=== nxm_wormhole_crossbar ===
nxm_wormhole_crossbar, signal wires on met3:
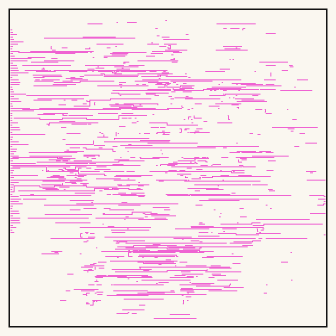

--- config.mk ---
export PLATFORM = sky130hd
export DESIGN_NAME = nxm_wormhole_crossbar
export DESIGN_NICKNAME = d
export VERILOG_FILES = /design/src/rtl/nxm_wormhole_crossbar.sv
export SDC_FILE = /design/constraint.sdc
export NUM_CORES = 1
export LEC_CHECK = 0
export ABC_AREA = 1
export CAP_MARGIN = 20
export CORE_UTILIZATION = 50
export CTS_CLUSTER_SIZE = 28
export DETAILED_ROUTE_END_ITERATION = 7
export GPL_TIMING_DRIVEN = 0
export PLACE_DENSITY_LB_ADDON = 0.3
export SLEW_MARGIN = 15
export SYNTH_ARGS = -nofsm -noshare
export SYNTH_HDL_FRONTEND = slang
export SYNTH_SLANG_ARGS = --single-unit
--- constraint.sdc ---
create_clock -name clk_i -period 4.3 [get_ports clk_i]
set_input_delay 0.43 -clock clk_i [delete_from_list [all_inputs] [get_ports clk_i]]
set_output_delay 0.43 -clock clk_i [all_outputs]
set_load 0.05 [all_outputs]
--- src/rtl/nxm_wormhole_crossbar.sv ---
// Registered IN_N x OUT_M wormhole crossbar.
// Round-robin arbitration per output, packet locking, valid/ready on every port.
module nxm_wormhole_crossbar #(
   parameter int DATA_W = 10,
   parameter int IN_N   = 5,
   parameter int OUT_M  = 5,
   localparam int RT_W  = ($clog2(OUT_M) > 0) ? $clog2(OUT_M) : 1
) (
   input  logic                    clk_i,
   input  logic                    rst_ni,
   input  logic [IN_N*DATA_W-1:0]  data_i,
   input  logic [IN_N-1:0]         valid_i,
   input  logic [IN_N*RT_W-1:0]    route_i,
   output logic [IN_N-1:0]         ready_o,
   output logic [OUT_M*DATA_W-1:0] data_o,
   output logic [OUT_M-1:0]        valid_o,
   input  logic [OUT_M-1:0]        ready_i
);

   localparam int IW = (IN_N > 1) ? $clog2(IN_N) : 1;
   localparam logic [1:0] ID_HEAD = 2'b01;
   localparam logic [1:0] ID_TAIL = 2'b10;
   localparam logic [1:0] ID_SGL  = 2'b11;

   logic [DATA_W-1:0] flit [IN_N];
   logic [RT_W-1:0]   rt   [IN_N];
   logic [IN_N-1:0]   hd;
   logic [IN_N-1:0]   locked;

   logic [OUT_M-1:0]  busy_q, hold_q, vld_q;
   logic [OUT_M-1:0]  gv, load;
   logic [IW-1:0]     own_q [OUT_M];
   logic [IW-1:0]     rr_q  [OUT_M];
   logic [IW-1:0]     gi    [OUT_M];
   logic [DATA_W-1:0] gf    [OUT_M];
   logic [DATA_W-1:0] dat_q [OUT_M];

   always_comb begin
      locked = '0;
      for (int i = 0; i < IN_N; i++) begin
         flit[i] = data_i[DATA_W*i +: DATA_W];
         rt[i]   = route_i[RT_W*i +: RT_W];
         hd[i]   = (flit[i][DATA_W-1:DATA_W-2] == ID_HEAD) ||
                   (flit[i][DATA_W-1:DATA_W-2] == ID_SGL);
      end
      for (int o = 0; o < OUT_M; o++) begin
         if (busy_q[o]) locked[own_q[o]] = 1'b1;
      end
   end

   // Busy outputs follow their owner; idle ones scan from rr_q, skipping
   // the cycle right after a tail so each packet leaves a one-cycle gap.
   always_comb begin
      int j;
      j = 0;
      for (int o = 0; o < OUT_M; o++) begin
         gv[o] = 1'b0;
         gi[o] = own_q[o];
         if (!rst_ni) begin
            gv[o] = 1'b0;
         end else if (busy_q[o]) begin
            gv[o] = valid_i[own_q[o]] & ~hd[own_q[o]];
         end else if (!hold_q[o]) begin
            for (int k = 0; k < IN_N; k++) begin
               j = (int'(rr_q[o]) + k) % IN_N;
               if (!gv[o] && valid_i[j] && hd[j] && !locked[j] &&
                   rt[j] == RT_W'(o)) begin
                  gv[o] = 1'b1;
                  gi[o] = IW'(j);
               end
            end
         end
         gf[o]   = flit[gi[o]];
         load[o] = gv[o] & (~vld_q[o] | ready_i[o]);
      end
   end

   always_comb begin
      ready_o = '0;
      for (int o = 0; o < OUT_M; o++) begin
         if (load[o]) ready_o[gi[o]] = 1'b1;
      end
   end

   always_ff @(posedge clk_i or negedge rst_ni) begin
      if (!rst_ni) begin
         busy_q <= '0;
         hold_q <= '0;
         vld_q  <= '0;
         for (int o = 0; o < OUT_M; o++) begin
            own_q[o] <= '0;
            rr_q[o]  <= '0;
            dat_q[o] <= '0;
         end
      end else begin
         for (int o = 0; o < OUT_M; o++) begin
            hold_q[o] <= 1'b0;
            if (load[o]) begin
               dat_q[o] <= gf[o];
               vld_q[o] <= 1'b1;
               if (busy_q[o]) begin
                  if (gf[o][DATA_W-1:DATA_W-2] == ID_TAIL) begin
                     busy_q[o] <= 1'b0;
                     hold_q[o] <= 1'b1;
                  end
               end else begin
                  rr_q[o] <= (gi[o] == IW'(IN_N-1)) ? '0 : gi[o] + 1'b1;
                  if (gf[o][DATA_W-1:DATA_W-2] == ID_HEAD) begin
                     busy_q[o] <= 1'b1;
                     own_q[o]  <= gi[o];
                  end
               end
            end else if (ready_i[o]) begin
               vld_q[o] <= 1'b0;
            end
         end
      end
   end

   always_comb begin
      for (int o = 0; o < OUT_M; o++) begin
         data_o[DATA_W*o +: DATA_W] = dat_q[o];
      end
      valid_o = vld_q;
   end

endmodule

=== pipelined_cla_adder ===
[src/rtl/pipelined_cla_adder.sv]
// Pipelined carry-lookahead adder. Operands are cut into STAGES chunks. Each stage adds
// one chunk. Skew registers carry the unused operand chunks forward, and deskew registers do the same for finished sum chunks.
module pipelined_cla_adder #(
  parameter int WIDTH  = 32,
  parameter int STAGES = 4
) (
  input  logic             clk,
  input  logic             rst_n,
  input  logic             in_valid,
  output logic             in_ready,
  input  logic [WIDTH-1:0] in_1,
  input  logic [WIDTH-1:0] in_2,
  input  logic             carry_in,
  output logic             out_valid,
  input  logic             out_ready,
  output logic [WIDTH-1:0] sum,
  output logic             carry_out,
  output logic             overflow
);

  localparam int CHUNK = WIDTH / STAGES;

  // Bit offset of pipeline level k inside the packed skew buses. Level k holds the
  // operand bits above chunk k, so its width shrinks by CHUNK at every level.
  function automatic int sk_off(input int k);
    int acc;
    acc = 0;
    for (int j = 0; j < k; j++) acc += WIDTH - (j + 1) * CHUNK;
    return acc;
  endfunction

  // Bit offset of level k inside the deskew bus. Level k holds sum chunks 0..k.
  function automatic int ds_off(input int k);
    return CHUNK * k * (k + 1) / 2;
  endfunction

  // Kogge-Stone prefix over one chunk. Returns {carry_out, sum}.
  function automatic logic [CHUNK:0] cla_chunk(input logic [CHUNK-1:0] a,
                                               input logic [CHUNK-1:0] b,
                                               input logic             cin);
    logic [CHUNK-1:0] p, g, gp, pp;
    logic [CHUNK:0]   c;
    p  = a ^ b;
    g  = a & b;
    gp = g;
    pp = p;
    for (int d = 1; d < CHUNK; d = d * 2) begin
      for (int i = CHUNK - 1; i >= d; i--) begin
        gp[i] = gp[i] | (pp[i] & gp[i-d]);
        pp[i] = pp[i] & pp[i-d];
      end
    end
    c[0] = cin;
    for (int i = 0; i < CHUNK; i++) c[i+1] = gp[i] | (pp[i] & cin);
    return {c[CHUNK], p ^ c[CHUNK-1:0]};
  endfunction

  localparam int LVLS    = (STAGES > 1) ? STAGES - 1 : 1;
  localparam int SK_BITS = (STAGES > 1) ? sk_off(STAGES - 1) : 1;
  localparam int DS_BITS = (STAGES > 1) ? ds_off(STAGES - 1) : 1;

  logic [SK_BITS-1:0] a_sk, b_sk;
  logic [DS_BITS-1:0] ds;
  logic [LVLS-1:0]    c_sk;

  logic [STAGES-1:0]  vld_q, vld_d;
  logic [WIDTH-1:0]   sum_q;
  logic               cout_q, ovf_q;
  logic               stall;

  // Handshake: a beat moves on either side only when valid && ready are both high in the
  // same cycle. in_ready depends only on out_valid/out_ready, so no input-to-ready path exists.
  assign stall     = vld_q[STAGES-1] & ~out_ready;
  assign in_ready  = ~stall;
  assign out_valid = vld_q[STAGES-1];
  assign sum       = sum_q;
  assign carry_out = cout_q;
  assign overflow  = ovf_q;

  always_comb begin
    vld_d    = vld_q << 1;
    vld_d[0] = in_valid;
  end

  always_ff @(posedge clk or negedge rst_n) begin
    if (!rst_n)      vld_q <= '0;
    else if (!stall) vld_q <= vld_d;
  end

  for (genvar k = 0; k < STAGES; k++) begin : g_stage
    logic [CHUNK-1:0] a_c, b_c;
    logic             c_in, en;
    logic [CHUNK:0]   res;

    if (k == 0) begin : g_from_in
      assign a_c  = in_1[CHUNK-1:0];
      assign b_c  = in_2[CHUNK-1:0];
      assign c_in = carry_in;
      assign en   = in_valid & ~stall;
    end else begin : g_from_pipe
      localparam int SRC_SK = sk_off(k - 1);
      assign a_c  = a_sk[SRC_SK +: CHUNK];
      assign b_c  = b_sk[SRC_SK +: CHUNK];
      assign c_in = c_sk[k-1];
      assign en   = vld_q[k-1] & ~stall;
    end

    assign res = cla_chunk(a_c, b_c, c_in);

    if (k < STAGES - 1) begin : g_skew
      localparam int HI_W   = WIDTH - (k + 1) * CHUNK;
      localparam int LO_W   = (k + 1) * CHUNK;
      localparam int DST_SK = sk_off(k);
      localparam int DST_DS = ds_off(k);
      logic [HI_W-1:0] a_hi_d, b_hi_d, a_hi_q, b_hi_q;
      logic [LO_W-1:0] lo_d, lo_q;
      logic            c_q;

      if (k == 0) begin : g_first
        assign a_hi_d = in_1[WIDTH-1:CHUNK];
        assign b_hi_d = in_2[WIDTH-1:CHUNK];
        assign lo_d   = res[CHUNK-1:0];
      end else begin : g_mid
        localparam int SRC_SK = sk_off(k - 1);
        localparam int SRC_DS = ds_off(k - 1);
        assign a_hi_d = a_sk[SRC_SK + CHUNK +: HI_W];
        assign b_hi_d = b_sk[SRC_SK + CHUNK +: HI_W];
        assign lo_d   = {res[CHUNK-1:0], ds[SRC_DS +: k * CHUNK]};
      end

      // Data registers load only with a valid beat, so bubbles leave them untouched.
      always_ff @(posedge clk or negedge rst_n) begin
        if (!rst_n) begin
          a_hi_q <= '0;
          b_hi_q <= '0;
          lo_q   <= '0;
          c_q    <= 1'b0;
        end else if (en) begin
          a_hi_q <= a_hi_d;
          b_hi_q <= b_hi_d;
          lo_q   <= lo_d;
          c_q    <= res[CHUNK];
        end
      end

      assign a_sk[DST_SK +: HI_W] = a_hi_q;
      assign b_sk[DST_SK +: HI_W] = b_hi_q;
      assign ds[DST_DS +: LO_W]   = lo_q;
      assign c_sk[k]              = c_q;
    end else begin : g_last
      logic [WIDTH-1:0] sum_d;
      logic             msb_c;

      if (k == 0) begin : g_single
        assign sum_d = res[CHUNK-1:0];
      end else begin : g_join
        localparam int SRC_DS = ds_off(k - 1);
        assign sum_d = {res[CHUNK-1:0], ds[SRC_DS +: k * CHUNK]};
      end

      // Carry into the MSB is recovered from the MSB sum bit itself.
      assign msb_c = a_c[CHUNK-1] ^ b_c[CHUNK-1] ^ res[CHUNK-1];

      always_ff @(posedge clk or negedge rst_n) begin
        if (!rst_n) begin
          sum_q  <= '0;
          cout_q <= 1'b0;
          ovf_q  <= 1'b0;
        end else if (en) begin
          sum_q  <= sum_d;
          cout_q <= res[CHUNK];
          ovf_q  <= msb_c ^ res[CHUNK];
        end
      end
    end
  end

endmodule

[config.mk]
export PLATFORM = sky130hd
export DESIGN_NAME = pipelined_cla_adder
export DESIGN_NICKNAME = d
export VERILOG_FILES = /design/src/rtl/pipelined_cla_adder.sv
export SDC_FILE = /design/constraint.sdc
export NUM_CORES = 1
export LEC_CHECK = 0
export CAP_MARGIN = 20
export CORE_MARGIN = 3
export CORE_UTILIZATION = 50
export CTS_BUF_LIST = sky130_fd_sc_hd__clkbuf_8
export CTS_CLUSTER_DIAMETER = 80
export DETAILED_ROUTE_END_ITERATION = 6
export PLACE_DENSITY = 0.83
export SYNTH_ARGS = -nofsm -noshare
export SYNTH_HDL_FRONTEND = slang
export SYNTH_SLANG_ARGS = --single-unit
export TNS_END_PERCENT = 100
[constraint.sdc]
create_clock -name clk -period 1.8 [get_ports clk]
set_clock_uncertainty 0.15 [all_clocks]
set_input_delay 0.45 -clock clk [delete_from_list [all_inputs] [get_ports clk]]
set_output_delay 0.45 -clock clk [all_outputs]
set_load 0.02 [all_outputs]
nxm_wormhole_crossbar, placed standard cells:
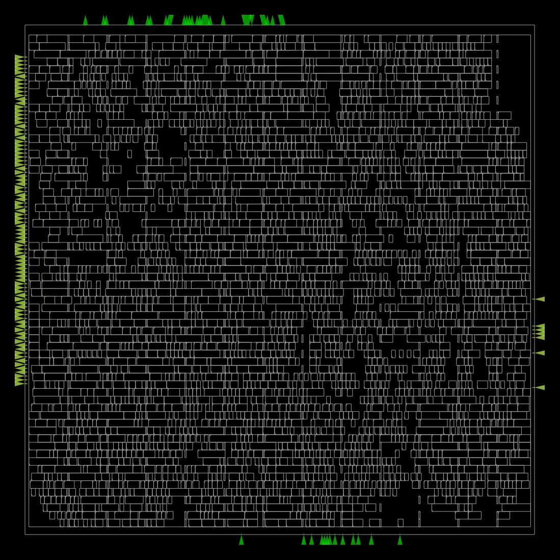
Tap Cells: 396
Core Util, Final: 72.2%
# fillers: 2438
Seq cells: 95
final std cells w/o fill: 3495

## Picture notes: 'signal wires on met3' of nxm_wormhole_crossbar
wire length on this layer	6950 µm
share of all routed wire	10%
M3 GR Usage: 7.40%
total routed wirelength: 67500 µm
DR vias: 20700

==> flow_metrics.tcl, nxm_wormhole_crossbar <==
# collected from the flow reports
set metrics [dict create \
    buffer_area_share_pct 18.0 \
    clock_sinks 95 \
    gp_congestion 1.00 \
    met3_length_um 6950 \
    grt_pass1_vias 18900 \
    log.warning_count 90 \
    crit_start "rr_q[13]$_DFFE_PN0P_" \
    antennaDiodeCount 0 \
    worstMarginPinSlew_ns 0.938 \
    ff_latch_area_um2 2400 \
    n_clock_buffer 9 \
    violations "setup timing" \
    inv_count 362 \
    syn_to_final_growth_pct 40.3 \
    use_met1_pct 47.1 \
    critPathLaunchType "flip-flop" \
    die_x_um 180 \
    finalSetupViolCount 68 \
    outcome "complete, but fails checks" \
    setup_slack_ns -0.952 \
]
[nxm_wormhole_crossbar: cells in the mapped netlist, types with 39 or more instances]
cell and count:
o21ai_1 58, o211ai_1 40, nand4_1 65, nor2_1 230, nand2_2 72, inv_1 307
inv_2 45, nand2_1 915, nor3_1 39, dfrtp_1 95, o21ai_0 106, ha_1 114
nand3_1 290
[nxm_wormhole_crossbar: repair_timing]
item / 4_1_cts / 5_1_grt
setup buffers: 139 / 101
pin swaps: 128 / 188
endpoints found under the setup margin: 100 / 96
resized: 302 / 348
hold endpoints to repair: 35 / 0
hold buffers: 1 / 0
gates cloned: 1 / 3
pipelined_cla_adder, placed standard cells:
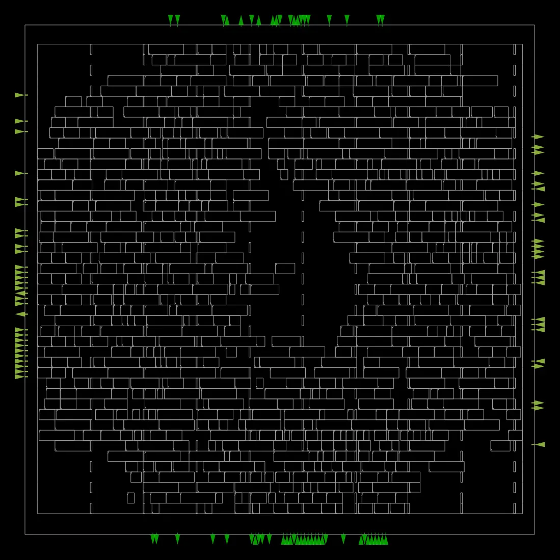
# fillers: 1051
Seq cells: 185
final std cells w/o fill: 964
row count: 45
Core Util, Final: 67.3%

==> flow_metrics.tcl, pipelined_cla_adder <==
# collected from the flow reports
set metrics [dict create \
    outcome "complete, but fails checks" \
    violations "setup timing" \
    die_area_um2 17700 \
    n_clock_buffer 18 \
    finalSetupViolCount 13 \
    r2r_end "g_stage[2].g_skew.lo_q[20]$_DFFE_PN0P_" \
    cts_buffers 17 \
    portBuffers 104 \
    setup_slack_ns -0.125 \
    seq_share_pct 44.4 \
    post-route-min-period_ns 1.93 \
    met2_usage_pct 33.6 \
    grt_usage_pct 18.7 \
]
## pipelined_cla_adder: cell usage after synthesis (5+ instances only)
cell,n
xnor2_1,20
a21o_1,9
a21oi_1,13
nand3_1,5
o21ai_0,35
mux2_2,148
ha_1,32
inv_1,12
o21bai_1,7
xor2_1,8
dfrtp_1,185
nand2_1,38
buf_2,13
## pipelined_cla_adder: worst max-delay path, delay by kind of cell (launching register included)
family / cells / cell delay, ns
xor gates and xnor gates: 1 / 0.22
adders and majority gates: 1 / 0.32
DFF: 1 / 0.40
AOI/OAI and AO/OA: 4 / 0.74

=== uart_rx_flat ===
uart_rx_flat, signal wires on met3:
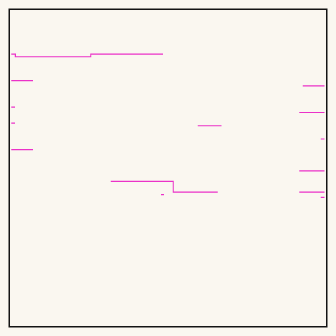

File: config.mk
export PLATFORM = sky130hd
export DESIGN_NAME = uart_rx_flat
export DESIGN_NICKNAME = d
export VERILOG_FILES = /design/src/rtl/uart_pkg.sv /design/src/rtl/uart_rx_if.sv /design/src/rtl/sync_2ff.sv /design/src/rtl/uart_rx.sv /design/src/flat_wrapper.sv
export SDC_FILE = /design/constraint.sdc
export NUM_CORES = 1
export LEC_CHECK = 0
export ABC_AREA = 1
export ABC_CLOCK_PERIOD_IN_PS = 3550
export CAP_MARGIN = 20
export CELL_PAD_IN_SITES_DETAIL_PLACEMENT = 1
export CELL_PAD_IN_SITES_GLOBAL_PLACEMENT = 1
export CORE_MARGIN = 5
export CORE_UTILIZATION = 40
export DETAILED_ROUTE_END_ITERATION = 7
export PLACE_DENSITY_LB_ADDON = 0.1
export SLEW_MARGIN = 20
export SYNTH_ARGS = -nofsm -noshare
export SYNTH_HDL_FRONTEND = slang
export SYNTH_SLANG_ARGS = --single-unit
File: constraint.sdc
create_clock -name clk -period 3.55 [get_ports clk]
set_clock_uncertainty 0.2 [all_clocks]
set_input_delay 0.8875 -clock clk [delete_from_list [all_inputs] [get_ports clk]]
set_output_delay 0.8875 -clock clk [all_outputs]
set_load 0.02 [all_outputs]
File: src/rtl/uart_pkg.sv
// Shared UART definitions: receiver FSM encodings and bit-timing constants.
package uart_pkg;

   // Simulation bit period and the 50 MHz / 9600 baud synthesis value.
   localparam int CLKS_PER_BIT_DEF      = 10;
   localparam int CLKS_PER_BIT_50M_9600 = 5208;

   typedef enum logic [3:0] {
      S_IDLE  = 4'b0001,
      S_START = 4'b0010,
      S_DATA  = 4'b0100,
      S_STOP  = 4'b1000
   } rx_state_t;

endpackage

File: src/rtl/uart_rx_if.sv
// Serial input and received-byte outputs of the UART receiver.
interface uart_rx_if;
   logic       rx_i;
   logic [7:0] data_o;
   logic       rx_done_o;
   logic       frame_err_o;
   logic       busy_o;

   modport master (
      output rx_i,
      input  data_o, rx_done_o, frame_err_o, busy_o
   );

   modport slave (
      input  rx_i,
      output data_o, rx_done_o, frame_err_o, busy_o
   );
endinterface

File: src/rtl/sync_2ff.sv
// Two-flop synchronizer for a single asynchronous bit.
module sync_2ff #(
   parameter logic RST_VAL = 1'b1
) (
   input  logic clk,
   input  logic rst,
   input  logic d,
   output logic q
);

   logic meta;

   // NOTE: non-blocking assignments make meta and q shift as a pipeline;
   // blocking ones would collapse both flops into one.
   always_ff @(posedge clk) begin
      if (rst) begin
         meta <= RST_VAL;
         q    <= RST_VAL;
      end else begin
         meta <= d;
         q    <= meta;
      end
   end

endmodule

File: src/rtl/uart_rx.sv
// 8N1 UART receiver: start-edge detect, mid-bit sampling, stop-bit check.
module uart_rx
   import uart_pkg::*;
#(
   parameter int CLKS_PER_BIT = CLKS_PER_BIT_DEF,
   parameter int HALF_BIT     = (CLKS_PER_BIT - 1) / 2
) (
   input logic      clk,
   input logic      rst,
   uart_rx_if.slave bus
);

   localparam logic [15:0] BIT_LAST  = 16'(CLKS_PER_BIT - 1);
   localparam logic [15:0] HALF_LAST = 16'(HALF_BIT - 1);

   rx_state_t   state, state_nxt;
   logic [15:0] cnt, cnt_nxt;
   logic [2:0]  idx, idx_nxt;
   logic [7:0]  shreg, shreg_nxt;
   logic [7:0]  data, data_nxt;
   logic        done, done_nxt;
   logic        ferr, ferr_nxt;
   logic        need_high, need_high_nxt;
   logic        rx_s;

   sync_2ff #(.RST_VAL(1'b1)) u_sync (
      .clk (clk),
      .rst (rst),
      .d   (bus.rx_i),
      .q   (rx_s)
   );

   always_ff @(posedge clk) begin
      if (rst) begin
         state     <= S_IDLE;
         cnt       <= '0;
         idx       <= '0;
         shreg     <= '0;
         data      <= '0;
         done      <= 1'b0;
         ferr      <= 1'b0;
         need_high <= 1'b0;
      end else begin
         state     <= state_nxt;
         cnt       <= cnt_nxt;
         idx       <= idx_nxt;
         shreg     <= shreg_nxt;
         data      <= data_nxt;
         done      <= done_nxt;
         ferr      <= ferr_nxt;
         need_high <= need_high_nxt;
      end
   end

   // NOTE: every output of this block gets a default before the case, so no
   // path leaves a signal unassigned and no latch is inferred.
   always_comb begin
      state_nxt     = state;
      cnt_nxt       = (cnt == BIT_LAST) ? '0 : cnt + 16'd1;
      idx_nxt       = idx;
      shreg_nxt     = shreg;
      data_nxt      = data;
      done_nxt      = 1'b0;
      ferr_nxt      = 1'b0;
      need_high_nxt = need_high;

      unique case (state)
         S_IDLE: begin
            cnt_nxt = '0;
            idx_nxt = '0;
            // After a framing error the line must be seen high before a new start.
            if (rx_s)
               need_high_nxt = 1'b0;
            else if (!need_high)
               state_nxt = S_START;
         end
         S_START: begin
            if (cnt == HALF_LAST) begin
               cnt_nxt   = '0;
               state_nxt = rx_s ? S_IDLE : S_DATA;
            end
         end
         S_DATA: begin
            if (cnt == BIT_LAST) begin
               shreg_nxt[idx] = rx_s;
               idx_nxt        = idx + 3'd1;
               if (idx == 3'd7)
                  state_nxt = S_STOP;
            end
         end
         S_STOP: begin
            // Return to IDLE at the stop sample so back-to-back frames are caught.
            if (cnt == BIT_LAST) begin
               state_nxt = S_IDLE;
               if (rx_s) begin
                  data_nxt = shreg;
                  done_nxt = 1'b1;
               end else begin
                  ferr_nxt      = 1'b1;
                  need_high_nxt = 1'b1;
               end
            end
         end
         default: state_nxt = S_IDLE;
      endcase
   end

   assign bus.data_o      = data;
   assign bus.rx_done_o   = done;
   assign bus.frame_err_o = ferr;
   assign bus.busy_o      = (state != S_IDLE);

endmodule
File: src/flat_wrapper.sv
// flat-port wrapper written by rule: the top's interface ports become plain ports
module uart_rx_flat import uart_pkg::*;
#(
   parameter int CLKS_PER_BIT = CLKS_PER_BIT_DEF,
   parameter int HALF_BIT     = (CLKS_PER_BIT - 1) / 2
)
  (clk, rst, bus_rx_i, bus_data_o, bus_rx_done_o, bus_frame_err_o, bus_busy_o);
  uart_rx_if bus_i ();
  input logic clk;
  input logic rst;
  input wire logic [$bits(bus_i.rx_i)-1:0] bus_rx_i;
  output wire logic [$bits(bus_i.data_o)-1:0] bus_data_o;
  output wire logic [$bits(bus_i.rx_done_o)-1:0] bus_rx_done_o;
  output wire logic [$bits(bus_i.frame_err_o)-1:0] bus_frame_err_o;
  output wire logic [$bits(bus_i.busy_o)-1:0] bus_busy_o;
  assign bus_i.rx_i = bus_rx_i;
  assign bus_data_o = bus_i.data_o;
  assign bus_rx_done_o = bus_i.rx_done_o;
  assign bus_frame_err_o = bus_i.frame_err_o;
  assign bus_busy_o = bus_i.busy_o;
  uart_rx #(.CLKS_PER_BIT(CLKS_PER_BIT), .HALF_BIT(HALF_BIT)) u_core (.clk(clk), .rst(rst), .bus(bus_i));
endmodule
=== cjg_hw_stack ===
===== src/rtl/cjg_stack_pkg.sv =====
// Shared definitions for the hardware stack: op encoding and pointer width helper.
package cjg_stack_pkg;

  // Operation code formed as {push, pop}.
  localparam logic [1:0] OP_NONE = 2'b00;
  localparam logic [1:0] OP_POP  = 2'b01;
  localparam logic [1:0] OP_PUSH = 2'b10;
  localparam logic [1:0] OP_REPL = 2'b11;

  // Stack pointer width: one extra bit so the count can reach DEPTH.
  function automatic int unsigned sp_width(input int unsigned addrw);
    return addrw + 1;
  endfunction

endpackage


===== src/rtl/cjg_stack_ram.sv =====
// Stack storage: register array with one write port and an asynchronous read port.
module cjg_stack_ram #(
  parameter int unsigned WIDTH = 32,
  parameter int unsigned DEPTH = 32,
  parameter int unsigned ADDRW = 5
) (
  input  logic             clk,
  input  logic             reset,
  input  logic             we,
  input  logic [ADDRW-1:0] waddr,
  input  logic [WIDTH-1:0] wdata,
  input  logic [ADDRW-1:0] raddr,
  output logic [WIDTH-1:0] rdata
);

  logic [WIDTH-1:0] mem [DEPTH];

  // Write port; reset is the only thing that zeroes storage.
  always_ff @(posedge clk or negedge reset) begin
    if (!reset) begin
      for (int i = 0; i < int'(DEPTH); i++) mem[i] <= '0;
    end else if (we) begin
      mem[waddr] <= wdata;
    end
  end

  // Asynchronous read of the entry below the current top.
  always_comb rdata = mem[raddr];

endmodule


===== src/rtl/cjg_hw_stack.sv =====
// LIFO call/data stack with internal pointer, registered top-of-stack and sticky error flags.
module cjg_hw_stack
  import cjg_stack_pkg::*;
#(
  parameter int unsigned WIDTH = 32,
  parameter int unsigned DEPTH = 32,
  parameter int unsigned ADDRW = 5
) (
  input  logic             clk,
  input  logic             reset,
  input  logic [WIDTH-1:0] d,
  input  logic             push,
  input  logic             pop,
  input  logic             clear,
  input  logic             err_clr,
  output logic [WIDTH-1:0] q,
  output logic [ADDRW:0]   sp,
  output logic             empty,
  output logic             full,
  output logic             overflow,
  output logic             underflow,
  input  logic             scan_in0,
  input  logic             scan_en,
  input  logic             test_mode,
  output logic             scan_out0
);

  localparam int unsigned SPW = sp_width(ADDRW);

  logic [1:0]       op;
  logic [SPW-1:0]   sp_n;
  logic [WIDTH-1:0] q_n;
  logic             ov_n;
  logic             un_n;
  logic             we;
  logic [ADDRW-1:0] waddr;
  logic [ADDRW-1:0] raddr;
  logic [WIDTH-1:0] rdata;
  logic             unused_dft;

  assign unused_dft = &{1'b0, scan_in0, scan_en, test_mode};
  assign scan_out0  = 1'b0;

  assign op    = {push, pop};
  assign empty = (sp == '0);
  assign full  = (sp == SPW'(DEPTH));
  assign raddr = ADDRW'(sp - SPW'(2));

  cjg_stack_ram #(
    .WIDTH (WIDTH),
    .DEPTH (DEPTH),
    .ADDRW (ADDRW)
  ) u_ram (
    .clk   (clk),
    .reset (reset),
    .we    (we),
    .waddr (waddr),
    .wdata (d),
    .raddr (raddr),
    .rdata (rdata)
  );

  // Next-state decode: clear dominates, then the stack op, with new errors beating err_clr.
  always_comb begin
    sp_n  = sp;
    q_n   = q;
    ov_n  = overflow;
    un_n  = underflow;
    we    = 1'b0;
    waddr = ADDRW'(sp);
    if (clear) begin
      sp_n = '0;
      q_n  = '0;
      ov_n = 1'b0;
      un_n = 1'b0;
    end else begin
      if (err_clr) begin
        ov_n = 1'b0;
        un_n = 1'b0;
      end
      case (op)
        OP_PUSH: begin
          if (full) begin
            ov_n = 1'b1;
          end else begin
            we   = 1'b1;
            sp_n = sp + SPW'(1);
            q_n  = d;
          end
        end
        OP_POP: begin
          if (empty) begin
            un_n = 1'b1;
          end else begin
            sp_n = sp - SPW'(1);
            q_n  = (sp >= SPW'(2)) ? rdata : '0;
          end
        end
        OP_REPL: begin
          // Replace-top on an empty stack degenerates to a plain push.
          we  = 1'b1;
          q_n = d;
          if (empty) begin
            sp_n = SPW'(1);
          end else begin
            waddr = ADDRW'(sp - SPW'(1));
          end
        end
        default: ;
      endcase
    end
  end

  // Pointer, top-of-stack and flag registers.
  always_ff @(posedge clk or negedge reset) begin
    if (!reset) begin
      sp        <= '0;
      q         <= '0;
      overflow  <= 1'b0;
      underflow <= 1'b0;
    end else begin
      sp        <= sp_n;
      q         <= q_n;
      overflow  <= ov_n;
      underflow <= un_n;
    end
  end

endmodule


===== config.mk =====
export PLATFORM = sky130hd
export DESIGN_NAME = cjg_hw_stack
export DESIGN_NICKNAME = d
export VERILOG_FILES = /design/src/rtl/cjg_stack_pkg.sv /design/src/rtl/cjg_stack_ram.sv /design/src/rtl/cjg_hw_stack.sv
export SDC_FILE = /design/constraint.sdc
export NUM_CORES = 2
export LEC_CHECK = 0
export ABC_AREA = 0
export CELL_PAD_IN_SITES_DETAIL_PLACEMENT = 1
export CELL_PAD_IN_SITES_GLOBAL_PLACEMENT = 2
export CORE_MARGIN = 2
export CORE_UTILIZATION = 48
export CTS_BUF_LIST = sky130_fd_sc_hd__clkbuf_16
export DETAILED_ROUTE_END_ITERATION = 16
export GPL_ROUTABILITY_DRIVEN = 0
export PLACE_DENSITY = 0.89
export SYNTH_ARGS = -nofsm -noshare
export SYNTH_HDL_FRONTEND = slang
export SYNTH_SLANG_ARGS = --single-unit

===== constraint.sdc =====
create_clock -name clk -period 5.08 [get_ports clk]
set_input_delay 1.524 -clock clk [delete_from_list [all_inputs] [get_ports clk]]
set_output_delay 1.524 -clock clk [all_outputs]
set_load 0.1 [all_outputs]

=== cve2_data_sram_bridge ===
===== config.mk =====
export PLATFORM = sky130hd
export DESIGN_NAME = cve2_data_sram_bridge
export DESIGN_NICKNAME = d
export VERILOG_FILES = /design/src/rtl/cve2_data_sram_bridge.sv
export SDC_FILE = /design/constraint.sdc
export NUM_CORES = 1
export LEC_CHECK = 0
export CAP_MARGIN = 10
export CORE_MARGIN = 4
export CORE_UTILIZATION = 23
export CTS_BUF_LIST = sky130_fd_sc_hd__clkbuf_2 sky130_fd_sc_hd__clkbuf_4 sky130_fd_sc_hd__clkbuf_8
export DETAILED_ROUTE_END_ITERATION = 7
export HOLD_SLACK_MARGIN = 0.06
export PLACE_DENSITY = 0.79
export SYNTH_ARGS = -nofsm -noshare
export SYNTH_HDL_FRONTEND = slang
export SYNTH_SLANG_ARGS = --single-unit

===== constraint.sdc =====
create_clock -name clk_i -period 1.9 [get_ports clk_i]
set_clock_uncertainty 0.1 [all_clocks]
set_input_delay 0.285 -clock clk_i [delete_from_list [all_inputs] [get_ports clk_i]]
set_output_delay 0.285 -clock clk_i [all_outputs]
set_load 0.005 [all_outputs]

===== src/rtl/cve2_data_sram_bridge.sv =====
// Bridges the core data req/gnt/rvalid interface to a single-port SRAM.
// It adds grant wait states, flags accesses outside the SRAM window and counts errors.
module cve2_data_sram_bridge #(
  parameter logic [31:0] AddrBase   = 32'h0001_0000,
  parameter int unsigned MemWords   = 1024,
  parameter int unsigned WaitStates = 0,
  parameter bit          OutReg     = 1'b0,
  localparam int unsigned AW        = $clog2(MemWords)
) (
  input  logic          clk_i,
  input  logic          rst_ni,
  input  logic          data_req_i,
  output logic          data_gnt_o,
  output logic          data_rvalid_o,
  input  logic          data_we_i,
  input  logic [3:0]    data_be_i,
  input  logic [31:0]   data_addr_i,
  input  logic [31:0]   data_wdata_i,
  output logic [31:0]   data_rdata_o,
  output logic          data_err_o,
  output logic          sram_req_o,
  output logic          sram_we_o,
  output logic [AW-1:0] sram_addr_o,
  output logic [31:0]   sram_wdata_o,
  output logic [31:0]   sram_wmask_o,
  input  logic [31:0]   sram_rdata_i,
  output logic [15:0]   err_cnt_o
);

  localparam logic [31:0] WinMask  = ~(32'(MemWords * 4) - 32'd1);
  localparam logic [2:0]  WaitInit =
    (WaitStates > 0) ? 3'(WaitStates - 1) : 3'd0;

  typedef enum logic [1:0] {
    IDLE,
    WAIT,
    RESP
  } state_e;

  state_e      state_q, state_d;
  logic [2:0]  cnt_q, cnt_d;
  logic        lat_q, lat_d;
  logic        we_q, we_d;
  logic        err_q, err_d;
  logic [31:0] rdata_q;
  logic [15:0] err_cnt_q;
  logic        gnt, rvalid, accept, in_win;

  assign in_win = (data_addr_i & WinMask) == AddrBase;

  // With OutReg the first RESP cycle only captures the SRAM data.
  assign rvalid = (state_q == RESP) && (!OutReg || lat_q);
  assign accept = (state_q == IDLE) || rvalid;

  always_comb begin
    state_d = state_q;
    cnt_d   = cnt_q;
    lat_d   = lat_q;
    we_d    = we_q;
    err_d   = err_q;
    gnt     = 1'b0;
    unique case (1'b1)
      accept: begin
        state_d = IDLE;
        if (data_req_i) begin
          if (WaitStates == 0) begin
            gnt = 1'b1;
          end else begin
            state_d = WAIT;
            cnt_d   = WaitInit;
          end
        end
      end
      (state_q == WAIT): begin
        if (!data_req_i) begin
          state_d = IDLE;
        end else if (cnt_q == 3'd0) begin
          gnt = 1'b1;
        end else begin
          cnt_d = cnt_q - 3'd1;
        end
      end
      default: lat_d = 1'b1;
    endcase
    if (gnt) begin
      state_d = RESP;
      lat_d   = 1'b0;
      we_d    = data_we_i;
      err_d   = !in_win;
    end
  end

  always_ff @(posedge clk_i or negedge rst_ni) begin
    if (!rst_ni) begin
      state_q <= IDLE;
      cnt_q   <= 3'd0;
      lat_q   <= 1'b0;
      we_q    <= 1'b0;
      err_q   <= 1'b0;
    end else begin
      state_q <= state_d;
      cnt_q   <= cnt_d;
      lat_q   <= lat_d;
      we_q    <= we_d;
      err_q   <= err_d;
    end
  end

  always_ff @(posedge clk_i or negedge rst_ni) begin
    if (!rst_ni) begin
      rdata_q <= '0;
    end else if (OutReg && state_q == RESP && !lat_q) begin
      rdata_q <= sram_rdata_i;
    end
  end

  always_ff @(posedge clk_i or negedge rst_ni) begin
    if (!rst_ni) begin
      err_cnt_q <= '0;
    end else if (rvalid && err_q && err_cnt_q != 16'hFFFF) begin
      err_cnt_q <= err_cnt_q + 16'd1;
    end
  end

  // Grant is held off while reset is asserted.
  assign data_gnt_o    = gnt && rst_ni;
  assign sram_req_o    = data_gnt_o && in_win;
  assign sram_we_o     = sram_req_o && data_we_i;
  assign sram_addr_o   = sram_req_o ? data_addr_i[2 +: AW] : '0;
  assign sram_wdata_o  = sram_we_o ? data_wdata_i : '0;

  always_comb begin
    sram_wmask_o = '0;
    for (int i = 0; i < 4; i++) begin
      sram_wmask_o[8*i +: 8] = {8{sram_we_o & data_be_i[i]}};
    end
  end

  assign data_rvalid_o = rvalid;
  assign data_err_o    = rvalid && err_q;
  assign data_rdata_o  = (rvalid && !we_q && !err_q) ?
                         (OutReg ? rdata_q : sram_rdata_i) : '0;
  assign err_cnt_o     = err_cnt_q;

endmodule


uart_rx_flat, clock distribution:
Bar = 20 µm.
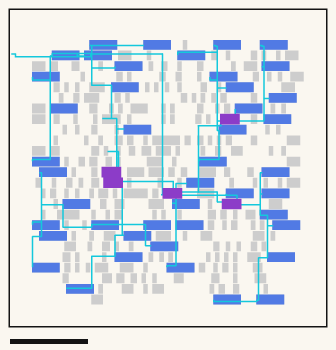
[cyan] clock wires | length: 568 µm
[blue] flip-flops | count: 44
[purple] clock drivers | count: 5
flops lie	widely spread
Worst-Skew Late Latency: 0.29 ns
Clock Power: 0.317 mW
Clock power frac: 33.3%

## Picture notes: 'signal wires on met3' of uart_rx_flat
wire length on this layer	113 µm
main direction	horizontal
share of all routed wire	2.8%
longest straight run	19.3 µm
nets with wire on the layer	12
M3 GR Usage: 3.33%
total routed wirelength: 4000 µm
DR vias: 1619

==> flow_metrics.tcl, uart_rx_flat <==
# collected from the flow reports
set metrics [dict create \
    finalSetupViolCount 0 \
    regMostFlops "u_core.cnt" \
    outcome "completed" \
    io_pins 14 \
    ant_nets 0 \
    r2r_slack_ns 1.71 \
    crit_arrival_ns 1.66 \
    setup_slack_ns 0.799 \
    finalHoldViolCount 0 \
    grt_pass1_vias 1660 \
    cts_tree "built" \
    grt-ovfl-total 0 \
    routed_via_density 4.65 \
    antennaDiodeCount 0 \
    post-route-min-period_ns 2.75 \
    fin_area_um2 2320 \
    fp_util_pct 41.9 \
]
uart_rx_flat: worst max-delay path, cell delays in order (launching register included):
cell and delay (ns):
dfxtp_1 0.40, nor2_1 0.08, nand3_1 0.22, clkdlybuf4s50_1 0.67
uart_rx_flat: area by class of cell:
class	instances	area [µm²]
Inverter	27	106
Timing Repair Buffer	15	145
Sequential cell	44	881
Clock buffer	8	90.1
Tap cell	67	83.8
Fill cell	635	2500
Multi-Input combinational cell	187	1010
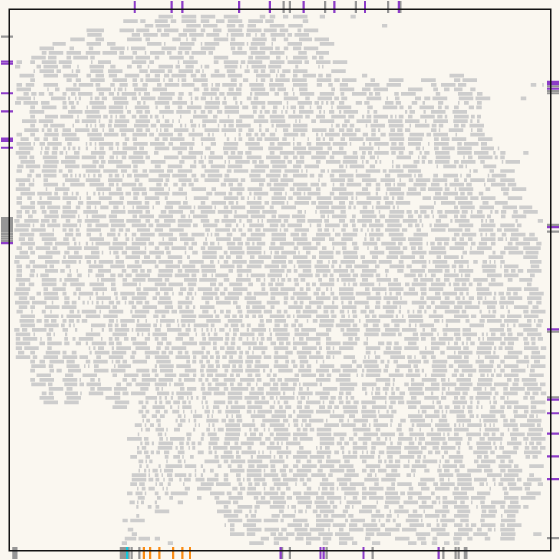
cjg_hw_stack: ports around the boundary
Pins as bars across the die edge, other pins in grey.
colour	port	pins	direction	edge
orange	sp	6	output	south
purple	d	32	input	10 east, 9 north, 8 west, 5 south
cyan	push	1	input	south
Die Y-Extent: 324 µm
Die X: 324 µm
IO Port Bufs: 79

==> flow_metrics.tcl, cjg_hw_stack <==
# collected from the flow reports
set metrics [dict create \
    outcome "completed" \
    antenna_found_initial 5 \
    worst-path-buf-inv 2 \
    fp_util_pct 48.3 \
    fin_setup_tns_ns 0 \
    grt_pass1_vias 39300 \
    syn_area_um2 49000 \
    crit_start "sp[1]$_DFFE_PN0P_" \
    powerDensity_nw_per_um2 485 \
    skew_ns 0.0327 \
    post-route-period-util_pct 90.1 \
    ys_cells 3754 \
    seq_share_pct 48.1 \
    finalSetupViolCount 0 \
    logic_area_um2 20800 \
]
==> cjg_hw_stack: power by group through the flow <==
stage               clock, mW  sequential (mW)  combinational (mW)
global route             8.55             11.4                7.74
finish                   8.15             11.3                7.38
CTS                      8.19             11.2                7.30
global placement            0             11.2                7.00
floorplan                   0             11.2                4.76
detailed placement          0             11.3                7.22
==> cjg_hw_stack: metal layers <==
layer  vias up  global-route usage (%)  routed length (µm)
li1      14300                       -                   -
met1     19500                    46.4               72600
met4         6                    18.6               10800
met2      2052                    55.0               83900
met3       578                    8.64               17300
met5         -                       0                  42
cve2_data_sram_bridge, signal wires on met3:
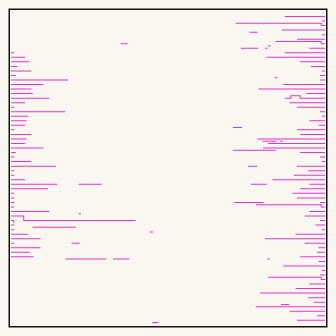
wire length on this layer	891 µm
nets with wire on the layer	126
share of all routed wire	9.0%
main direction	horizontal
longest straight run	33.4 µm
DR vias: 2482
M3 GR Usage: 4.70%
total routed wirelength: 9920 µm

cve2_data_sram_bridge, cell area per tile:
The die is cut into 9 by 9 equal tiles; white is low, dark blue is high, 0 to 100% covered.
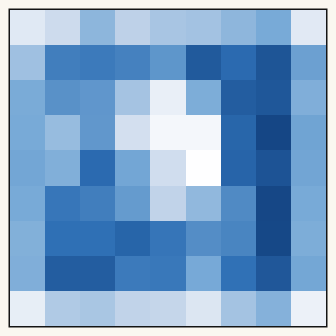
fullest tile	91%
densest ninth of the die	east
emptiest ninth of the die	centre
nearly empty tiles	1.2%
tiles over 75% full	20%
mean over tiles	52%
FP Util: 23.7%
Core Util, Final: 65.8%
standard cell core area: 7290 µm²

==> flow_metrics.tcl, cve2_data_sram_bridge <==
# collected from the flow reports
set metrics [dict create \
    outcome "complete, but fails checks" \
    setup_slack_ns -0.403 \
    common_cells "and2_1 (44), and3_1 (37), buf_4 (29), dfrtp_1 (19), xor2_1 (14)" \
    violations "setup timing" \
    yosys.cell_count.top_type "and2_1" \
    routed_via_density 4.47 \
    finalSetupViolCount 76 \
    seq_share_pct 9.91 \
    fin_setup_tns_ns -23.37 \
    p_leak_nw 2.33 \
    cpMostUsedCell "buf_6" \
    log.warning_count 31 \
    drt-initial-drc-count 23 \
    adder_share_pct 0.723 \
    mux_area_share_pct 1.95 \
    worst-path-stages 9 \
    ff_latch_area_um2 475 \
    ys_cells 208 \
    max_freq_mhz 434 \
    ctsHoldBuffers 0 \
]
cve2_data_sram_bridge: routing by layer:
metal  global-route usage [%]  up-vias  share of wire (%)
met5                        0        -                  0
met2                     37.1      139                 55
met1                     18.5     1149                 33
li1                         -     1173                  -
met3                     4.70       21                9.0
met4                     4.93        0                3.1
cve2_data_sram_bridge: flip-flops by register name, summed over array words and instances, names as in the netlist:
name,count
err_cnt_o,16
state_q,1
err_q,1
we_q,1
cve2_data_sram_bridge: report_power, final:
part	total [mW]	switching [mW]	internal, mW
registers	0.558	0.0808	0.477
clock network	0.295	0.131	0.163
logic	0.610	0.198	0.412

=== ahb3lite_mem_slave ===
ahb3lite_mem_slave, clock distribution:
Bar = 100 µm.
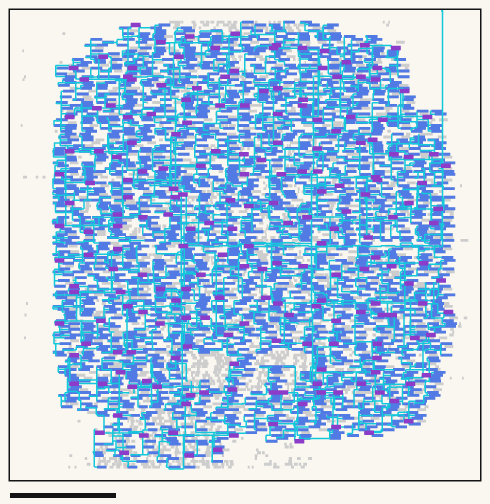

==> config.mk <==
export PLATFORM = sky130hd
export DESIGN_NAME = ahb3lite_mem_slave
export DESIGN_NICKNAME = d
export VERILOG_FILES = /design/src/rtl/ahb3lite_pkg.sv /design/src/rtl/ahb3lite_sp_ram.sv /design/src/rtl/ahb3lite_mem_slave.sv
export SDC_FILE = /design/constraint.sdc
export NUM_CORES = 2
export LEC_CHECK = 0
export CAP_MARGIN = 20
export CORE_MARGIN = 10
export CORE_UTILIZATION = 45
export DETAILED_ROUTE_END_ITERATION = 8
export HOLD_SLACK_MARGIN = 0.12
export PLACE_DENSITY = 0.6
export SETUP_SLACK_MARGIN = 0.15
export SLEW_MARGIN = 20
export SYNTH_ARGS = -nofsm -noshare
export SYNTH_HDL_FRONTEND = slang
export SYNTH_SLANG_ARGS = --single-unit
==> constraint.sdc <==
create_clock -name HCLK -period 5.6 [get_ports HCLK]
set_input_delay 1.4 -clock HCLK [delete_from_list [all_inputs] [get_ports HCLK]]
set_output_delay 1.4 -clock HCLK [all_outputs]
set_load 0.02 [all_outputs]
==> src/rtl/ahb3lite_pkg.sv <==
// Shared AHB-Lite types: transfer encoding, memory-slave FSM states and response codes.
package ahb3lite_pkg;

    typedef enum logic [1:0] {
        IDLE   = 2'b00,
        BUSY   = 2'b01,
        NONSEQ = 2'b10,
        SEQ    = 2'b11
    } HTRANS_state;

    typedef enum logic [2:0] {
        S_IDLE,
        S_WAIT,
        S_DATA,
        S_ERR1,
        S_ERR2
    } slave_state_t;

    localparam logic HRESP_OKAY  = 1'b0;
    localparam logic HRESP_ERROR = 1'b1;

endpackage

==> src/rtl/ahb3lite_sp_ram.sv <==
// DEPTH x 32 single-port word array: synchronous write, combinational read.
module ahb3lite_sp_ram #(
    parameter int DEPTH = 64,
    parameter int AW    = $clog2(DEPTH)
) (
    input  logic          clk_i,
    input  logic          we_i,
    input  logic [AW-1:0] addr_i,
    input  logic [31:0]   wdata_i,
    output logic [31:0]   rdata_o
);

    logic [31:0] mem_q [DEPTH];

    always_ff @(posedge clk_i) begin
        if (we_i) begin
            mem_q[addr_i] <= wdata_i;
        end
    end

    assign rdata_o = mem_q[addr_i];

endmodule

==> src/rtl/ahb3lite_mem_slave.sv <==
// AHB-Lite word-memory slave with programmable wait states, two-cycle ERROR for
// out-of-range addresses and a write tap for the downstream verifier.
module ahb3lite_mem_slave import ahb3lite_pkg::*; #(
    parameter int          DEPTH       = 64,
    parameter logic [31:0] BASE_ADDR   = 32'h0000_0000,
    parameter int          WAIT_STATES = 0
) (
    input  logic        HCLK,
    input  logic        HRESET,
    input  logic        HSEL,
    input  logic [31:0] HADDR,
    input  HTRANS_state HTRANS,
    input  logic        HWRITE,
    input  logic [31:0] HWDATA,
    input  logic        HREADY,
    output logic        HREADYOUT,
    output logic        HRESP,
    output logic [31:0] HRDATA,
    output logic [31:0] mem_WR_addr,
    output logic        mem_write_flag,
    output logic [31:0] HWDATA_toMem,
    output logic [15:0] wr_count
);

    localparam int         AW        = $clog2(DEPTH);
    localparam logic [3:0] WAIT_LAST = 4'(WAIT_STATES > 0 ? WAIT_STATES - 1 : 0);

    slave_state_t state_q, state_d;
    logic [3:0]   wait_cnt_q, wait_cnt_d;
    logic         write_q, write_d;
    logic [15:0]  wr_count_q, wr_count_d;
    logic [31:0]  haddr_q;
    logic [AW-1:0] idx_q;

    logic [31:0]  offset;
    logic         in_range;
    logic         accept;
    logic         commit;
    logic [31:0]  rdata;

    // Addresses below BASE_ADDR wrap to huge offsets and fall out of range.
    assign offset   = HADDR - BASE_ADDR;
    assign in_range = offset < 32'(DEPTH);
    assign accept   = HSEL && HREADY && HREADYOUT && (HTRANS == NONSEQ || HTRANS == SEQ);
    assign commit   = (state_q == S_DATA) && write_q;

    always_comb begin
        state_d    = state_q;
        wait_cnt_d = wait_cnt_q;
        write_d    = write_q;
        wr_count_d = commit ? wr_count_q + 16'd1 : wr_count_q;
        case (state_q)
            S_WAIT: begin
                if (wait_cnt_q == WAIT_LAST) begin
                    state_d    = S_DATA;
                    wait_cnt_d = 4'd0;
                end else begin
                    wait_cnt_d = wait_cnt_q + 4'd1;
                end
            end
            S_ERR1: state_d = S_ERR2;
            default: begin
                state_d = S_IDLE;
                if (accept) begin
                    write_d = HWRITE;
                    if (!in_range) begin
                        state_d = S_ERR1;
                    end else if (WAIT_STATES > 0) begin
                        state_d = S_WAIT;
                    end else begin
                        state_d = S_DATA;
                    end
                end
            end
        endcase
    end

    always_ff @(posedge HCLK or posedge HRESET) begin
        if (HRESET) begin
            state_q    <= S_IDLE;
            wait_cnt_q <= 4'd0;
            write_q    <= 1'b0;
            wr_count_q <= 16'd0;
        end else begin
            state_q    <= state_d;
            wait_cnt_q <= wait_cnt_d;
            write_q    <= write_d;
            wr_count_q <= wr_count_d;
        end
    end

    // Address-phase capture; these are only consumed while a data phase is live.
    always_ff @(posedge HCLK) begin
        if (accept) begin
            haddr_q <= HADDR;
            idx_q   <= offset[AW-1:0];
        end
    end

    ahb3lite_sp_ram #(
        .DEPTH (DEPTH),
        .AW    (AW)
    ) u_ram (
        .clk_i   (HCLK),
        .we_i    (commit),
        .addr_i  (idx_q),
        .wdata_i (HWDATA),
        .rdata_o (rdata)
    );

    assign HREADYOUT      = !(state_q == S_WAIT || state_q == S_ERR1);
    assign HRESP          = (state_q == S_ERR1 || state_q == S_ERR2) ? HRESP_ERROR : HRESP_OKAY;
    assign HRDATA         = (state_q == S_DATA && !write_q) ? rdata : 32'h0;
    assign mem_write_flag = commit;
    assign mem_WR_addr    = commit ? haddr_q : 32'h0;
    assign HWDATA_toMem   = commit ? HWDATA : 32'h0;
    assign wr_count       = wr_count_q;

endmodule

=== demux_e_reg ===
### src/rtl/demux_e_reg.sv
// Registered one-hot demultiplexer: one valid/ready input stream steered to GN
// single-entry output slots; non-one-hot selects are consumed, flagged and counted.
module demux_e_reg #(
    parameter int GN   = 2,
    parameter int GW   = 4,
    parameter int CNTW = 8
) (
    input  logic             Clk,
    input  logic             Rst,
    input  logic [GW-1:0]    Da_In,
    input  logic             Da_In_Vld,
    output logic             Da_In_Rdy,
    input  logic [GN-1:0]    Da_En,
    output logic [GN*GW-1:0] Da_Ou,
    output logic [GN-1:0]    Da_Ou_Vld,
    input  logic [GN-1:0]    Da_Ou_Rdy,
    output logic             Err_Sel,
    input  logic             Err_Clr,
    output logic [CNTW-1:0]  Drop_Cnt
);

    logic [GN-1:0]    vld_q,  vld_d;
    logic [GN*GW-1:0] data_q, data_d;
    logic             err_q,  err_d;
    logic [CNTW-1:0]  cnt_q,  cnt_d;

    logic             sel_ok_s;
    logic [GN-1:0]    free_s;
    logic             rdy_s;
    logic             accept_s;
    logic             bad_s;

    function automatic logic is_onehot(input logic [GN-1:0] v);
        logic seen;
        logic multi;
        seen  = 1'b0;
        multi = 1'b0;
        for (int i = 0; i < GN; i++) begin
            if (v[i]) begin
                multi = multi | seen;
                seen  = 1'b1;
            end else begin
                multi = multi;
            end
        end
        return seen & ~multi;
    endfunction

    // Select decode and input handshake; a slot draining this cycle counts as free.
    always_comb begin
        sel_ok_s = is_onehot(Da_En);
        free_s   = ~vld_q | Da_Ou_Rdy;
        if (sel_ok_s) begin
            rdy_s = |(Da_En & free_s);
        end else begin
            rdy_s = 1'b1;
        end
        accept_s = Da_In_Vld & rdy_s & sel_ok_s;
        bad_s    = Da_In_Vld & ~sel_ok_s;
    end

    // Next state: fill overrides drain on the same slot, drained data is kept.
    always_comb begin
        vld_d  = vld_q;
        data_d = data_q;
        for (int c = 0; c < GN; c++) begin
            if (accept_s && Da_En[c]) begin
                vld_d[c]           = 1'b1;
                data_d[GW*c +: GW] = Da_In;
            end else begin
                vld_d[c]           = vld_q[c] & ~Da_Ou_Rdy[c];
                data_d[GW*c +: GW] = data_q[GW*c +: GW];
            end
        end

        if (bad_s) begin
            err_d = 1'b1;
        end else if (Err_Clr) begin
            err_d = 1'b0;
        end else begin
            err_d = err_q;
        end

        if (bad_s && (cnt_q != {CNTW{1'b1}})) begin
            cnt_d = cnt_q + CNTW'(1);
        end else begin
            cnt_d = cnt_q;
        end
    end

    // State registers with synchronous reset.
    always_ff @(posedge Clk) begin
        if (Rst) begin
            vld_q  <= {GN{1'b0}};
            data_q <= {(GN*GW){1'b0}};
            err_q  <= 1'b0;
            cnt_q  <= {CNTW{1'b0}};
        end else begin
            vld_q  <= vld_d;
            data_q <= data_d;
            err_q  <= err_d;
            cnt_q  <= cnt_d;
        end
    end

    assign Da_In_Rdy = rdy_s;
    assign Da_Ou     = data_q;
    assign Da_Ou_Vld = vld_q;
    assign Err_Sel   = err_q;
    assign Drop_Cnt  = cnt_q;

endmodule

### config.mk
export PLATFORM = sky130hd
export DESIGN_NAME = demux_e_reg
export DESIGN_NICKNAME = d
export VERILOG_FILES = /design/src/rtl/demux_e_reg.sv
export SDC_FILE = /design/constraint.sdc
export NUM_CORES = 1
export LEC_CHECK = 0
export CAP_MARGIN = 20
export CORE_MARGIN = 2
export CORE_UTILIZATION = 30
export DETAILED_ROUTE_END_ITERATION = 8
export GPL_ROUTABILITY_DRIVEN = 0
export HOLD_SLACK_MARGIN = 0.15
export PLACE_DENSITY_LB_ADDON = 0.15
export SYNTH_ARGS = -nofsm -noshare
export SYNTH_HDL_FRONTEND = slang
export SYNTH_SLANG_ARGS = --single-unit
export TNS_END_PERCENT = 30
### constraint.sdc
create_clock -name Clk -period 1.6 [get_ports Clk]
set_input_delay 0.32 -clock Clk [delete_from_list [all_inputs] [get_ports Clk]]
set_output_delay 0.32 -clock Clk [all_outputs]
set_load 0.02 [all_outputs]
=== latch_fifo ===
--- src/rtl/latch_fifo.sv ---
// latch_fifo: parametrised first-word-fall-through FIFO with valid/ready
// handshakes on both sides, occupancy flags and a synchronous flush.
// Status flags are registered from the next-state count, so they never
// depend combinationally on IN_VALID or OUT_READY.
module latch_fifo #(
    parameter int WIDTH = 32,
    parameter int DEPTH = 4,
    localparam int CW = $clog2(DEPTH + 1)
) (
    input  logic             CLK,
    input  logic             RST,
    input  logic             FLUSH,
    input  logic [WIDTH-1:0] IN_DATA,
    input  logic             IN_VALID,
    output logic             IN_READY,
    output logic [WIDTH-1:0] OUT_DATA,
    output logic             OUT_VALID,
    input  logic             OUT_READY,
    output logic [CW-1:0]    COUNT,
    output logic             FULL,
    output logic             EMPTY
);

    localparam int AW = (DEPTH > 1) ? $clog2(DEPTH) : 1;

    logic [WIDTH-1:0] r_mem [DEPTH];
    logic [AW-1:0]    r_wptr;
    logic [AW-1:0]    r_rptr;
    logic [CW-1:0]    r_count;
    logic             r_full;
    logic             r_empty;

    logic             w_push;
    logic             w_pop;
    logic             w_clear;
    logic [CW-1:0]    w_count_nxt;

    // Pointer advance with explicit wrap so non-power-of-two depths work.
    function automatic logic [AW-1:0] ptr_inc(input logic [AW-1:0] p);
        logic [AW-1:0] n;
        if (p == AW'(DEPTH - 1)) begin
            n = {AW{1'b0}};
        end else begin
            n = p + AW'(1);
        end
        return n;
    endfunction

    // Handshake qualification: only registered flags gate transfers.
    always_comb begin
        w_push  = IN_VALID  && !r_full;
        w_pop   = OUT_READY && !r_empty;
        w_clear = RST || FLUSH;
    end

    // Next occupancy: push-only increments, pop-only decrements.
    always_comb begin
        w_count_nxt = r_count;
        case ({w_push, w_pop})
            2'b10:   w_count_nxt = r_count + CW'(1);
            2'b01:   w_count_nxt = r_count - CW'(1);
            default: w_count_nxt = r_count;
        endcase
    end

    // Control state: pointers, count and flags; RST/FLUSH empty the FIFO.
    always_ff @(posedge CLK) begin
        if (w_clear) begin
            r_wptr  <= {AW{1'b0}};
            r_rptr  <= {AW{1'b0}};
            r_count <= {CW{1'b0}};
            r_full  <= 1'b0;
            r_empty <= 1'b1;
        end else begin
            if (w_push) begin
                r_wptr <= ptr_inc(r_wptr);
            end
            if (w_pop) begin
                r_rptr <= ptr_inc(r_rptr);
            end
            r_count <= w_count_nxt;
            r_full  <= (w_count_nxt == CW'(DEPTH));
            r_empty <= (w_count_nxt == {CW{1'b0}});
        end
    end

    // Storage write; contents are not cleared by RST or FLUSH.
    always_ff @(posedge CLK) begin
        if (w_push && !w_clear) begin
            r_mem[r_wptr] <= IN_DATA;
        end
    end

    // Output decode: head word falls through, status from registered flags.
    always_comb begin
        OUT_DATA  = r_mem[r_rptr];
        OUT_VALID = !r_empty;
        IN_READY  = !r_full;
        COUNT     = r_count;
        FULL      = r_full;
        EMPTY     = r_empty;
    end

endmodule

--- config.mk ---
export PLATFORM = sky130hd
export DESIGN_NAME = latch_fifo
export DESIGN_NICKNAME = d
export VERILOG_FILES = /design/src/rtl/latch_fifo.sv
export SDC_FILE = /design/constraint.sdc
export NUM_CORES = 1
export LEC_CHECK = 0
export CAP_MARGIN = 25
export CORE_UTILIZATION = 54
export CTS_CLUSTER_SIZE = 24
export DETAILED_ROUTE_END_ITERATION = 7
export PLACE_DENSITY = 0.77
export SLEW_MARGIN = 20
export SYNTH_ARGS = -nofsm -noshare
export SYNTH_HDL_FRONTEND = slang
export SYNTH_SLANG_ARGS = --single-unit
--- constraint.sdc ---
create_clock -name CLK -period 2.53 [get_ports CLK]
set_input_delay 0.6325 -clock CLK [delete_from_list [all_inputs] [get_ports CLK]]
set_output_delay 0.6325 -clock CLK [all_outputs]
set_load 0.02 [all_outputs]
ahb3lite_mem_slave, signal wires on met3:
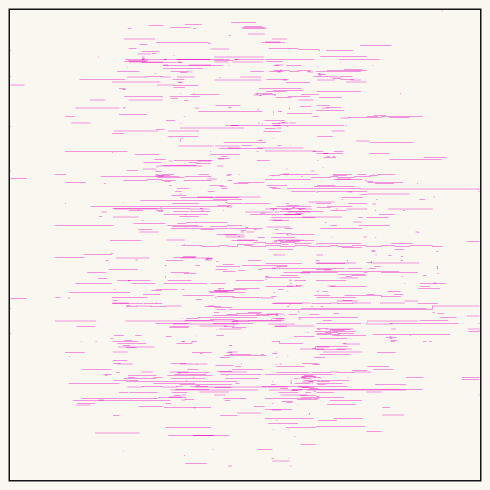
main direction	horizontal
longest straight run	193 µm
wire length on this layer	15700 µm
nets with wire on the layer	397
share of all routed wire	7.1%
total routed wirelength: 221000 µm
M3 GR Usage: 3.61%
DR vias: 39300

## Picture notes: 'clock distribution' of ahb3lite_mem_slave
[cyan] clock wires | length: 23.4 mm
[blue] flip-flops | count: 2110
[purple] clock drivers | count: 205
flops lie	widely spread
Worst-Skew Late Latency: 0.84 ns
Clock Power: 13.3 mW
Clock power frac: 41.0%
clk_skew: 0.0208 ns

==> flow_metrics.tcl, ahb3lite_mem_slave <==
# collected from the flow reports
set metrics [dict create \
    outcome "completed" \
    min_to "wait_cnt_q[3]$_DFFE_PP0N_" \
    cts_buffers 205 \
    fin_setup_tns_ns 0 \
    fin_cells 6490 \
    synth_cell_types 58 \
    worst-path-stages 8 \
    rows 156 \
    max_slew_margin_pct 31.8 \
    hpwl_um 127000 \
    layout_top_cells "edfxtp_1 (2080), mux4_2 (563), clkbuf_16 (209)" \
    cp-end-kind "output port" \
    yosysChipArea_um2 81400 \
    path_delay_family "multiplexers" \
    drive_gt1_share_pct 30.4 \
    cts_tree "built" \
    netSwitchingPower_mw 6.89 \
    holdCritPathClass "flip-flop to flip-flop" \
    power.total_mw 32.4 \
    die_area_um2 198000 \
    hold-worst-slack_ns 0.471 \
    clock_sinks 2110 \
    finalSetupViolCount 0 \
    nonClockBufferCount 426 \
    p_sw_share_pct 21.3 \
    rsz0062_at_grt "yes" \
]
## ahb3lite_mem_slave: metal layers
metal	track usage [%]	share of wire, %	vias to the layer above
met5	0	0.022	-
met4	5.92	2.7	8
met3	3.61	7.1	308
met2	35.9	50	1673
met1	30.6	41	21500
li1	-	-	15800
## ahb3lite_mem_slave: what timing repair did
action / CTS / global route
setup buffers: 15 / 0
pin swaps: 2 / 1
setup endpoints to repair: 31 / 12
hold buffers: 0 / 0
gates cloned: 1 / 2
gates resized: 39 / 13
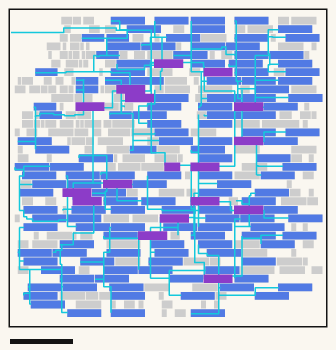
latch_fifo: clock distribution
Bar = 20 µm.
[blue] flip-flops | count: 139
[cyan] clock wires | length: 1450 µm
[purple] clock drivers | count: 17
flops lie	widely spread
routed clock nets	18
clk_skew: 0.0143 ns
Clock Power: 2.46 mW
Clock power frac: 47.0%
Worst-Skew Late Latency: 0.50 ns

latch_fifo, cell area per tile:
The die is cut into 10 by 10 equal tiles; white is low, dark blue is high, 0 to 100% covered.
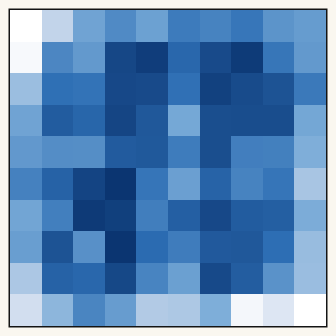
fullest tile	98%
nearly empty tiles	2.0%
mean over tiles	66%
tiles over 75% full	40%
Core Util, Final: 73.1%
standard cell core area: 9280 µm²

==> flow_metrics.tcl, latch_fifo <==
# collected from the flow reports
set metrics [dict create \
    outcome "completed" \
    die_x_um 99.9 \
    path_cells "bufbuf_16, mux4_2, buf_2" \
    worst-setup-path-type "flip-flop to output port" \
    routed.top_layer "met4" \
    common_cells "edfxtp_1 (128), mux4_2 (32), dfxtp_1 (11), nor2_1 (10), inv_1 (8)" \
    fp_nets 273 \
    netSwitchingPower_mw 1.07 \
    crit_arrival_ns 1.87 \
    die-height_um 99.9 \
    io_pins 76 \
    critPathSlowestCell "mux4_2" \
    simple_gate_share_pct 2.13 \
    hpwl_um 5740 \
    syn_inst 229 \
    ys_cells 229 \
    grt_util_met3_pct 5.50 \
    nFillCells 580 \
    hold_path_depth 2 \
    rr_worst_depth 7 \
    antennaDiodeCount 0 \
    yosysChipArea_um2 5180 \
    logic_area_um2 1030 \
    buffer_area_share_pct 13.3 \
    power.group.top "registers" \
    vias 2532 \
]
-- latch_fifo: worst max-delay path, delay by kind of cell, from the launching register on --
kind / cells / cell delay [ns]
buffers and inverters: 2 / 0.48
flip-flops: 1 / 0.39
multiplexers: 1 / 0.50
-- latch_fifo: registers in the layout, indices dropped and copies added, names as in the netlist, named ones only --
signal / flops
r_mem: 128
COUNT: 3
r_rptr: 2
EMPTY: 1
FULL: 1
r_wptr: 2
demux_e_reg, signal wires on met3:
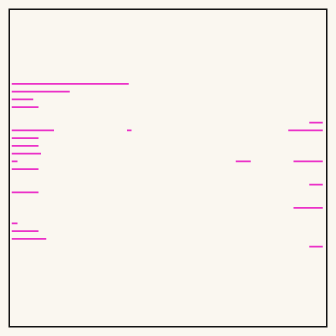
main direction	horizontal
nets with wire on the layer	21
longest straight run	20.2 µm
share of all routed wire	5.7%
DR vias: 776
total routed wirelength: 1810 µm
M3 GR Usage: 2.34%

==> flow_metrics.tcl, demux_e_reg <==
# collected from the flow reports
set metrics [dict create \
    outcome "completed" \
    routed_via_density 4.79 \
    dp_slack_ns -0.439 \
    slew_viol_final 0 \
    grt_usage_pct 12.3 \
    routed.top_layer "met4" \
    synthTopCellsByArea "dfxtp_1 (48%), mux2i_1 (11%), a21oi_1 (6.3%), nor2_1 (5.7%), o31ai_1 (2.8%)" \
    power.total_mw 0.906 \
    fin_area_um2 1300 \
    ctsHoldBuffers 0 \
    ff_latch_area_um2 385 \
    skew_ns 0.00983 \
    grt-ovfl-total 0 \
    seq_share_pct 29.7 \
    edf_count 0 \
    hold_path_depth 2 \
    maxCapViolations 0 \
    fin_setup_tns_ns 0 \
    wl_met1_um 834 \
]
-- demux_e_reg: repair_timing --
action                     in CTS  in global routing
setup endpoints to repair      15                 11
pin swaps                       1                  3
setup buffers                   0                  1
resized                        17                 14
gates cloned                    0                  0
-- demux_e_reg: power by group through the flow --
| stage | Clock [mW] | Sequential [mW] | Combinational (mW) |
|---|---|---|---|
| finish | 0.244 | 0.498 | 0.164 |
| global route | 0.280 | 0.501 | 0.178 |
| CTS | 0.255 | 0.496 | 0.162 |
| detailed placement | 0 | 0.506 | 0.169 |
| global placement | 0 | 0.506 | 0.168 |
| floorplan | 0 | 0.526 | 0.0523 |

=== load_store_unit ===
load_store_unit, placed standard cells:
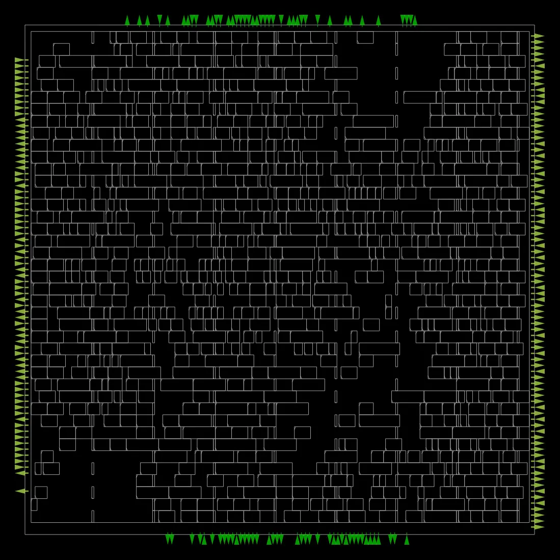

$ cat src/rtl/cpu_pkg.sv
// Shared encodings for the load/store unit: access sizes, FSM states, alignment helpers.
// Latency: n/a (types, constants and pure functions only).
// Backpressure: n/a.
package cpu_pkg;

  localparam logic [1:0] SZ_BYTE = 2'b00;
  localparam logic [1:0] SZ_HALF = 2'b01;
  localparam logic [1:0] SZ_WORD = 2'b10;
  localparam logic [1:0] SZ_RSVD = 2'b11;

  typedef enum logic [2:0] {
    S_IDLE    = 3'd0,
    S_LD_RD   = 3'd1,
    S_LD_CAP  = 3'd2,
    S_ST_RD   = 3'd3,
    S_ST_MRG  = 3'd4,
    S_ST_WR   = 3'd5,
    S_RESP    = 3'd6
  } lsu_state_e;

  // True when the request cannot be performed as issued (reserved size or
  // an address that is not a multiple of the access size).
  function automatic logic is_misaligned(input logic [1:0] size, input logic [1:0] off);
    logic bad;
    bad = 1'b0;
    case (size)
      SZ_HALF: bad = off[0];
      SZ_WORD: bad = (off != 2'b00);
      SZ_RSVD: bad = 1'b1;
      default: bad = 1'b0;
    endcase
    return bad;
  endfunction

  // Round an address down to the natural boundary of the access size.
  function automatic logic [31:0] force_align(input logic [1:0] size, input logic [31:0] addr);
    logic [31:0] a;
    a = addr;
    case (size)
      SZ_HALF: a[0]   = 1'b0;
      SZ_BYTE: a      = addr;
      default: a[1:0] = 2'b00;
    endcase
    return a;
  endfunction

endpackage

$ cat src/rtl/lsu_lane_align.sv
// Byte-lane steering: extract/extend a load lane and merge a sub-word store into a read word.
// Latency: combinational, zero cycles.
// Backpressure: none; pure function of its inputs.
module lsu_lane_align
  import cpu_pkg::*;
#(
  parameter int D_WIDTH = 32
) (
  input  logic [D_WIDTH-1:0] rd_word,
  input  logic [1:0]         byte_off,
  input  logic [1:0]         size,
  input  logic               is_unsigned,
  input  logic [D_WIDTH-1:0] st_data,
  output logic [D_WIDTH-1:0] ld_data,
  output logic [D_WIDTH-1:0] mrg_word
);

  logic [D_WIDTH-1:0] shifted;

  // Little-endian lane select with sign/zero extension, and lane replacement for RMW stores.
  always_comb begin
    shifted  = rd_word >> {byte_off, 3'b000};
    ld_data  = rd_word;
    mrg_word = rd_word;
    case (size)
      SZ_BYTE: begin
        ld_data = {{24{~is_unsigned & shifted[7]}}, shifted[7:0]};
        mrg_word[{byte_off, 3'b000} +: 8] = st_data[7:0];
      end
      SZ_HALF: begin
        ld_data = {{16{~is_unsigned & shifted[15]}}, shifted[15:0]};
        mrg_word[{byte_off[1], 4'b0000} +: 16] = st_data[15:0];
      end
      default: begin
        ld_data  = rd_word;
        mrg_word = st_data;
      end
    endcase
  end

endmodule

$ cat src/rtl/load_store_unit.sv
// Data-memory initiator: one CPU load/store at a time, sub-word stores via read-modify-write.
// Latency accept->resp_valid: error 1, word store 2, load 3, sub-word store 4 cycles.
// Backpressure: req_ready only in IDLE; LSU_MISALIGN_TRAP_EN selects trap vs force-align on misalignment.
module load_store_unit
  import cpu_pkg::*;
#(
  parameter int D_WIDTH = 32
) (
  input  logic               clk,
  input  logic               rst,
  input  logic               req_valid,
  output logic               req_ready,
  input  logic               req_we,
  input  logic [1:0]         req_size,
  input  logic               req_unsigned,
  input  logic [31:0]        req_addr,
  input  logic [D_WIDTH-1:0] req_wdata,
  output logic               resp_valid,
  output logic               resp_err,
  output logic [D_WIDTH-1:0] resp_rdata,
  output logic               mem_we,
  output logic [31:0]        mem_w_addr,
  output logic [D_WIDTH-1:0] mem_w_data,
  output logic               mem_re,
  output logic [31:0]        mem_r_addr,
  input  logic [D_WIDTH-1:0] mem_r_data
);

  lsu_state_e         state_q, state_d;
  logic [31:0]        addr_q, addr_d;
  logic [D_WIDTH-1:0] wdata_q, wdata_d;
  logic [1:0]         size_q, size_d;
  logic               uns_q, uns_d;
  logic               mem_re_q, mem_re_d;
  logic               mem_we_q, mem_we_d;
  logic               resp_valid_q, resp_valid_d;
  logic               resp_err_q, resp_err_d;
  logic [D_WIDTH-1:0] resp_rdata_q, resp_rdata_d;

  logic               acc_err;
  logic [1:0]         acc_size;
  logic [31:0]        acc_addr;
  logic [D_WIDTH-1:0] ld_data;
  logic [D_WIDTH-1:0] mrg_word;

  assign req_ready = (state_q == S_IDLE) && !rst;

  // Classify the incoming request: trap misalignment, or silently round it down.
  always_comb begin
`ifdef LSU_MISALIGN_TRAP_EN
    acc_err  = is_misaligned(req_size, req_addr[1:0]);
    acc_size = req_size;
    acc_addr = req_addr;
`else
    acc_err  = 1'b0;
    acc_size = (req_size == SZ_RSVD) ? SZ_WORD : req_size;
    acc_addr = force_align(acc_size, req_addr);
`endif
  end

  lsu_lane_align #(.D_WIDTH(D_WIDTH)) u_align (
    .rd_word     (mem_r_data),
    .byte_off    (addr_q[1:0]),
    .size        (size_q),
    .is_unsigned (uns_q),
    .st_data     (wdata_q),
    .ld_data     (ld_data),
    .mrg_word    (mrg_word)
  );

  // Next-state and next-output decode; strobes are computed one cycle ahead so they leave a flop.
  always_comb begin
    state_d      = state_q;
    addr_d       = addr_q;
    wdata_d      = wdata_q;
    size_d       = size_q;
    uns_d        = uns_q;
    mem_re_d     = 1'b0;
    mem_we_d     = 1'b0;
    resp_valid_d = 1'b0;
    resp_err_d   = resp_err_q;
    resp_rdata_d = resp_rdata_q;
    case (state_q)
      S_IDLE: begin
        if (req_valid && req_ready) begin
          addr_d       = acc_addr;
          wdata_d      = req_wdata;
          size_d       = acc_size;
          uns_d        = req_unsigned;
          resp_err_d   = acc_err;
          resp_rdata_d = '0;
          if (acc_err) begin
            state_d      = S_RESP;
            resp_valid_d = 1'b1;
          end else if (!req_we) begin
            state_d  = S_LD_RD;
            mem_re_d = 1'b1;
          end else if (acc_size == SZ_WORD) begin
            state_d  = S_ST_WR;
            mem_we_d = 1'b1;
          end else begin
            state_d  = S_ST_RD;
            mem_re_d = 1'b1;
          end
        end
      end
      S_LD_RD:  state_d = S_LD_CAP;
      S_LD_CAP: begin
        resp_rdata_d = ld_data;
        resp_valid_d = 1'b1;
        state_d      = S_RESP;
      end
      S_ST_RD:  state_d = S_ST_MRG;
      S_ST_MRG: begin
        // The store data register now carries the full word to be written.
        wdata_d  = mrg_word;
        mem_we_d = 1'b1;
        state_d  = S_ST_WR;
      end
      S_ST_WR: begin
        resp_valid_d = 1'b1;
        state_d      = S_RESP;
      end
      S_RESP:   state_d = S_IDLE;
      default:  state_d = S_IDLE;
    endcase
  end

  // FSM and request registers; reset aborts any sequence and drops all strobes at once.
  always_ff @(posedge clk) begin
    if (rst) begin
      state_q      <= S_IDLE;
      addr_q       <= '0;
      wdata_q      <= '0;
      size_q       <= SZ_BYTE;
      uns_q        <= 1'b0;
      mem_re_q     <= 1'b0;
      mem_we_q     <= 1'b0;
      resp_valid_q <= 1'b0;
      resp_err_q   <= 1'b0;
      resp_rdata_q <= '0;
    end else begin
      state_q      <= state_d;
      addr_q       <= addr_d;
      wdata_q      <= wdata_d;
      size_q       <= size_d;
      uns_q        <= uns_d;
      mem_re_q     <= mem_re_d;
      mem_we_q     <= mem_we_d;
      resp_valid_q <= resp_valid_d;
      resp_err_q   <= resp_err_d;
      resp_rdata_q <= resp_rdata_d;
    end
  end

  assign mem_re     = mem_re_q;
  assign mem_we     = mem_we_q;
  assign mem_r_addr = {addr_q[31:2], 2'b00};
  assign mem_w_addr = {addr_q[31:2], 2'b00};
  assign mem_w_data = wdata_q;
  assign resp_valid = resp_valid_q;
  assign resp_err   = resp_err_q;
  assign resp_rdata = resp_rdata_q;

endmodule

$ cat config.mk
export PLATFORM = sky130hd
export DESIGN_NAME = load_store_unit
export DESIGN_NICKNAME = d
export VERILOG_FILES = /design/src/rtl/cpu_pkg.sv /design/src/rtl/lsu_lane_align.sv /design/src/rtl/load_store_unit.sv
export SDC_FILE = /design/constraint.sdc
export NUM_CORES = 1
export LEC_CHECK = 0
export ABC_CLOCK_PERIOD_IN_PS = 2900
export CORE_UTILIZATION = 43
export CTS_CLUSTER_DIAMETER = 40
export DETAILED_ROUTE_END_ITERATION = 7
export GPL_TIMING_DRIVEN = 0
export PLACE_DENSITY = 0.91
export SETUP_SLACK_MARGIN = 0.2
export SLEW_MARGIN = 20
export SYNTH_ARGS = -nofsm -noshare
export SYNTH_HDL_FRONTEND = slang
export SYNTH_SLANG_ARGS = --single-unit
$ cat constraint.sdc
create_clock -name clk -period 2.9 [get_ports clk]
set_input_delay 0.435 -clock clk [delete_from_list [all_inputs] [get_ports clk]]
set_output_delay 0.435 -clock clk [all_outputs]
set_load 0.005 [all_outputs]
=== seg7_scan ===
`src/rtl/seg7_pkg.sv`:
```
// Shared constants and types for the four-digit seven-segment scanner.
// Segment bit order is {g,f,e,d,c,b,a}, active-high.
package seg7_pkg;

    localparam int NUM_DIGITS = 4;

    localparam logic [6:0] SEG_0     = 7'h3F;
    localparam logic [6:0] SEG_1     = 7'h06;
    localparam logic [6:0] SEG_2     = 7'h5B;
    localparam logic [6:0] SEG_3     = 7'h4F;
    localparam logic [6:0] SEG_4     = 7'h66;
    localparam logic [6:0] SEG_5     = 7'h6D;
    localparam logic [6:0] SEG_6     = 7'h7D;
    localparam logic [6:0] SEG_7     = 7'h07;
    localparam logic [6:0] SEG_8     = 7'h7F;
    localparam logic [6:0] SEG_9     = 7'h6F;
    localparam logic [6:0] SEG_DASH  = 7'h40;
    localparam logic [6:0] SEG_BLANK = 7'h00;

    typedef logic [1:0] idx_t;

    typedef struct packed {
        logic [4*NUM_DIGITS-1:0] digits;
        logic [NUM_DIGITS-1:0]   dp;
    } frame_t;

endpackage

```
`src/rtl/bcd_to_seg7.sv`:
```
// Combinational BCD to seven-segment decoder.
// Nibbles A-F render as a dash.
module bcd_to_seg7
    import seg7_pkg::*;
(
    input  logic [3:0] i_bcd,
    output logic [6:0] o_seg
);

    // Map each nibble to its segment pattern.
    always_comb begin
        o_seg = SEG_DASH;
        case (i_bcd)
            4'd0:    o_seg = SEG_0;
            4'd1:    o_seg = SEG_1;
            4'd2:    o_seg = SEG_2;
            4'd3:    o_seg = SEG_3;
            4'd4:    o_seg = SEG_4;
            4'd5:    o_seg = SEG_5;
            4'd6:    o_seg = SEG_6;
            4'd7:    o_seg = SEG_7;
            4'd8:    o_seg = SEG_8;
            4'd9:    o_seg = SEG_9;
            default: o_seg = SEG_DASH;
        endcase
    end

endmodule

```
`src/rtl/seg7_scan.sv`:
```
// Four-digit multiplexed seven-segment scanner with frame snapshot.
// Optional leading-zero blanking: define LEADING_ZERO_BLANK_EN.
module seg7_scan
    import seg7_pkg::*;
#(
    parameter int CLK_HZ  = 125000000,
    parameter int SCAN_HZ = 1000
)(
    input  logic        CLK,
    input  logic        RESET,
    input  logic [15:0] DIGITS,
    input  logic [3:0]  DP_IN,
    output logic [6:0]  SEG,
    output logic        DP,
    output logic [3:0]  AN
);

    localparam int SCAN_DIV = CLK_HZ / SCAN_HZ;
    localparam int DIV_W    = (SCAN_DIV > 1) ? $clog2(SCAN_DIV) : 1;
    localparam logic [DIV_W-1:0] DIV_LAST = DIV_W'(SCAN_DIV - 1);

    logic [DIV_W-1:0] r_div;
    idx_t             r_idx;
    frame_t           r_frame;
    logic             r_upd;
    logic [6:0]       r_seg;
    logic             r_dp;
    logic [3:0]       r_an;

    logic             w_tick;
    logic [3:0]       w_nib;
    logic [6:0]       w_seg;
    logic             w_dp;
    logic [3:0]       w_an;
    logic             w_blank;

    assign w_tick = (r_div == DIV_LAST);
    assign w_nib  = r_frame.digits[{r_idx, 2'b00} +: 4];
    assign w_dp   = r_frame.dp[r_idx];
    assign w_an   = ~(4'b0001 << r_idx);

`ifdef LEADING_ZERO_BLANK_EN
    logic [15:0] w_upper;
    assign w_upper = r_frame.digits >> {r_idx, 2'b00};
    // Digit 0 always shows; a DP request keeps a zero digit lit.
    assign w_blank = (r_idx != 2'd0) && (w_upper == 16'h0) && !w_dp;
`else
    assign w_blank = 1'b0;
`endif

    bcd_to_seg7 u_dec (
        .i_bcd (w_nib),
        .o_seg (w_seg)
    );

    // Free-running scan divider, one-cycle tick at the last count.
    always_ff @(posedge CLK) begin
        if (RESET) begin
            r_div <= '0;
        end else if (w_tick) begin
            r_div <= '0;
        end else begin
            r_div <= r_div + 1'b1;
        end
    end

    // Advance digit index on tick; snapshot inputs when wrapping to 0.
    always_ff @(posedge CLK) begin
        if (RESET) begin
            r_idx   <= 2'd3;
            r_frame <= '0;
            r_upd   <= 1'b0;
        end else begin
            r_upd <= w_tick;
            if (w_tick) begin
                r_idx <= r_idx + 2'd1;
                if (r_idx == 2'd3) begin
                    r_frame.digits <= DIGITS;
                    r_frame.dp     <= DP_IN;
                end
            end
        end
    end

    // Register the drive for the new digit the cycle after each tick.
    always_ff @(posedge CLK) begin
        if (RESET) begin
            r_seg <= SEG_BLANK;
            r_dp  <= 1'b0;
            r_an  <= 4'hF;
        end else if (r_upd) begin
            if (w_blank) begin
                r_seg <= SEG_BLANK;
                r_dp  <= 1'b0;
                r_an  <= 4'hF;
            end else begin
                r_seg <= w_seg;
                r_dp  <= w_dp;
                r_an  <= w_an;
            end
        end
    end

    assign SEG = r_seg;
    assign DP  = r_dp;
    assign AN  = r_an;

endmodule
```
`config.mk`:
```
export PLATFORM = sky130hd
export DESIGN_NAME = seg7_scan
export DESIGN_NICKNAME = d
export VERILOG_FILES = /design/src/rtl/seg7_pkg.sv /design/src/rtl/bcd_to_seg7.sv /design/src/rtl/seg7_scan.sv
export SDC_FILE = /design/constraint.sdc
export NUM_CORES = 1
export LEC_CHECK = 0
export CORE_MARGIN = 3
export CORE_UTILIZATION = 55
export CTS_BUF_LIST = sky130_fd_sc_hd__clkbuf_4
export CTS_CLUSTER_SIZE = 8
export DETAILED_ROUTE_END_ITERATION = 10
export GPL_TIMING_DRIVEN = 0
export PLACE_DENSITY = 0.76
export SLEW_MARGIN = 20
export SYNTH_ARGS = -nofsm -noshare
export SYNTH_HDL_FRONTEND = slang
export SYNTH_SLANG_ARGS = --single-unit
```
`constraint.sdc`:
```
create_clock -name CLK -period 4.6 [get_ports CLK]
set_input_delay 0.69 -clock CLK [delete_from_list [all_inputs] [get_ports CLK]]
set_output_delay 0.69 -clock CLK [all_outputs]
set_load 0.02 [all_outputs]
```
=== io_sevenseg_scan_flat ===
==> src/rtl/io_sevenseg_scan_if.sv <==
// Bus bundle between the I/O output registers and the seven-segment scanner.
//   in_port0   : out_port0 value, [15:0] shown on digits 3..0
//   in_port1   : out_port1 value, [15:0] shown on digits 7..4, [23:16] dp mask
//   disp_en    : 1 = scan, 0 = freeze counters and blank all digits
//   an_n       : digit anodes, active-low
//   seg_n      : segments {g,f,e,d,c,b,a}, active-low
//   dp_n       : decimal point, active-low
//   frame_done : one-cycle pulse when the frame snapshot reloads
// master drives the port values, slave is the scanner.
interface io_sevenseg_scan_if;
    logic [31:0] in_port0;
    logic [31:0] in_port1;
    logic        disp_en;
    logic [7:0]  an_n;
    logic [6:0]  seg_n;
    logic        dp_n;
    logic        frame_done;

    modport master (
        output in_port0,
        output in_port1,
        output disp_en,
        input  an_n,
        input  seg_n,
        input  dp_n,
        input  frame_done
    );

    modport slave (
        input  in_port0,
        input  in_port1,
        input  disp_en,
        output an_n,
        output seg_n,
        output dp_n,
        output frame_done
    );
endinterface

==> src/rtl/io_sevenseg_scan.sv <==
// Time-multiplexed 8-digit seven-segment driver.
// Shows {in_port1[15:0], in_port0[15:0]} as 8 hex digits, one digit per slot of DIV
// clocks, with the first BLANK_CYC clocks of each slot dark to suppress ghosting.
// The ports are snapshotted once per frame (and on the first enabled edge after
// reset) so a digit never changes mid-scan.
// Ports:
//   clock : system clock, rising edge
//   clrn  : asynchronous active-low reset
//   bus   : io_sevenseg_scan_if.slave (port values, disp_en, an_n/seg_n/dp_n, frame_done)
// Optional feature: define SEVENSEG_LZB_EN for leading-zero blanking per 4-digit half
// (digits 0 and 4 always shown; blanked digits also force dp_n high).
module io_sevenseg_scan #(
    parameter int unsigned DIV       = 50000,
    parameter int unsigned BLANK_CYC = 4
) (
    input  logic                clock,
    input  logic                clrn,
    io_sevenseg_scan_if.slave   bus
);

    localparam int unsigned PCW = (DIV > 1) ? $clog2(DIV) : 1;
    localparam logic [PCW-1:0] PC_LAST  = PCW'(DIV - 1);
    localparam logic [PCW-1:0] PC_BLANK = PCW'(BLANK_CYC);

    // Hex digit to active-low segment pattern {g,f,e,d,c,b,a}.
    function automatic logic [6:0] hex_seg(input logic [3:0] nib);
        logic [6:0] s;
        case (nib)
            4'h0:    s = 7'h40;
            4'h1:    s = 7'h79;
            4'h2:    s = 7'h24;
            4'h3:    s = 7'h30;
            4'h4:    s = 7'h19;
            4'h5:    s = 7'h12;
            4'h6:    s = 7'h02;
            4'h7:    s = 7'h78;
            4'h8:    s = 7'h00;
            4'h9:    s = 7'h10;
            4'hA:    s = 7'h08;
            4'hB:    s = 7'h03;
            4'hC:    s = 7'h46;
            4'hD:    s = 7'h21;
            4'hE:    s = 7'h06;
            default: s = 7'h0E;
        endcase
        return s;
    endfunction

`ifdef SEVENSEG_LZB_EN
    // 1 when digit i and every higher digit of its half are zero, and i is not
    // the half's lowest digit.
    function automatic logic lz_blank(input logic [31:0] s, input logic [2:0] i);
        logic       blank;
        logic [4:0] lsb;
        blank = (i[1:0] != 2'd0);
        for (int j = 0; j < 4; j++) begin
            lsb = {i[2], 2'(j), 2'b00};
            if ((2'(j) >= i[1:0]) && (s[lsb +: 4] != 4'h0)) begin
                blank = 1'b0;
            end
        end
        return blank;
    endfunction
`endif

    // Scan state
    logic [PCW-1:0] pcnt;
    logic [2:0]     idx;
    logic [31:0]    snap;
    logic [7:0]     dpm;
    logic           first;

    // Next-state and next-output values
    logic [PCW-1:0] pcnt_nx;
    logic [2:0]     idx_nx;
    logic [31:0]    snap_nx;
    logic [7:0]     dpm_nx;
    logic           first_nx;
    logic           fd_nx;
    logic [7:0]     an_nx;
    logic [6:0]     seg_nx;
    logic           dp_nx;

    logic           slot_end;
    logic           reload;
    logic           lz;
    logic [4:0]     nib_lsb;
    logic [3:0]     nib;

    // Port bits that never reach the display.
    logic unused_bits;
    assign unused_bits = ^{bus.in_port0[31:16], bus.in_port1[31:24]};

    // Next-state / next-output logic; outputs follow the updated pcnt/idx/snapshot.
    always_comb begin
        pcnt_nx  = pcnt;
        idx_nx   = idx;
        snap_nx  = snap;
        dpm_nx   = dpm;
        first_nx = first;
        fd_nx    = 1'b0;
        an_nx    = 8'hFF;
        seg_nx   = 7'h7F;
        dp_nx    = 1'b1;
        lz       = 1'b0;
        nib_lsb  = 5'd0;
        nib      = 4'h0;

        slot_end = (pcnt == PC_LAST);
        reload   = first || (slot_end && (idx == 3'd7));

        if (bus.disp_en) begin
            pcnt_nx = slot_end ? '0 : pcnt + PCW'(1);
            idx_nx  = slot_end ? idx + 3'd1 : idx;

            // Snapshot only at frame wrap (or the first enabled edge) so a frame is coherent.
            if (reload) begin
                snap_nx  = {bus.in_port1[15:0], bus.in_port0[15:0]};
                dpm_nx   = bus.in_port1[23:16];
                first_nx = 1'b0;
                fd_nx    = 1'b1;
            end

            nib_lsb = {idx_nx, 2'b00};
            nib     = snap_nx[nib_lsb +: 4];

`ifdef SEVENSEG_LZB_EN
            lz = lz_blank(snap_nx, idx_nx);
`else
            lz = 1'b0;
`endif

            if ((pcnt_nx >= PC_BLANK) && !lz) begin
                an_nx  = ~(8'd1 << idx_nx);
                seg_nx = hex_seg(nib);
                dp_nx  = ~dpm_nx[idx_nx];
            end
        end
    end

    // State and output registers.
    always_ff @(posedge clock or negedge clrn) begin
        if (!clrn) begin
            pcnt           <= '0;
            idx            <= 3'd0;
            snap           <= 32'h0;
            dpm            <= 8'h0;
            first          <= 1'b1;
            bus.an_n       <= 8'hFF;
            bus.seg_n      <= 7'h7F;
            bus.dp_n       <= 1'b1;
            bus.frame_done <= 1'b0;
        end else begin
            pcnt           <= pcnt_nx;
            idx            <= idx_nx;
            snap           <= snap_nx;
            dpm            <= dpm_nx;
            first          <= first_nx;
            bus.an_n       <= an_nx;
            bus.seg_n      <= seg_nx;
            bus.dp_n       <= dp_nx;
            bus.frame_done <= fd_nx;
        end
    end

endmodule

==> src/flat_wrapper.sv <==
// flat-port wrapper written by rule: the top's interface ports become plain ports
module io_sevenseg_scan_flat 
#(
    parameter int unsigned DIV       = 50000,
    parameter int unsigned BLANK_CYC = 4
)
  (clock, clrn, bus_in_port0, bus_in_port1, bus_disp_en, bus_an_n, bus_seg_n, bus_dp_n, bus_frame_done);
  io_sevenseg_scan_if bus_i ();
  input  logic clock;
  input  logic clrn;
  input wire logic [$bits(bus_i.in_port0)-1:0] bus_in_port0;
  input wire logic [$bits(bus_i.in_port1)-1:0] bus_in_port1;
  input wire logic [$bits(bus_i.disp_en)-1:0] bus_disp_en;
  output wire logic [$bits(bus_i.an_n)-1:0] bus_an_n;
  output wire logic [$bits(bus_i.seg_n)-1:0] bus_seg_n;
  output wire logic [$bits(bus_i.dp_n)-1:0] bus_dp_n;
  output wire logic [$bits(bus_i.frame_done)-1:0] bus_frame_done;
  assign bus_i.in_port0 = bus_in_port0;
  assign bus_i.in_port1 = bus_in_port1;
  assign bus_i.disp_en = bus_disp_en;
  assign bus_an_n = bus_i.an_n;
  assign bus_seg_n = bus_i.seg_n;
  assign bus_dp_n = bus_i.dp_n;
  assign bus_frame_done = bus_i.frame_done;
  io_sevenseg_scan #(.DIV(DIV), .BLANK_CYC(BLANK_CYC)) u_core (.clock(clock), .clrn(clrn), .bus(bus_i));
endmodule
==> config.mk <==
export PLATFORM = sky130hd
export DESIGN_NAME = io_sevenseg_scan_flat
export DESIGN_NICKNAME = d
export VERILOG_FILES = /design/src/rtl/io_sevenseg_scan_if.sv /design/src/rtl/io_sevenseg_scan.sv /design/src/flat_wrapper.sv
export SDC_FILE = /design/constraint.sdc
export NUM_CORES = 1
export LEC_CHECK = 0
export ABC_CLOCK_PERIOD_IN_PS = 9200
export CAP_MARGIN = 20
export CORE_MARGIN = 2
export CORE_UTILIZATION = 40
export DETAILED_ROUTE_END_ITERATION = 8
export PLACE_DENSITY = 0.7
export SYNTH_ARGS = -nofsm -noshare
export SYNTH_HDL_FRONTEND = slang
export SYNTH_SLANG_ARGS = --single-unit
==> constraint.sdc <==
create_clock -name clock -period 9.2 [get_ports clock]
set_clock_uncertainty 0.1 [all_clocks]
set_input_delay 0.92 -clock clock [delete_from_list [all_inputs] [get_ports clock]]
set_output_delay 0.92 -clock clock [all_outputs]
set_load 0.1 [all_outputs]
seg7_scan, cell area per tile:
The die is cut into 7 by 7 equal tiles; white is low, dark blue is high, 0 to 100% covered.
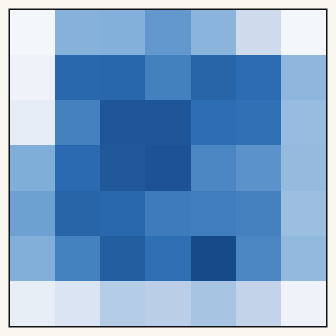
densest ninth of the die	centre
tiles over 75% full	29%
mean over tiles	54%
FP Util: 57.7%
Core Util, Final: 68.2%
standard cell core area: 4380 µm²

==> flow_metrics.tcl, seg7_scan <==
# collected from the flow reports
set metrics [dict create \
    yosys_most_used_dff "dfxtp_1" \
    outcome "completed" \
    routed_wl_um 4870 \
    n_clock_buffer 5 \
    ff_latch_area_um2 1040 \
    buffer_area_share_pct 14.3 \
    layout_top_cells "nand2_1 (60), dfxtp_1 (52), clkdlybuf4s50_1 (32)" \
    critPathCapture "r_frame[17]$_SDFFE_PP0P_" \
    place_inst 360 \
    top_area_share_pct 41.2 \
    hold-worst-slack_ns 0.468 \
    rr_worst_depth 6 \
    pwr-share-comb_pct 5.7 \
    worstSkewPairLatency_ns 0.38 \
    ys_cells 276 \
    fin_cells 368 \
    required_ns 4.89 \
    ff_count 52 \
    num_tap_cells 52 \
    nets 349 \
    simple_gate_share_pct 23.5 \
]
[seg7_scan: cells by family after synthesis]
family,Yosys count
xor gates and xnor gates,11
adders and majority gates,12
buffers and inverters,25
AOI/OAI and AO/OA,26
and+or+nand+nor,123
muxes,27
DFF,52
[seg7_scan: power by group through the flow]
stage	Sequential [mW]	Combinational, mW	Clock, mW
floorplan	0.465	0.0199	0
global route	0.457	0.0467	0.279
CTS	0.456	0.0429	0.258
detailed placement	0.466	0.0429	0
finish	0.456	0.0425	0.252
global placement	0.466	0.0422	0
load_store_unit, signal wires on met3:
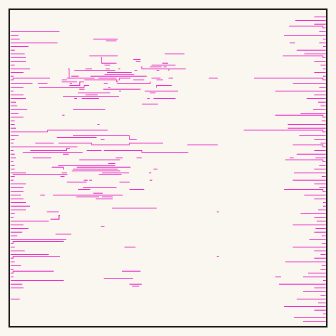
main direction	horizontal
nets with wire on the layer	225
M3 GR Usage: 5.81%
DR vias: 5862
total routed wirelength: 19400 µm

## Picture notes: 'placed standard cells' of load_store_unit
flop share of the area: 25.0%
# fillers: 1047
row count: 41
Core Util, Final: 66.6%

==> flow_metrics.tcl, load_store_unit <==
# collected from the flow reports
set metrics [dict create \
    wl_met2_um 9490 \
    wl_met1_um 7560 \
    clk-power_mw 1.25 \
    p_leak_nw 3.24 \
    syn_inst 636 \
    mux_area_share_pct 3.29 \
    crit_arrival_ns 2.80 \
    top_usage_layer "met2" \
    syn_to_final_growth_pct 51.1 \
    grt-ovfl-total 0 \
    yosys.cell_count.top_type "dfxtp_1" \
    critPathSlowestCell "dfxtp_1" \
    die_area_um2 13400 \
    numSynthFlops 105 \
    drive_gt1_share_pct 14.6 \
    skew_ns 0.00779 \
    outcome "completed" \
    worst-setup-path-type "flip-flop to flip-flop" \
    met2_usage_pct 50.3 \
    async_reset_ff_share_pct 0 \
    post_cts_buffers 0 \
    cp_max_fo 10 \
    use_met1_pct 34.0 \
    grt_pass1_wl_um 28800 \
    die_x_um 116 \
    die-height_um 116 \
    path_cells "buf_4, buf_4, inv_1, ha_1, nor2b_1, nand3_1, o21ai_2, a221oi_1, o41ai_1" \
    maxCapViolations 0 \
    remaining_drc_errors 0 \
    r2r_slack_ns 0.34 \
]
[load_store_unit: layout make-up]
class | instances | area (µm²) | area share (%)
multi-input cells | 418 | 2720 | 32.4
repair buffers | 230 | 2300 | 27.4
flip-flops and latches | 105 | 2100 | 25.0
plain buffers | 112 | 734 | 8.74
clock buffers | 9 | 225 | 2.68
well taps | 172 | 215 | 2.56
clock inverters | 7 | 80.1 | 0.953
inverters | 5 | 18.8 | 0.223
io_sevenseg_scan_flat, placed standard cells:
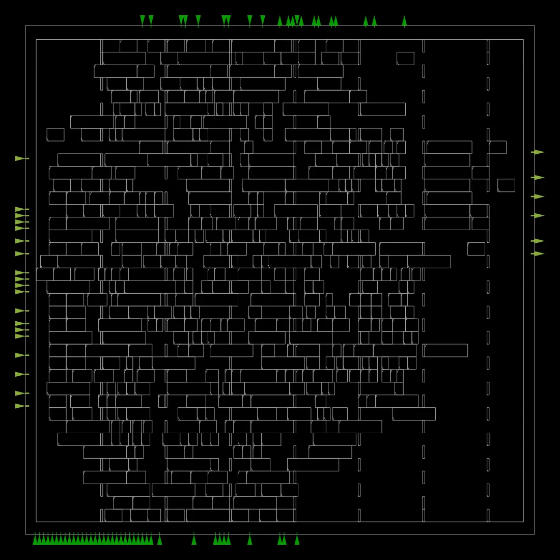
# fillers: 970
Seq cells: 77
row count: 38
Core Util, Final: 49.7%

==> flow_metrics.tcl, io_sevenseg_scan_flat <==
# collected from the flow reports
set metrics [dict create \
    min_to "u_core.snap[26]$_DFFE_PN0P_" \
    r2r_slack_ns 4.52 \
    core_area_um2 10800 \
    remaining_drc_errors 0 \
    outcome "completed" \
    ant_nets 0 \
    grt_pass1_wl_um 17100 \
    grt_pass1_vias 3525 \
    die-height_um 109 \
    io_pins 84 \
    dp_slack_ns 4.57 \
    syn_inst 450 \
    simple_gate_share_pct 18.1 \
    p_int_mw 0.645 \
    fin_setup_tns_ns 0 \
    largest_cell_class "multi-input combinational cells" \
]
[io_sevenseg_scan_flat: per-stage QoR]
step | hold WS (ns) | utilization (%) | instances | instance area (µm²)
finish | 0.409 | 49.7 | 643 | 5360
global route | 0.423 | 49.7 | 643 | 5360
CTS | 0.410 | 49.6 | 642 | 5350
detailed placement | 0.392 | 47.4 | 626 | 5110
global placement | 0.381 | 47.4 | 626 | 5110
floorplan | 0.372 | - | 450 | 4420

==> layout pictures side by side <==
Clock distribution.
Bar = 20 µm.
Plate I
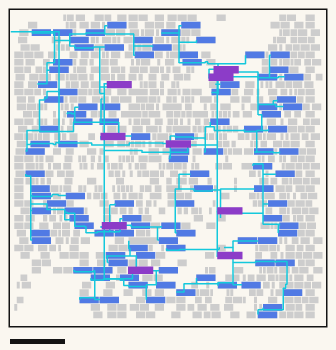
Plate II
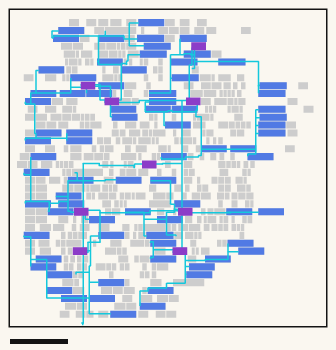
Plate III
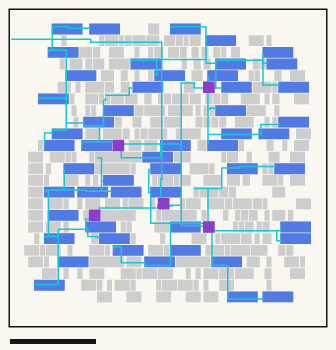
- most sequential cells: Plate I
- smallest die: Plate III
| picture | from |
|---|---|
| Plate I | load_store_unit |
| Plate III | seg7_scan |
| Plate II | io_sevenseg_scan_flat |


=== clk_gen_param ===
==> src/rtl/clk_gen_param.sv <==
// Clock-enable generator: free-running divider, pixel enable and a mode-selected CPU enable.
// Optional step_count output is compiled in when CLK_GEN_STEP_CNT_EN is defined.
module clk_gen_param #(
    parameter int CNT_W    = 32,
    parameter int PIX_DIV  = 4,
    parameter int FAST_BIT = 3,
    parameter int SLOW_BIT = 23,
    parameter int DEB_CYC  = 1000000,
    parameter int DEB_W    = 20
) (
    input  logic             clk_100mhz,
    input  logic             rst,
    input  logic [1:0]       mode,
    input  logic             btn_step,
    output logic [CNT_W-1:0] clkdiv,
    output logic             pix_en,
    output logic             cpu_clk_en,
    output logic             btn_clean
`ifdef CLK_GEN_STEP_CNT_EN
    ,
    output logic [15:0]      step_count
`endif
);

    localparam int PIX_W = (PIX_DIV > 2) ? $clog2(PIX_DIV) : 1;
    localparam logic [PIX_W-1:0] PIX_LAST = PIX_W'(PIX_DIV - 1);
    localparam logic [DEB_W-1:0] DEB_LAST = DEB_W'(DEB_CYC - 1);

    localparam logic [1:0] M_FAST = 2'b00;
    localparam logic [1:0] M_SLOW = 2'b01;
    localparam logic [1:0] M_STEP = 2'b10;

    typedef enum logic [1:0] {
        S_IDLE,
        S_FIRE,
        S_WAIT_REL
    } step_state_t;

    logic [PIX_W-1:0] pix_cnt;
    logic [1:0]       mode_q;
    logic             was_step;
    logic [1:0]       tap_q;
    logic [1:0]       sync_q;
    logic [DEB_W-1:0] deb_cnt;
    step_state_t      state, state_nxt;
    logic             fire;
    logic             mode_chg;
    logic             rise_fast, rise_slow;
    logic             cpu_src;

    always_ff @(posedge clk_100mhz or posedge rst) begin
        if (rst) begin
            clkdiv  <= '0;
            pix_cnt <= '0;
            pix_en  <= 1'b0;
        end else begin
            clkdiv  <= clkdiv + CNT_W'(1);
            pix_en  <= (pix_cnt == PIX_LAST);
            pix_cnt <= (pix_cnt == PIX_LAST) ? '0 : pix_cnt + PIX_W'(1);
        end
    end

    // was_step marks that mode_q was already 10 last cycle, so a button held
    // while entering step mode is not mistaken for a fresh press.
    always_ff @(posedge clk_100mhz or posedge rst) begin
        if (rst) begin
            mode_q   <= M_FAST;
            was_step <= 1'b0;
            tap_q    <= '0;
        end else begin
            mode_q   <= mode;
            was_step <= (mode_q == M_STEP);
            tap_q    <= {clkdiv[SLOW_BIT], clkdiv[FAST_BIT]};
        end
    end

    always_ff @(posedge clk_100mhz or posedge rst) begin
        if (rst) begin
            sync_q    <= '0;
            deb_cnt   <= '0;
            btn_clean <= 1'b0;
        end else begin
            sync_q <= {sync_q[0], btn_step};
            if (sync_q[1] == btn_clean) begin
                deb_cnt <= '0;
            end else if (deb_cnt == DEB_LAST) begin
                deb_cnt   <= '0;
                btn_clean <= ~btn_clean;
            end else begin
                deb_cnt <= deb_cnt + DEB_W'(1);
            end
        end
    end

    always_ff @(posedge clk_100mhz or posedge rst) begin
        if (rst) state <= S_IDLE;
        else     state <= state_nxt;
    end

    always_comb begin
        state_nxt = state;
        fire      = 1'b0;
        if (mode_q != M_STEP) begin
            state_nxt = S_IDLE;
        end else begin
            case (state)
                S_IDLE: begin
                    if (btn_clean) state_nxt = was_step ? S_FIRE : S_WAIT_REL;
                end
                S_FIRE: begin
                    fire      = 1'b1;
                    state_nxt = S_WAIT_REL;
                end
                S_WAIT_REL: begin
                    if (!btn_clean) state_nxt = S_IDLE;
                end
                default: state_nxt = S_IDLE;
            endcase
        end
    end

    // A pending mode change masks the pulse on the edge that loads mode_q.
    always_comb begin
        mode_chg  = (mode != mode_q);
        rise_fast = clkdiv[FAST_BIT] & ~tap_q[0];
        rise_slow = clkdiv[SLOW_BIT] & ~tap_q[1];
        cpu_src   = 1'b0;
        case (mode_q)
            M_FAST:  cpu_src = rise_fast;
            M_SLOW:  cpu_src = rise_slow;
            M_STEP:  cpu_src = fire;
            default: cpu_src = 1'b0;
        endcase
    end

    always_ff @(posedge clk_100mhz or posedge rst) begin
        if (rst) cpu_clk_en <= 1'b0;
        else     cpu_clk_en <= cpu_src & ~mode_chg;
    end

`ifdef CLK_GEN_STEP_CNT_EN
    always_ff @(posedge clk_100mhz or posedge rst) begin
        if (rst)             step_count <= '0;
        else if (cpu_clk_en) step_count <= step_count + 16'd1;
    end
`endif

endmodule
==> config.mk <==
export PLATFORM = sky130hd
export DESIGN_NAME = clk_gen_param
export DESIGN_NICKNAME = d
export VERILOG_FILES = /design/src/rtl/clk_gen_param.sv
export SDC_FILE = /design/constraint.sdc
export NUM_CORES = 1
export LEC_CHECK = 0
export ABC_AREA = 1
export CORE_ASPECT_RATIO = 1.4
export CORE_MARGIN = 3
export CORE_UTILIZATION = 50
export CTS_BUF_LIST = sky130_fd_sc_hd__clkbuf_4 sky130_fd_sc_hd__clkbuf_8
export DETAILED_ROUTE_END_ITERATION = 12
export PLACE_DENSITY_LB_ADDON = 0.12
export SYNTH_ARGS = -nofsm -noshare
export SYNTH_HDL_FRONTEND = slang
export SYNTH_SLANG_ARGS = --single-unit
==> constraint.sdc <==
create_clock -name clk_100mhz -period 2.1 [get_ports clk_100mhz]
set_input_delay 0.42 -clock clk_100mhz [delete_from_list [all_inputs] [get_ports clk_100mhz]]
set_output_delay 0.42 -clock clk_100mhz [all_outputs]
set_load 0.01 [all_outputs]
=== trigger_scheduler ===
### src/rtl/trigger_scheduler.sv
// Round-robin trigger arbiter sharing one trigger-frame transmitter.
// Optional macro TRIG_SCHED_TIMEOUT_EN adds a WAIT_TX watchdog and a timeout port.
module trigger_scheduler #(
  parameter int         NUM_SRC        = 4,
  parameter int         HOLDOFF_FRAMES = 2,
  parameter logic [7:0] CODE_BASE      = 8'h08,
  parameter int         TIMEOUT_CYCLES = 64
) (
  input  logic               clk,
  input  logic               reset,
  input  logic [NUM_SRC-1:0] req,
  input  logic               frame_start,
  input  logic               clear_dropped,
  output logic               trigger_pulse,
  output logic [7:0]         trigger_code,
  output logic [NUM_SRC-1:0] grant,
  output logic [NUM_SRC-1:0] pending,
  output logic [NUM_SRC-1:0] dropped,
`ifdef TRIG_SCHED_TIMEOUT_EN
  output logic               timeout,
`endif
  output logic               busy
);

  localparam int PW = (NUM_SRC > 1) ? $clog2(NUM_SRC) : 1;

  typedef enum logic [1:0] {
    IDLE,
    ARM,
    WAIT_TX,
    HOLDOFF
  } state_t;

  state_t             state;
  logic [NUM_SRC-1:0] req_q;
  logic [PW-1:0]      rr_ptr;
  logic [3:0]         fcnt;
  logic [3:0]         hcnt;
  logic [PW-1:0]      win;
  logic               any;
  logic [NUM_SRC-1:0] edges;
  logic [NUM_SRC-1:0] clr;
  logic [NUM_SRC-1:0] drop_set;

`ifdef TRIG_SCHED_TIMEOUT_EN
  localparam int TW = $clog2(TIMEOUT_CYCLES + 1);
  logic [TW-1:0] tcnt;
`endif

  // search starts one past the last winner
  always_comb begin
    win = '0;
    any = 1'b0;
    for (int k = 1; k <= NUM_SRC; k++) begin
      if (!any && pending[PW'((int'(rr_ptr) + k) % NUM_SRC)]) begin
        any = 1'b1;
        win = PW'((int'(rr_ptr) + k) % NUM_SRC);
      end
    end
  end

  assign edges    = req & ~req_q;
  assign clr      = (state == IDLE && any) ? (NUM_SRC'(1) << win) : '0;
  assign drop_set = edges & pending & ~clr;
  assign busy     = (state != IDLE);

  always_ff @(posedge clk or negedge reset) begin
    if (!reset) begin
      state         <= IDLE;
      req_q         <= '0;
      rr_ptr        <= PW'(NUM_SRC - 1);
      fcnt          <= '0;
      hcnt          <= '0;
      pending       <= '0;
      dropped       <= '0;
      grant         <= '0;
      trigger_code  <= '0;
      trigger_pulse <= 1'b0;
`ifdef TRIG_SCHED_TIMEOUT_EN
      tcnt          <= '0;
      timeout       <= 1'b0;
`endif
    end else begin
      req_q         <= req;
      pending       <= (pending & ~clr) | edges;
      dropped       <= (clear_dropped ? '0 : dropped) | drop_set;
      trigger_pulse <= 1'b0;
`ifdef TRIG_SCHED_TIMEOUT_EN
      if (clear_dropped) timeout <= 1'b0;
`endif
      unique case (state)
        IDLE: begin
          if (any) begin
            state         <= ARM;
            grant         <= NUM_SRC'(1) << win;
            trigger_code  <= CODE_BASE + 8'(win);
            rr_ptr        <= win;
            trigger_pulse <= 1'b1;
          end
        end
        ARM: begin
          state <= WAIT_TX;
          fcnt  <= frame_start ? 4'd1 : 4'd0;
`ifdef TRIG_SCHED_TIMEOUT_EN
          tcnt  <= '0;
`endif
        end
        WAIT_TX: begin
          // second SOP closes the trigger frame
          if (frame_start && fcnt != 4'd0) begin
            grant        <= '0;
            trigger_code <= '0;
            fcnt         <= '0;
            hcnt         <= '0;
            state        <= (HOLDOFF_FRAMES == 0) ? IDLE : HOLDOFF;
          end
`ifdef TRIG_SCHED_TIMEOUT_EN
          else if (tcnt == TW'(TIMEOUT_CYCLES - 1)) begin
            grant        <= '0;
            trigger_code <= '0;
            fcnt         <= '0;
            timeout      <= 1'b1;
            state        <= IDLE;
          end
`endif
          else begin
            if (frame_start) fcnt <= fcnt + 4'd1;
`ifdef TRIG_SCHED_TIMEOUT_EN
            tcnt <= tcnt + TW'(1);
`endif
          end
        end
        HOLDOFF: begin
          if (frame_start) begin
            hcnt <= hcnt + 4'd1;
            if (hcnt + 4'd1 == 4'(HOLDOFF_FRAMES)) state <= IDLE;
          end
        end
        default: state <= IDLE;
      endcase
    end
  end

endmodule

### config.mk
export PLATFORM = sky130hd
export DESIGN_NAME = trigger_scheduler
export DESIGN_NICKNAME = d
export VERILOG_FILES = /design/src/rtl/trigger_scheduler.sv
export SDC_FILE = /design/constraint.sdc
export NUM_CORES = 1
export LEC_CHECK = 0
export CELL_PAD_IN_SITES_DETAIL_PLACEMENT = 0
export CELL_PAD_IN_SITES_GLOBAL_PLACEMENT = 1
export CORE_ASPECT_RATIO = 1.1
export CORE_MARGIN = 3
export CORE_UTILIZATION = 40
export CTS_CLUSTER_SIZE = 28
export DETAILED_ROUTE_END_ITERATION = 12
export PLACE_DENSITY_LB_ADDON = 0.1
export SYNTH_ARGS = -nofsm -noshare
export SYNTH_HDL_FRONTEND = slang
export SYNTH_SLANG_ARGS = --single-unit
### constraint.sdc
create_clock -name clk -period 5.3 [get_ports clk]
set_clock_uncertainty 0.05 [all_clocks]
set_input_delay 0.795 -clock clk [delete_from_list [all_inputs] [get_ports clk]]
set_output_delay 0.795 -clock clk [all_outputs]
set_load 0.005 [all_outputs]
=== id_operand_stage ===
**src/rtl/id_operand_stage.sv**
```systemverilog
// id_operand_stage: resolves source operands with EX/MEM/WB forwarding, stalls on
// hazards it cannot forward, and holds the ID/EX pipeline register.
module id_operand_stage #(
  parameter int CTRL_W = 16,
  parameter int XLEN = 32
) (
  input  logic              clk,
  input  logic              rstn,
  input  logic              in_valid,
  output logic              in_ready,
  input  logic [XLEN-1:0]   in_pc,
  input  logic [4:0]        in_rs1_addr,
  input  logic [4:0]        in_rs2_addr,
  input  logic              in_use_rs1,
  input  logic              in_use_rs2,
  input  logic [4:0]        in_rd_addr,
  input  logic              in_rd_we,
  input  logic [XLEN-1:0]   in_imm,
  input  logic [CTRL_W-1:0] in_ctrl,
  output logic [4:0]        rf_rs1_addr,
  output logic [4:0]        rf_rs2_addr,
  input  logic [XLEN-1:0]   rf_rs1_dout,
  input  logic [XLEN-1:0]   rf_rs2_dout,
  input  logic              ex_we,
  input  logic [4:0]        ex_rd_addr,
  input  logic              ex_data_ok,
  input  logic [XLEN-1:0]   ex_data,
  input  logic              mem_we,
  input  logic [4:0]        mem_rd_addr,
  input  logic [XLEN-1:0]   mem_data,
  input  logic              wb_we,
  input  logic [4:0]        wb_rd_addr,
  input  logic [XLEN-1:0]   wb_data,
  input  logic              flush,
  output logic              out_valid,
  input  logic              out_ready,
  output logic [XLEN-1:0]   out_pc,
  output logic [XLEN-1:0]   out_rs1_val,
  output logic [XLEN-1:0]   out_rs2_val,
  output logic [XLEN-1:0]   out_imm,
  output logic [4:0]        out_rd_addr,
  output logic              out_rd_we,
  output logic [CTRL_W-1:0] out_ctrl
);
  logic [4:0] rs1_q, rs2_q;
  logic use1_q, use2_q;
  logic [XLEN-1:0] rs1_fwd, rs2_fwd, rs1_hold, rs2_hold;
  logic haz1, haz2, hazard;
  assign rf_rs1_addr = in_rs1_addr;
  assign rf_rs2_addr = in_rs2_addr;
  always_comb begin
    rs1_fwd = (in_rs1_addr == 5'd0) ? '0 :
              (ex_we && ex_rd_addr == in_rs1_addr) ? ex_data :
              (mem_we && mem_rd_addr == in_rs1_addr) ? mem_data :
              (wb_we && wb_rd_addr == in_rs1_addr) ? wb_data : rf_rs1_dout;
    rs2_fwd = (in_rs2_addr == 5'd0) ? '0 :
              (ex_we && ex_rd_addr == in_rs2_addr) ? ex_data :
              (mem_we && mem_rd_addr == in_rs2_addr) ? mem_data :
              (wb_we && wb_rd_addr == in_rs2_addr) ? wb_data : rf_rs2_dout;
    // A held instruction cannot see EX: that result belongs to an older, already-resolved producer
    rs1_hold = (!use1_q || rs1_q == 5'd0) ? out_rs1_val :
               (mem_we && mem_rd_addr == rs1_q) ? mem_data :
               (wb_we && wb_rd_addr == rs1_q) ? wb_data : out_rs1_val;
    rs2_hold = (!use2_q || rs2_q == 5'd0) ? out_rs2_val :
               (mem_we && mem_rd_addr == rs2_q) ? mem_data :
               (wb_we && wb_rd_addr == rs2_q) ? wb_data : out_rs2_val;
    haz1 = in_use_rs1 && in_rs1_addr != 5'd0 &&
           ((out_valid && out_rd_we && out_rd_addr == in_rs1_addr) ||
            (ex_we && ex_rd_addr == in_rs1_addr && !ex_data_ok));
    haz2 = in_use_rs2 && in_rs2_addr != 5'd0 &&
           ((out_valid && out_rd_we && out_rd_addr == in_rs2_addr) ||
            (ex_we && ex_rd_addr == in_rs2_addr && !ex_data_ok));
    hazard = in_valid && (haz1 || haz2);
    in_ready = !flush && !hazard && (!out_valid || out_ready);
  end
  always_ff @(posedge clk or negedge rstn) begin
    if (!rstn) begin
      out_valid <= 1'b0;
      out_pc <= '0;
      out_rs1_val <= '0;
      out_rs2_val <= '0;
      out_imm <= '0;
      out_rd_addr <= '0;
      out_rd_we <= 1'b0;
      out_ctrl <= '0;
      rs1_q <= '0;
      rs2_q <= '0;
      use1_q <= 1'b0;
      use2_q <= 1'b0;
    end else if (flush) begin
      out_valid <= 1'b0;
    end else if (in_valid && in_ready) begin
      out_valid <= 1'b1;
      out_pc <= in_pc;
      out_rs1_val <= rs1_fwd;
      out_rs2_val <= rs2_fwd;
      out_imm <= in_imm;
      out_rd_addr <= in_rd_addr;
      out_rd_we <= in_rd_we;
      out_ctrl <= in_ctrl;
      rs1_q <= in_rs1_addr;
      rs2_q <= in_rs2_addr;
      use1_q <= in_use_rs1;
      use2_q <= in_use_rs2;
    end else if (out_valid && out_ready) begin
      out_valid <= 1'b0;
    end else if (out_valid) begin
      out_rs1_val <= rs1_hold;
      out_rs2_val <= rs2_hold;
    end
  end
endmodule

```
**config.mk**
```make
export PLATFORM = sky130hd
export DESIGN_NAME = id_operand_stage
export DESIGN_NICKNAME = d
export VERILOG_FILES = /design/src/rtl/id_operand_stage.sv
export SDC_FILE = /design/constraint.sdc
export NUM_CORES = 1
export LEC_CHECK = 0
export CORE_AREA = 5 5 171 173
export CTS_BUF_LIST = sky130_fd_sc_hd__clkbuf_8
export DETAILED_ROUTE_END_ITERATION = 16
export DIE_AREA = 0 0 176 178
export PLACE_DENSITY = 0.87
export SKIP_LAST_GASP = 1
export SLEW_MARGIN = 15
export SYNTH_ARGS = -nofsm -noshare
export SYNTH_HDL_FRONTEND = slang
export SYNTH_SLANG_ARGS = --single-unit
```
**constraint.sdc**
```tcl
create_clock -name clk -period 6.51 [get_ports clk]
set_input_delay 1.302 -clock clk [delete_from_list [all_inputs] [get_ports clk]]
set_output_delay 1.302 -clock clk [all_outputs]
set_load 0.01 [all_outputs]
```

## Gallery

Ports around the boundary.
Pins as bars across the die edge, other pins in grey.
shot_01.png
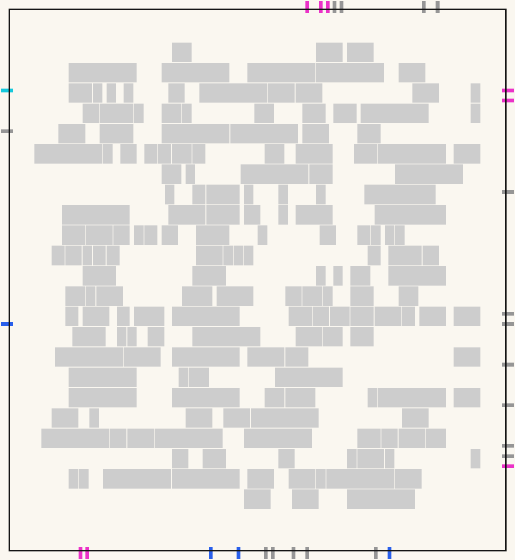
shot_02.png
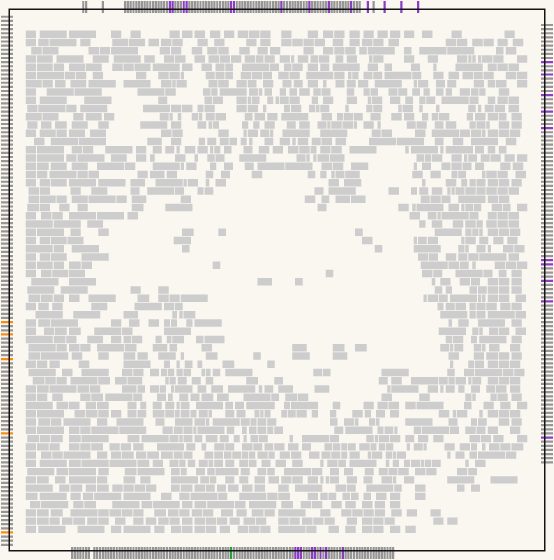
shot_03.png
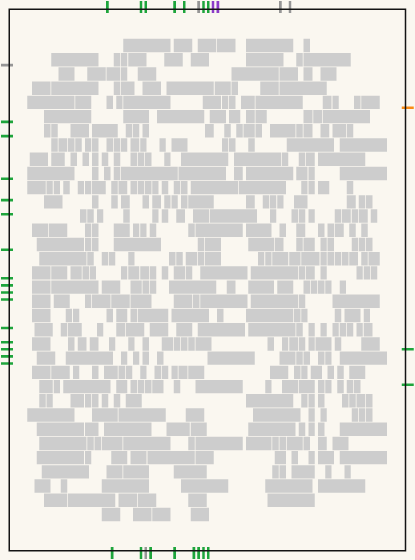
id_operand_stage -> shot_02.png
trigger_scheduler -> shot_01.png
clk_gen_param -> shot_03.png
The one with the fewest pins is shot_01.png.

trigger_scheduler, cell area per tile:
The die is cut into 7 by 7 equal tiles; white is low, dark blue is high, 0 to 100% covered.
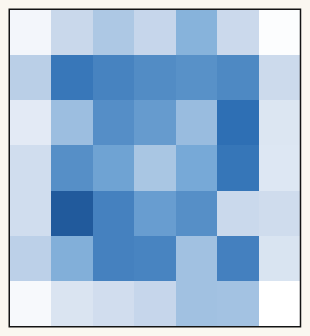
mean over tiles	40%
tiles over 75% full	2.0%
nearly empty tiles	4.1%
fullest tile	83%
FP Util: 42.7%
standard cell core area: 3740 µm²
Core Util, Final: 52.6%

==> flow_metrics.tcl, trigger_scheduler <==
# collected from the flow reports
set metrics [dict create \
    antenna_found_initial 0 \
    common_cells "dfrtp_1 (30), inv_1 (15), nand2_1 (14), ha_1 (8), o21ai_0 (8)" \
    grt-ovfl-total 0 \
    fin_area_um2 1970 \
    p_leak_nw 0.886 \
    place_inst 220 \
    drt-wirelength-per-cell_um 13.4 \
    routed_wl_um 3050 \
    syn_avg_cell_area_um2 10.8 \
    pg_seq_mw 0.400 \
    outcome "completed" \
    cts_buffers 5 \
    layout_top_cells "dfrtp_1 (30), clkdlybuf4s50_1 (24), inv_1 (15)" \
    p_comb_mw 0.495 \
    clockBufferDepth 2 \
]
## trigger_scheduler: per-layer routing
metal / wire, µm / share of wire, %
met5: 0 / 0
met2: 1520 / 50
met1: 1370 / 45
met4: 46 / 1.5
met3: 118 / 3.9
## trigger_scheduler: final cells by class
type / count / area [µm²] / area share [%]
inverter: 15 / 56.3 / 2.86
clock inverter: 2 / 15.0 / 0.762
clock buffer: 6 / 82.6 / 4.19
sequential: 32 / 803 / 40.8
tap: 50 / 62.6 / 3.18
timing repair buffer: 25 / 248 / 12.6
multi-input combinational: 98 / 702 / 35.6
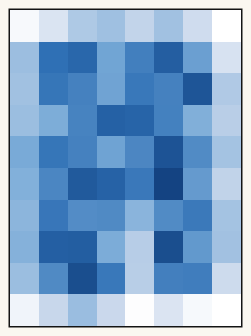
clk_gen_param: cell area per tile
The die is cut into 8 by 10 equal tiles; white is low, dark blue is high, 0 to 100% covered.
nearly empty tiles	3.7%
mean over tiles	51%
tiles over 75% full	16%
fullest tile	92%
FP Util: 53.1%
standard cell core area: 6380 µm²
Core Util, Final: 64.0%

clk_gen_param, signal wires on met3:
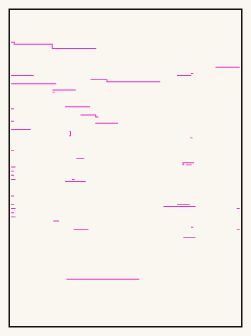
share of all routed wire	2.5%
longest straight run	23.5 µm
main direction	horizontal
nets with wire on the layer	34
M3 GR Usage: 4.64%
total routed wirelength: 7770 µm
DR vias: 2803

==> flow_metrics.tcl, clk_gen_param <==
# collected from the flow reports
set metrics [dict create \
    peakVddDrop_mv 0.531 \
    met3_length_um 197 \
    drt-wirelength-per-cell_um 14.3 \
    simple_gate_share_pct 34.8 \
    drive_gt1_share_pct 11.0 \
    comb_area_share_pct 38.4 \
    required_ns 1.68 \
    clock_area_share_pct 4.72 \
    yosysChipArea_um2 3390 \
    crit_arrival_ns 1.40 \
    power.group.top "registers" \
    ff_count 66 \
    outcome "completed" \
    routed.top_layer "met4" \
    finalSetupViolCount 0 \
    yosys_most_used_dff "dfrtp_1" \
    r2r_slack_ns 0.58 \
    layout_top_cells "nand2_1 (118), nor2_1 (80), dfrtp_1 (66)" \
    synth_cell_types 30 \
    seq_share_pct 40.5 \
]
clk_gen_param: registers in the layout (all words and copies together), names as in the netlist:
| register | count |
|---|---|
| pix_cnt | 2 |
| deb_cnt | 20 |
| was_step | 1 |
| btn_clean | 1 |
| mode_q | 2 |
| sync_q | 2 |
| clkdiv | 32 |
| state | 2 |
| tap_q | 2 |
| pix_en | 1 |
| cpu_clk_en | 1 |
id_operand_stage, signal wires on met3:
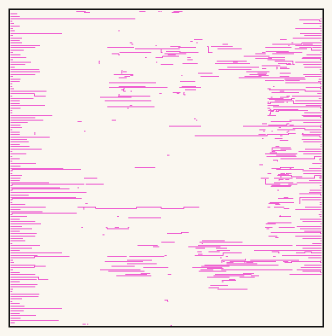
wire length on this layer	4800 µm
share of all routed wire	11%
nets with wire on the layer	345
longest straight run	69.9 µm
main direction	horizontal
M3 GR Usage: 8.03%
total routed wirelength: 45500 µm
DR vias: 10800

id_operand_stage, clock distribution:
Bar = 50 µm.
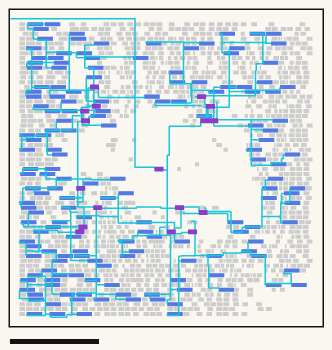
[cyan] clock wires | length: 2660 µm
[blue] flip-flops | count: 163
[purple] clock drivers | count: 17
flops lie	widely spread
routed clock nets	18
Clock Power: 0.776 mW
Clock power frac: 23.4%
clk_skew: 0.0283 ns
Worst-Skew Late Latency: 0.46 ns

==> flow_metrics.tcl, id_operand_stage <==
# collected from the flow reports
set metrics [dict create \
    cp_max_fo 34 \
    first_pass_iters 7 \
    cts_root_buf "clkbuf_8" \
    drt-wirelength-per-cell_um 26.1 \
    fin_setup_tns_ns 0 \
    aoi_share_pct 18.8 \
    cts_buffers 17 \
    die_area_um2 31300 \
    critPathCapture "in_ready" \
    p_leak_nw 6.57 \
    hold-worst-slack_ns 0.506 \
    yosys_most_used_dff "dfrtp_1" \
    mux_area_share_pct 20.2 \
    outcome "completed" \
    max_slew_margin_pct 23.9 \
]
id_operand_stage: final cells by class:
cell class	count	area, µm²	share of cell area, %
flip-flops and latches	163	4080	25.9
multi-input cells	735	6210	39.5
diodes	2	5.00	0.0318
clock inverters	15	158	1.00
clock buffers	17	234	1.49
well taps	346	433	2.75
repair buffers	465	4600	29.3
inverters	2	7.51	0.0477
id_operand_stage: power by group through the flow:
stage	logic [mW]	clock network (mW)	registers, mW
global route	1.27	0.840	1.36
CTS	1.21	0.800	1.34
finish	1.21	0.776	1.34
detailed placement	1.21	0	1.35
floorplan	0.425	0	1.40
global placement	1.19	0	1.35


==> layout pictures side by side <==
Clock distribution.
(a)
Bar = 50 µm.
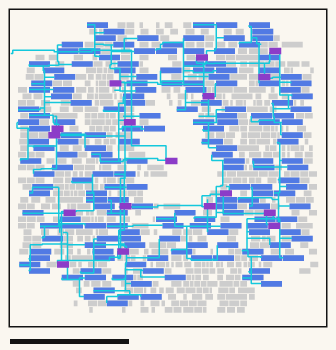
(b)
Bar = 50 µm.
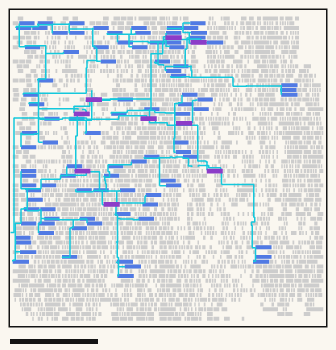
(c)
Bar = 20 µm.
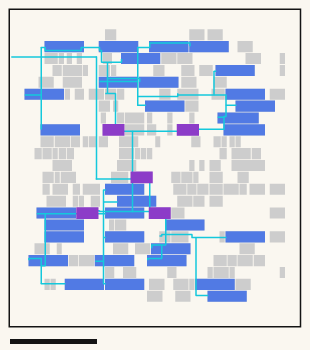
(d)
Bar = 100 µm.
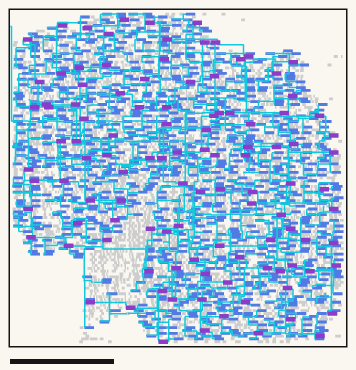
(e)
Bar = 20 µm.
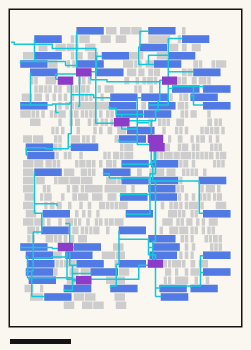
(f)
Bar = 20 µm.
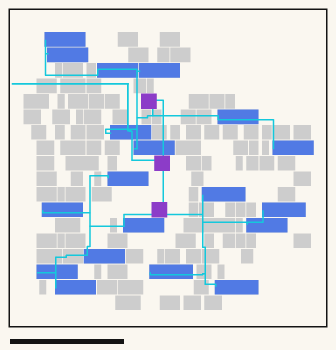
(f) -> demux_e_reg
(d) -> cjg_hw_stack
(e) -> clk_gen_param
(a) -> pipelined_cla_adder
(c) -> trigger_scheduler
(b) -> nxm_wormhole_crossbar
The one with the largest die is (d).
The one with the fewest sequential cells is (f).

Key to (a):
[cyan] clock wires | length: 1980 µm
[blue] flip-flops | count: 185
[purple] clock drivers | count: 17
flops lie	widely spread
routed clock nets	18


==> gallery <==
Placed standard cells.
panel A
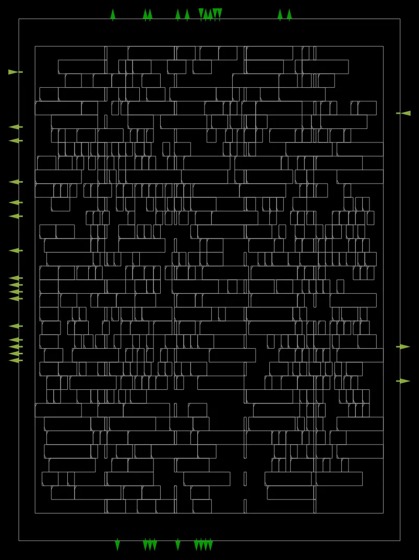
panel B
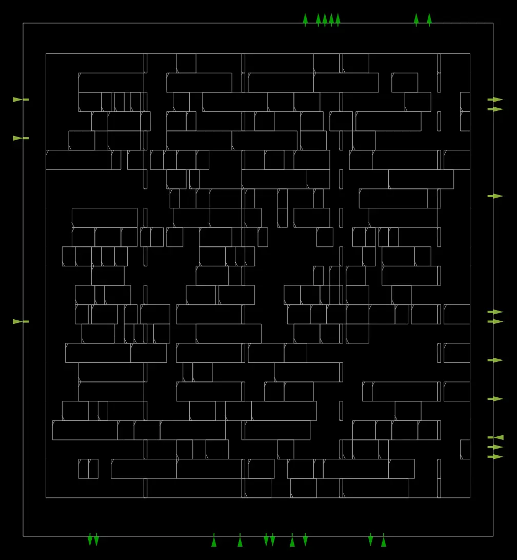
panel C
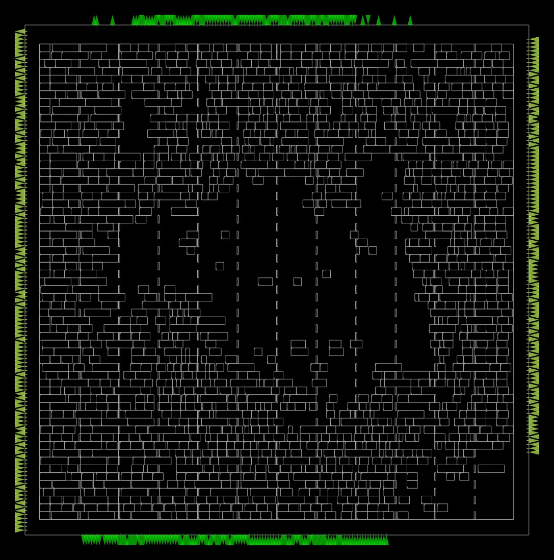
panel D
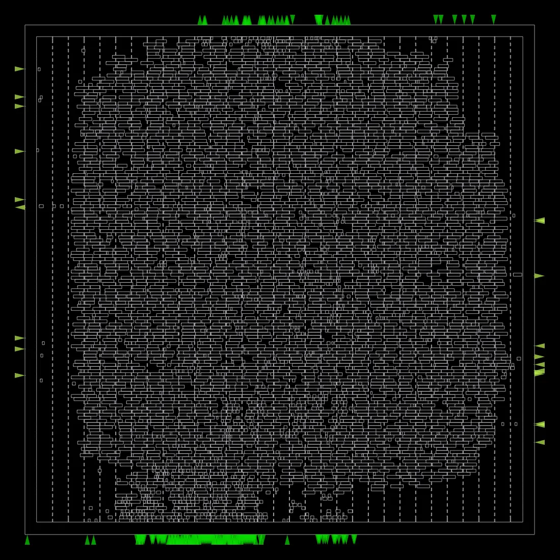
panel E
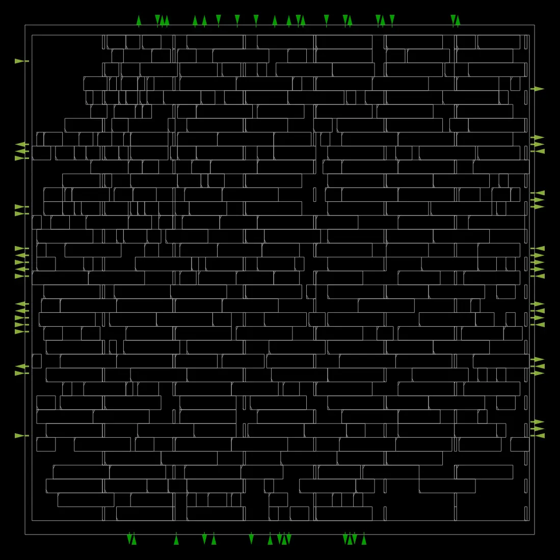
panel F
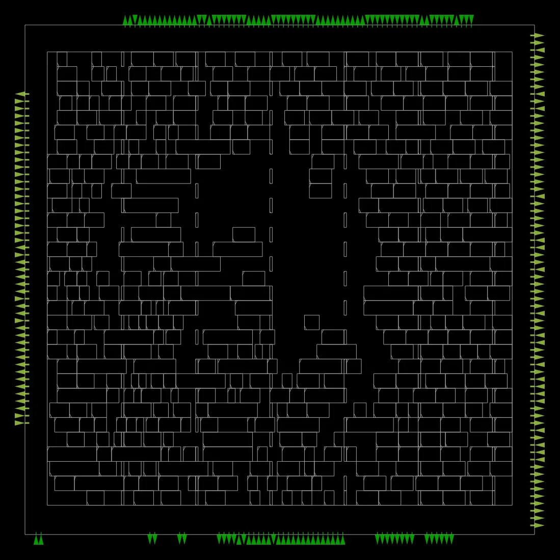
- most sequential cells: panel D
- fewest sequential cells: panel F
- panel D = ahb3lite_mem_slave
- panel B = trigger_scheduler
- panel C = id_operand_stage
- panel A = clk_gen_param
- panel F = cve2_data_sram_bridge
- panel E = latch_fifo

No activity file was given, so power comes from the tool's default toggle rates.
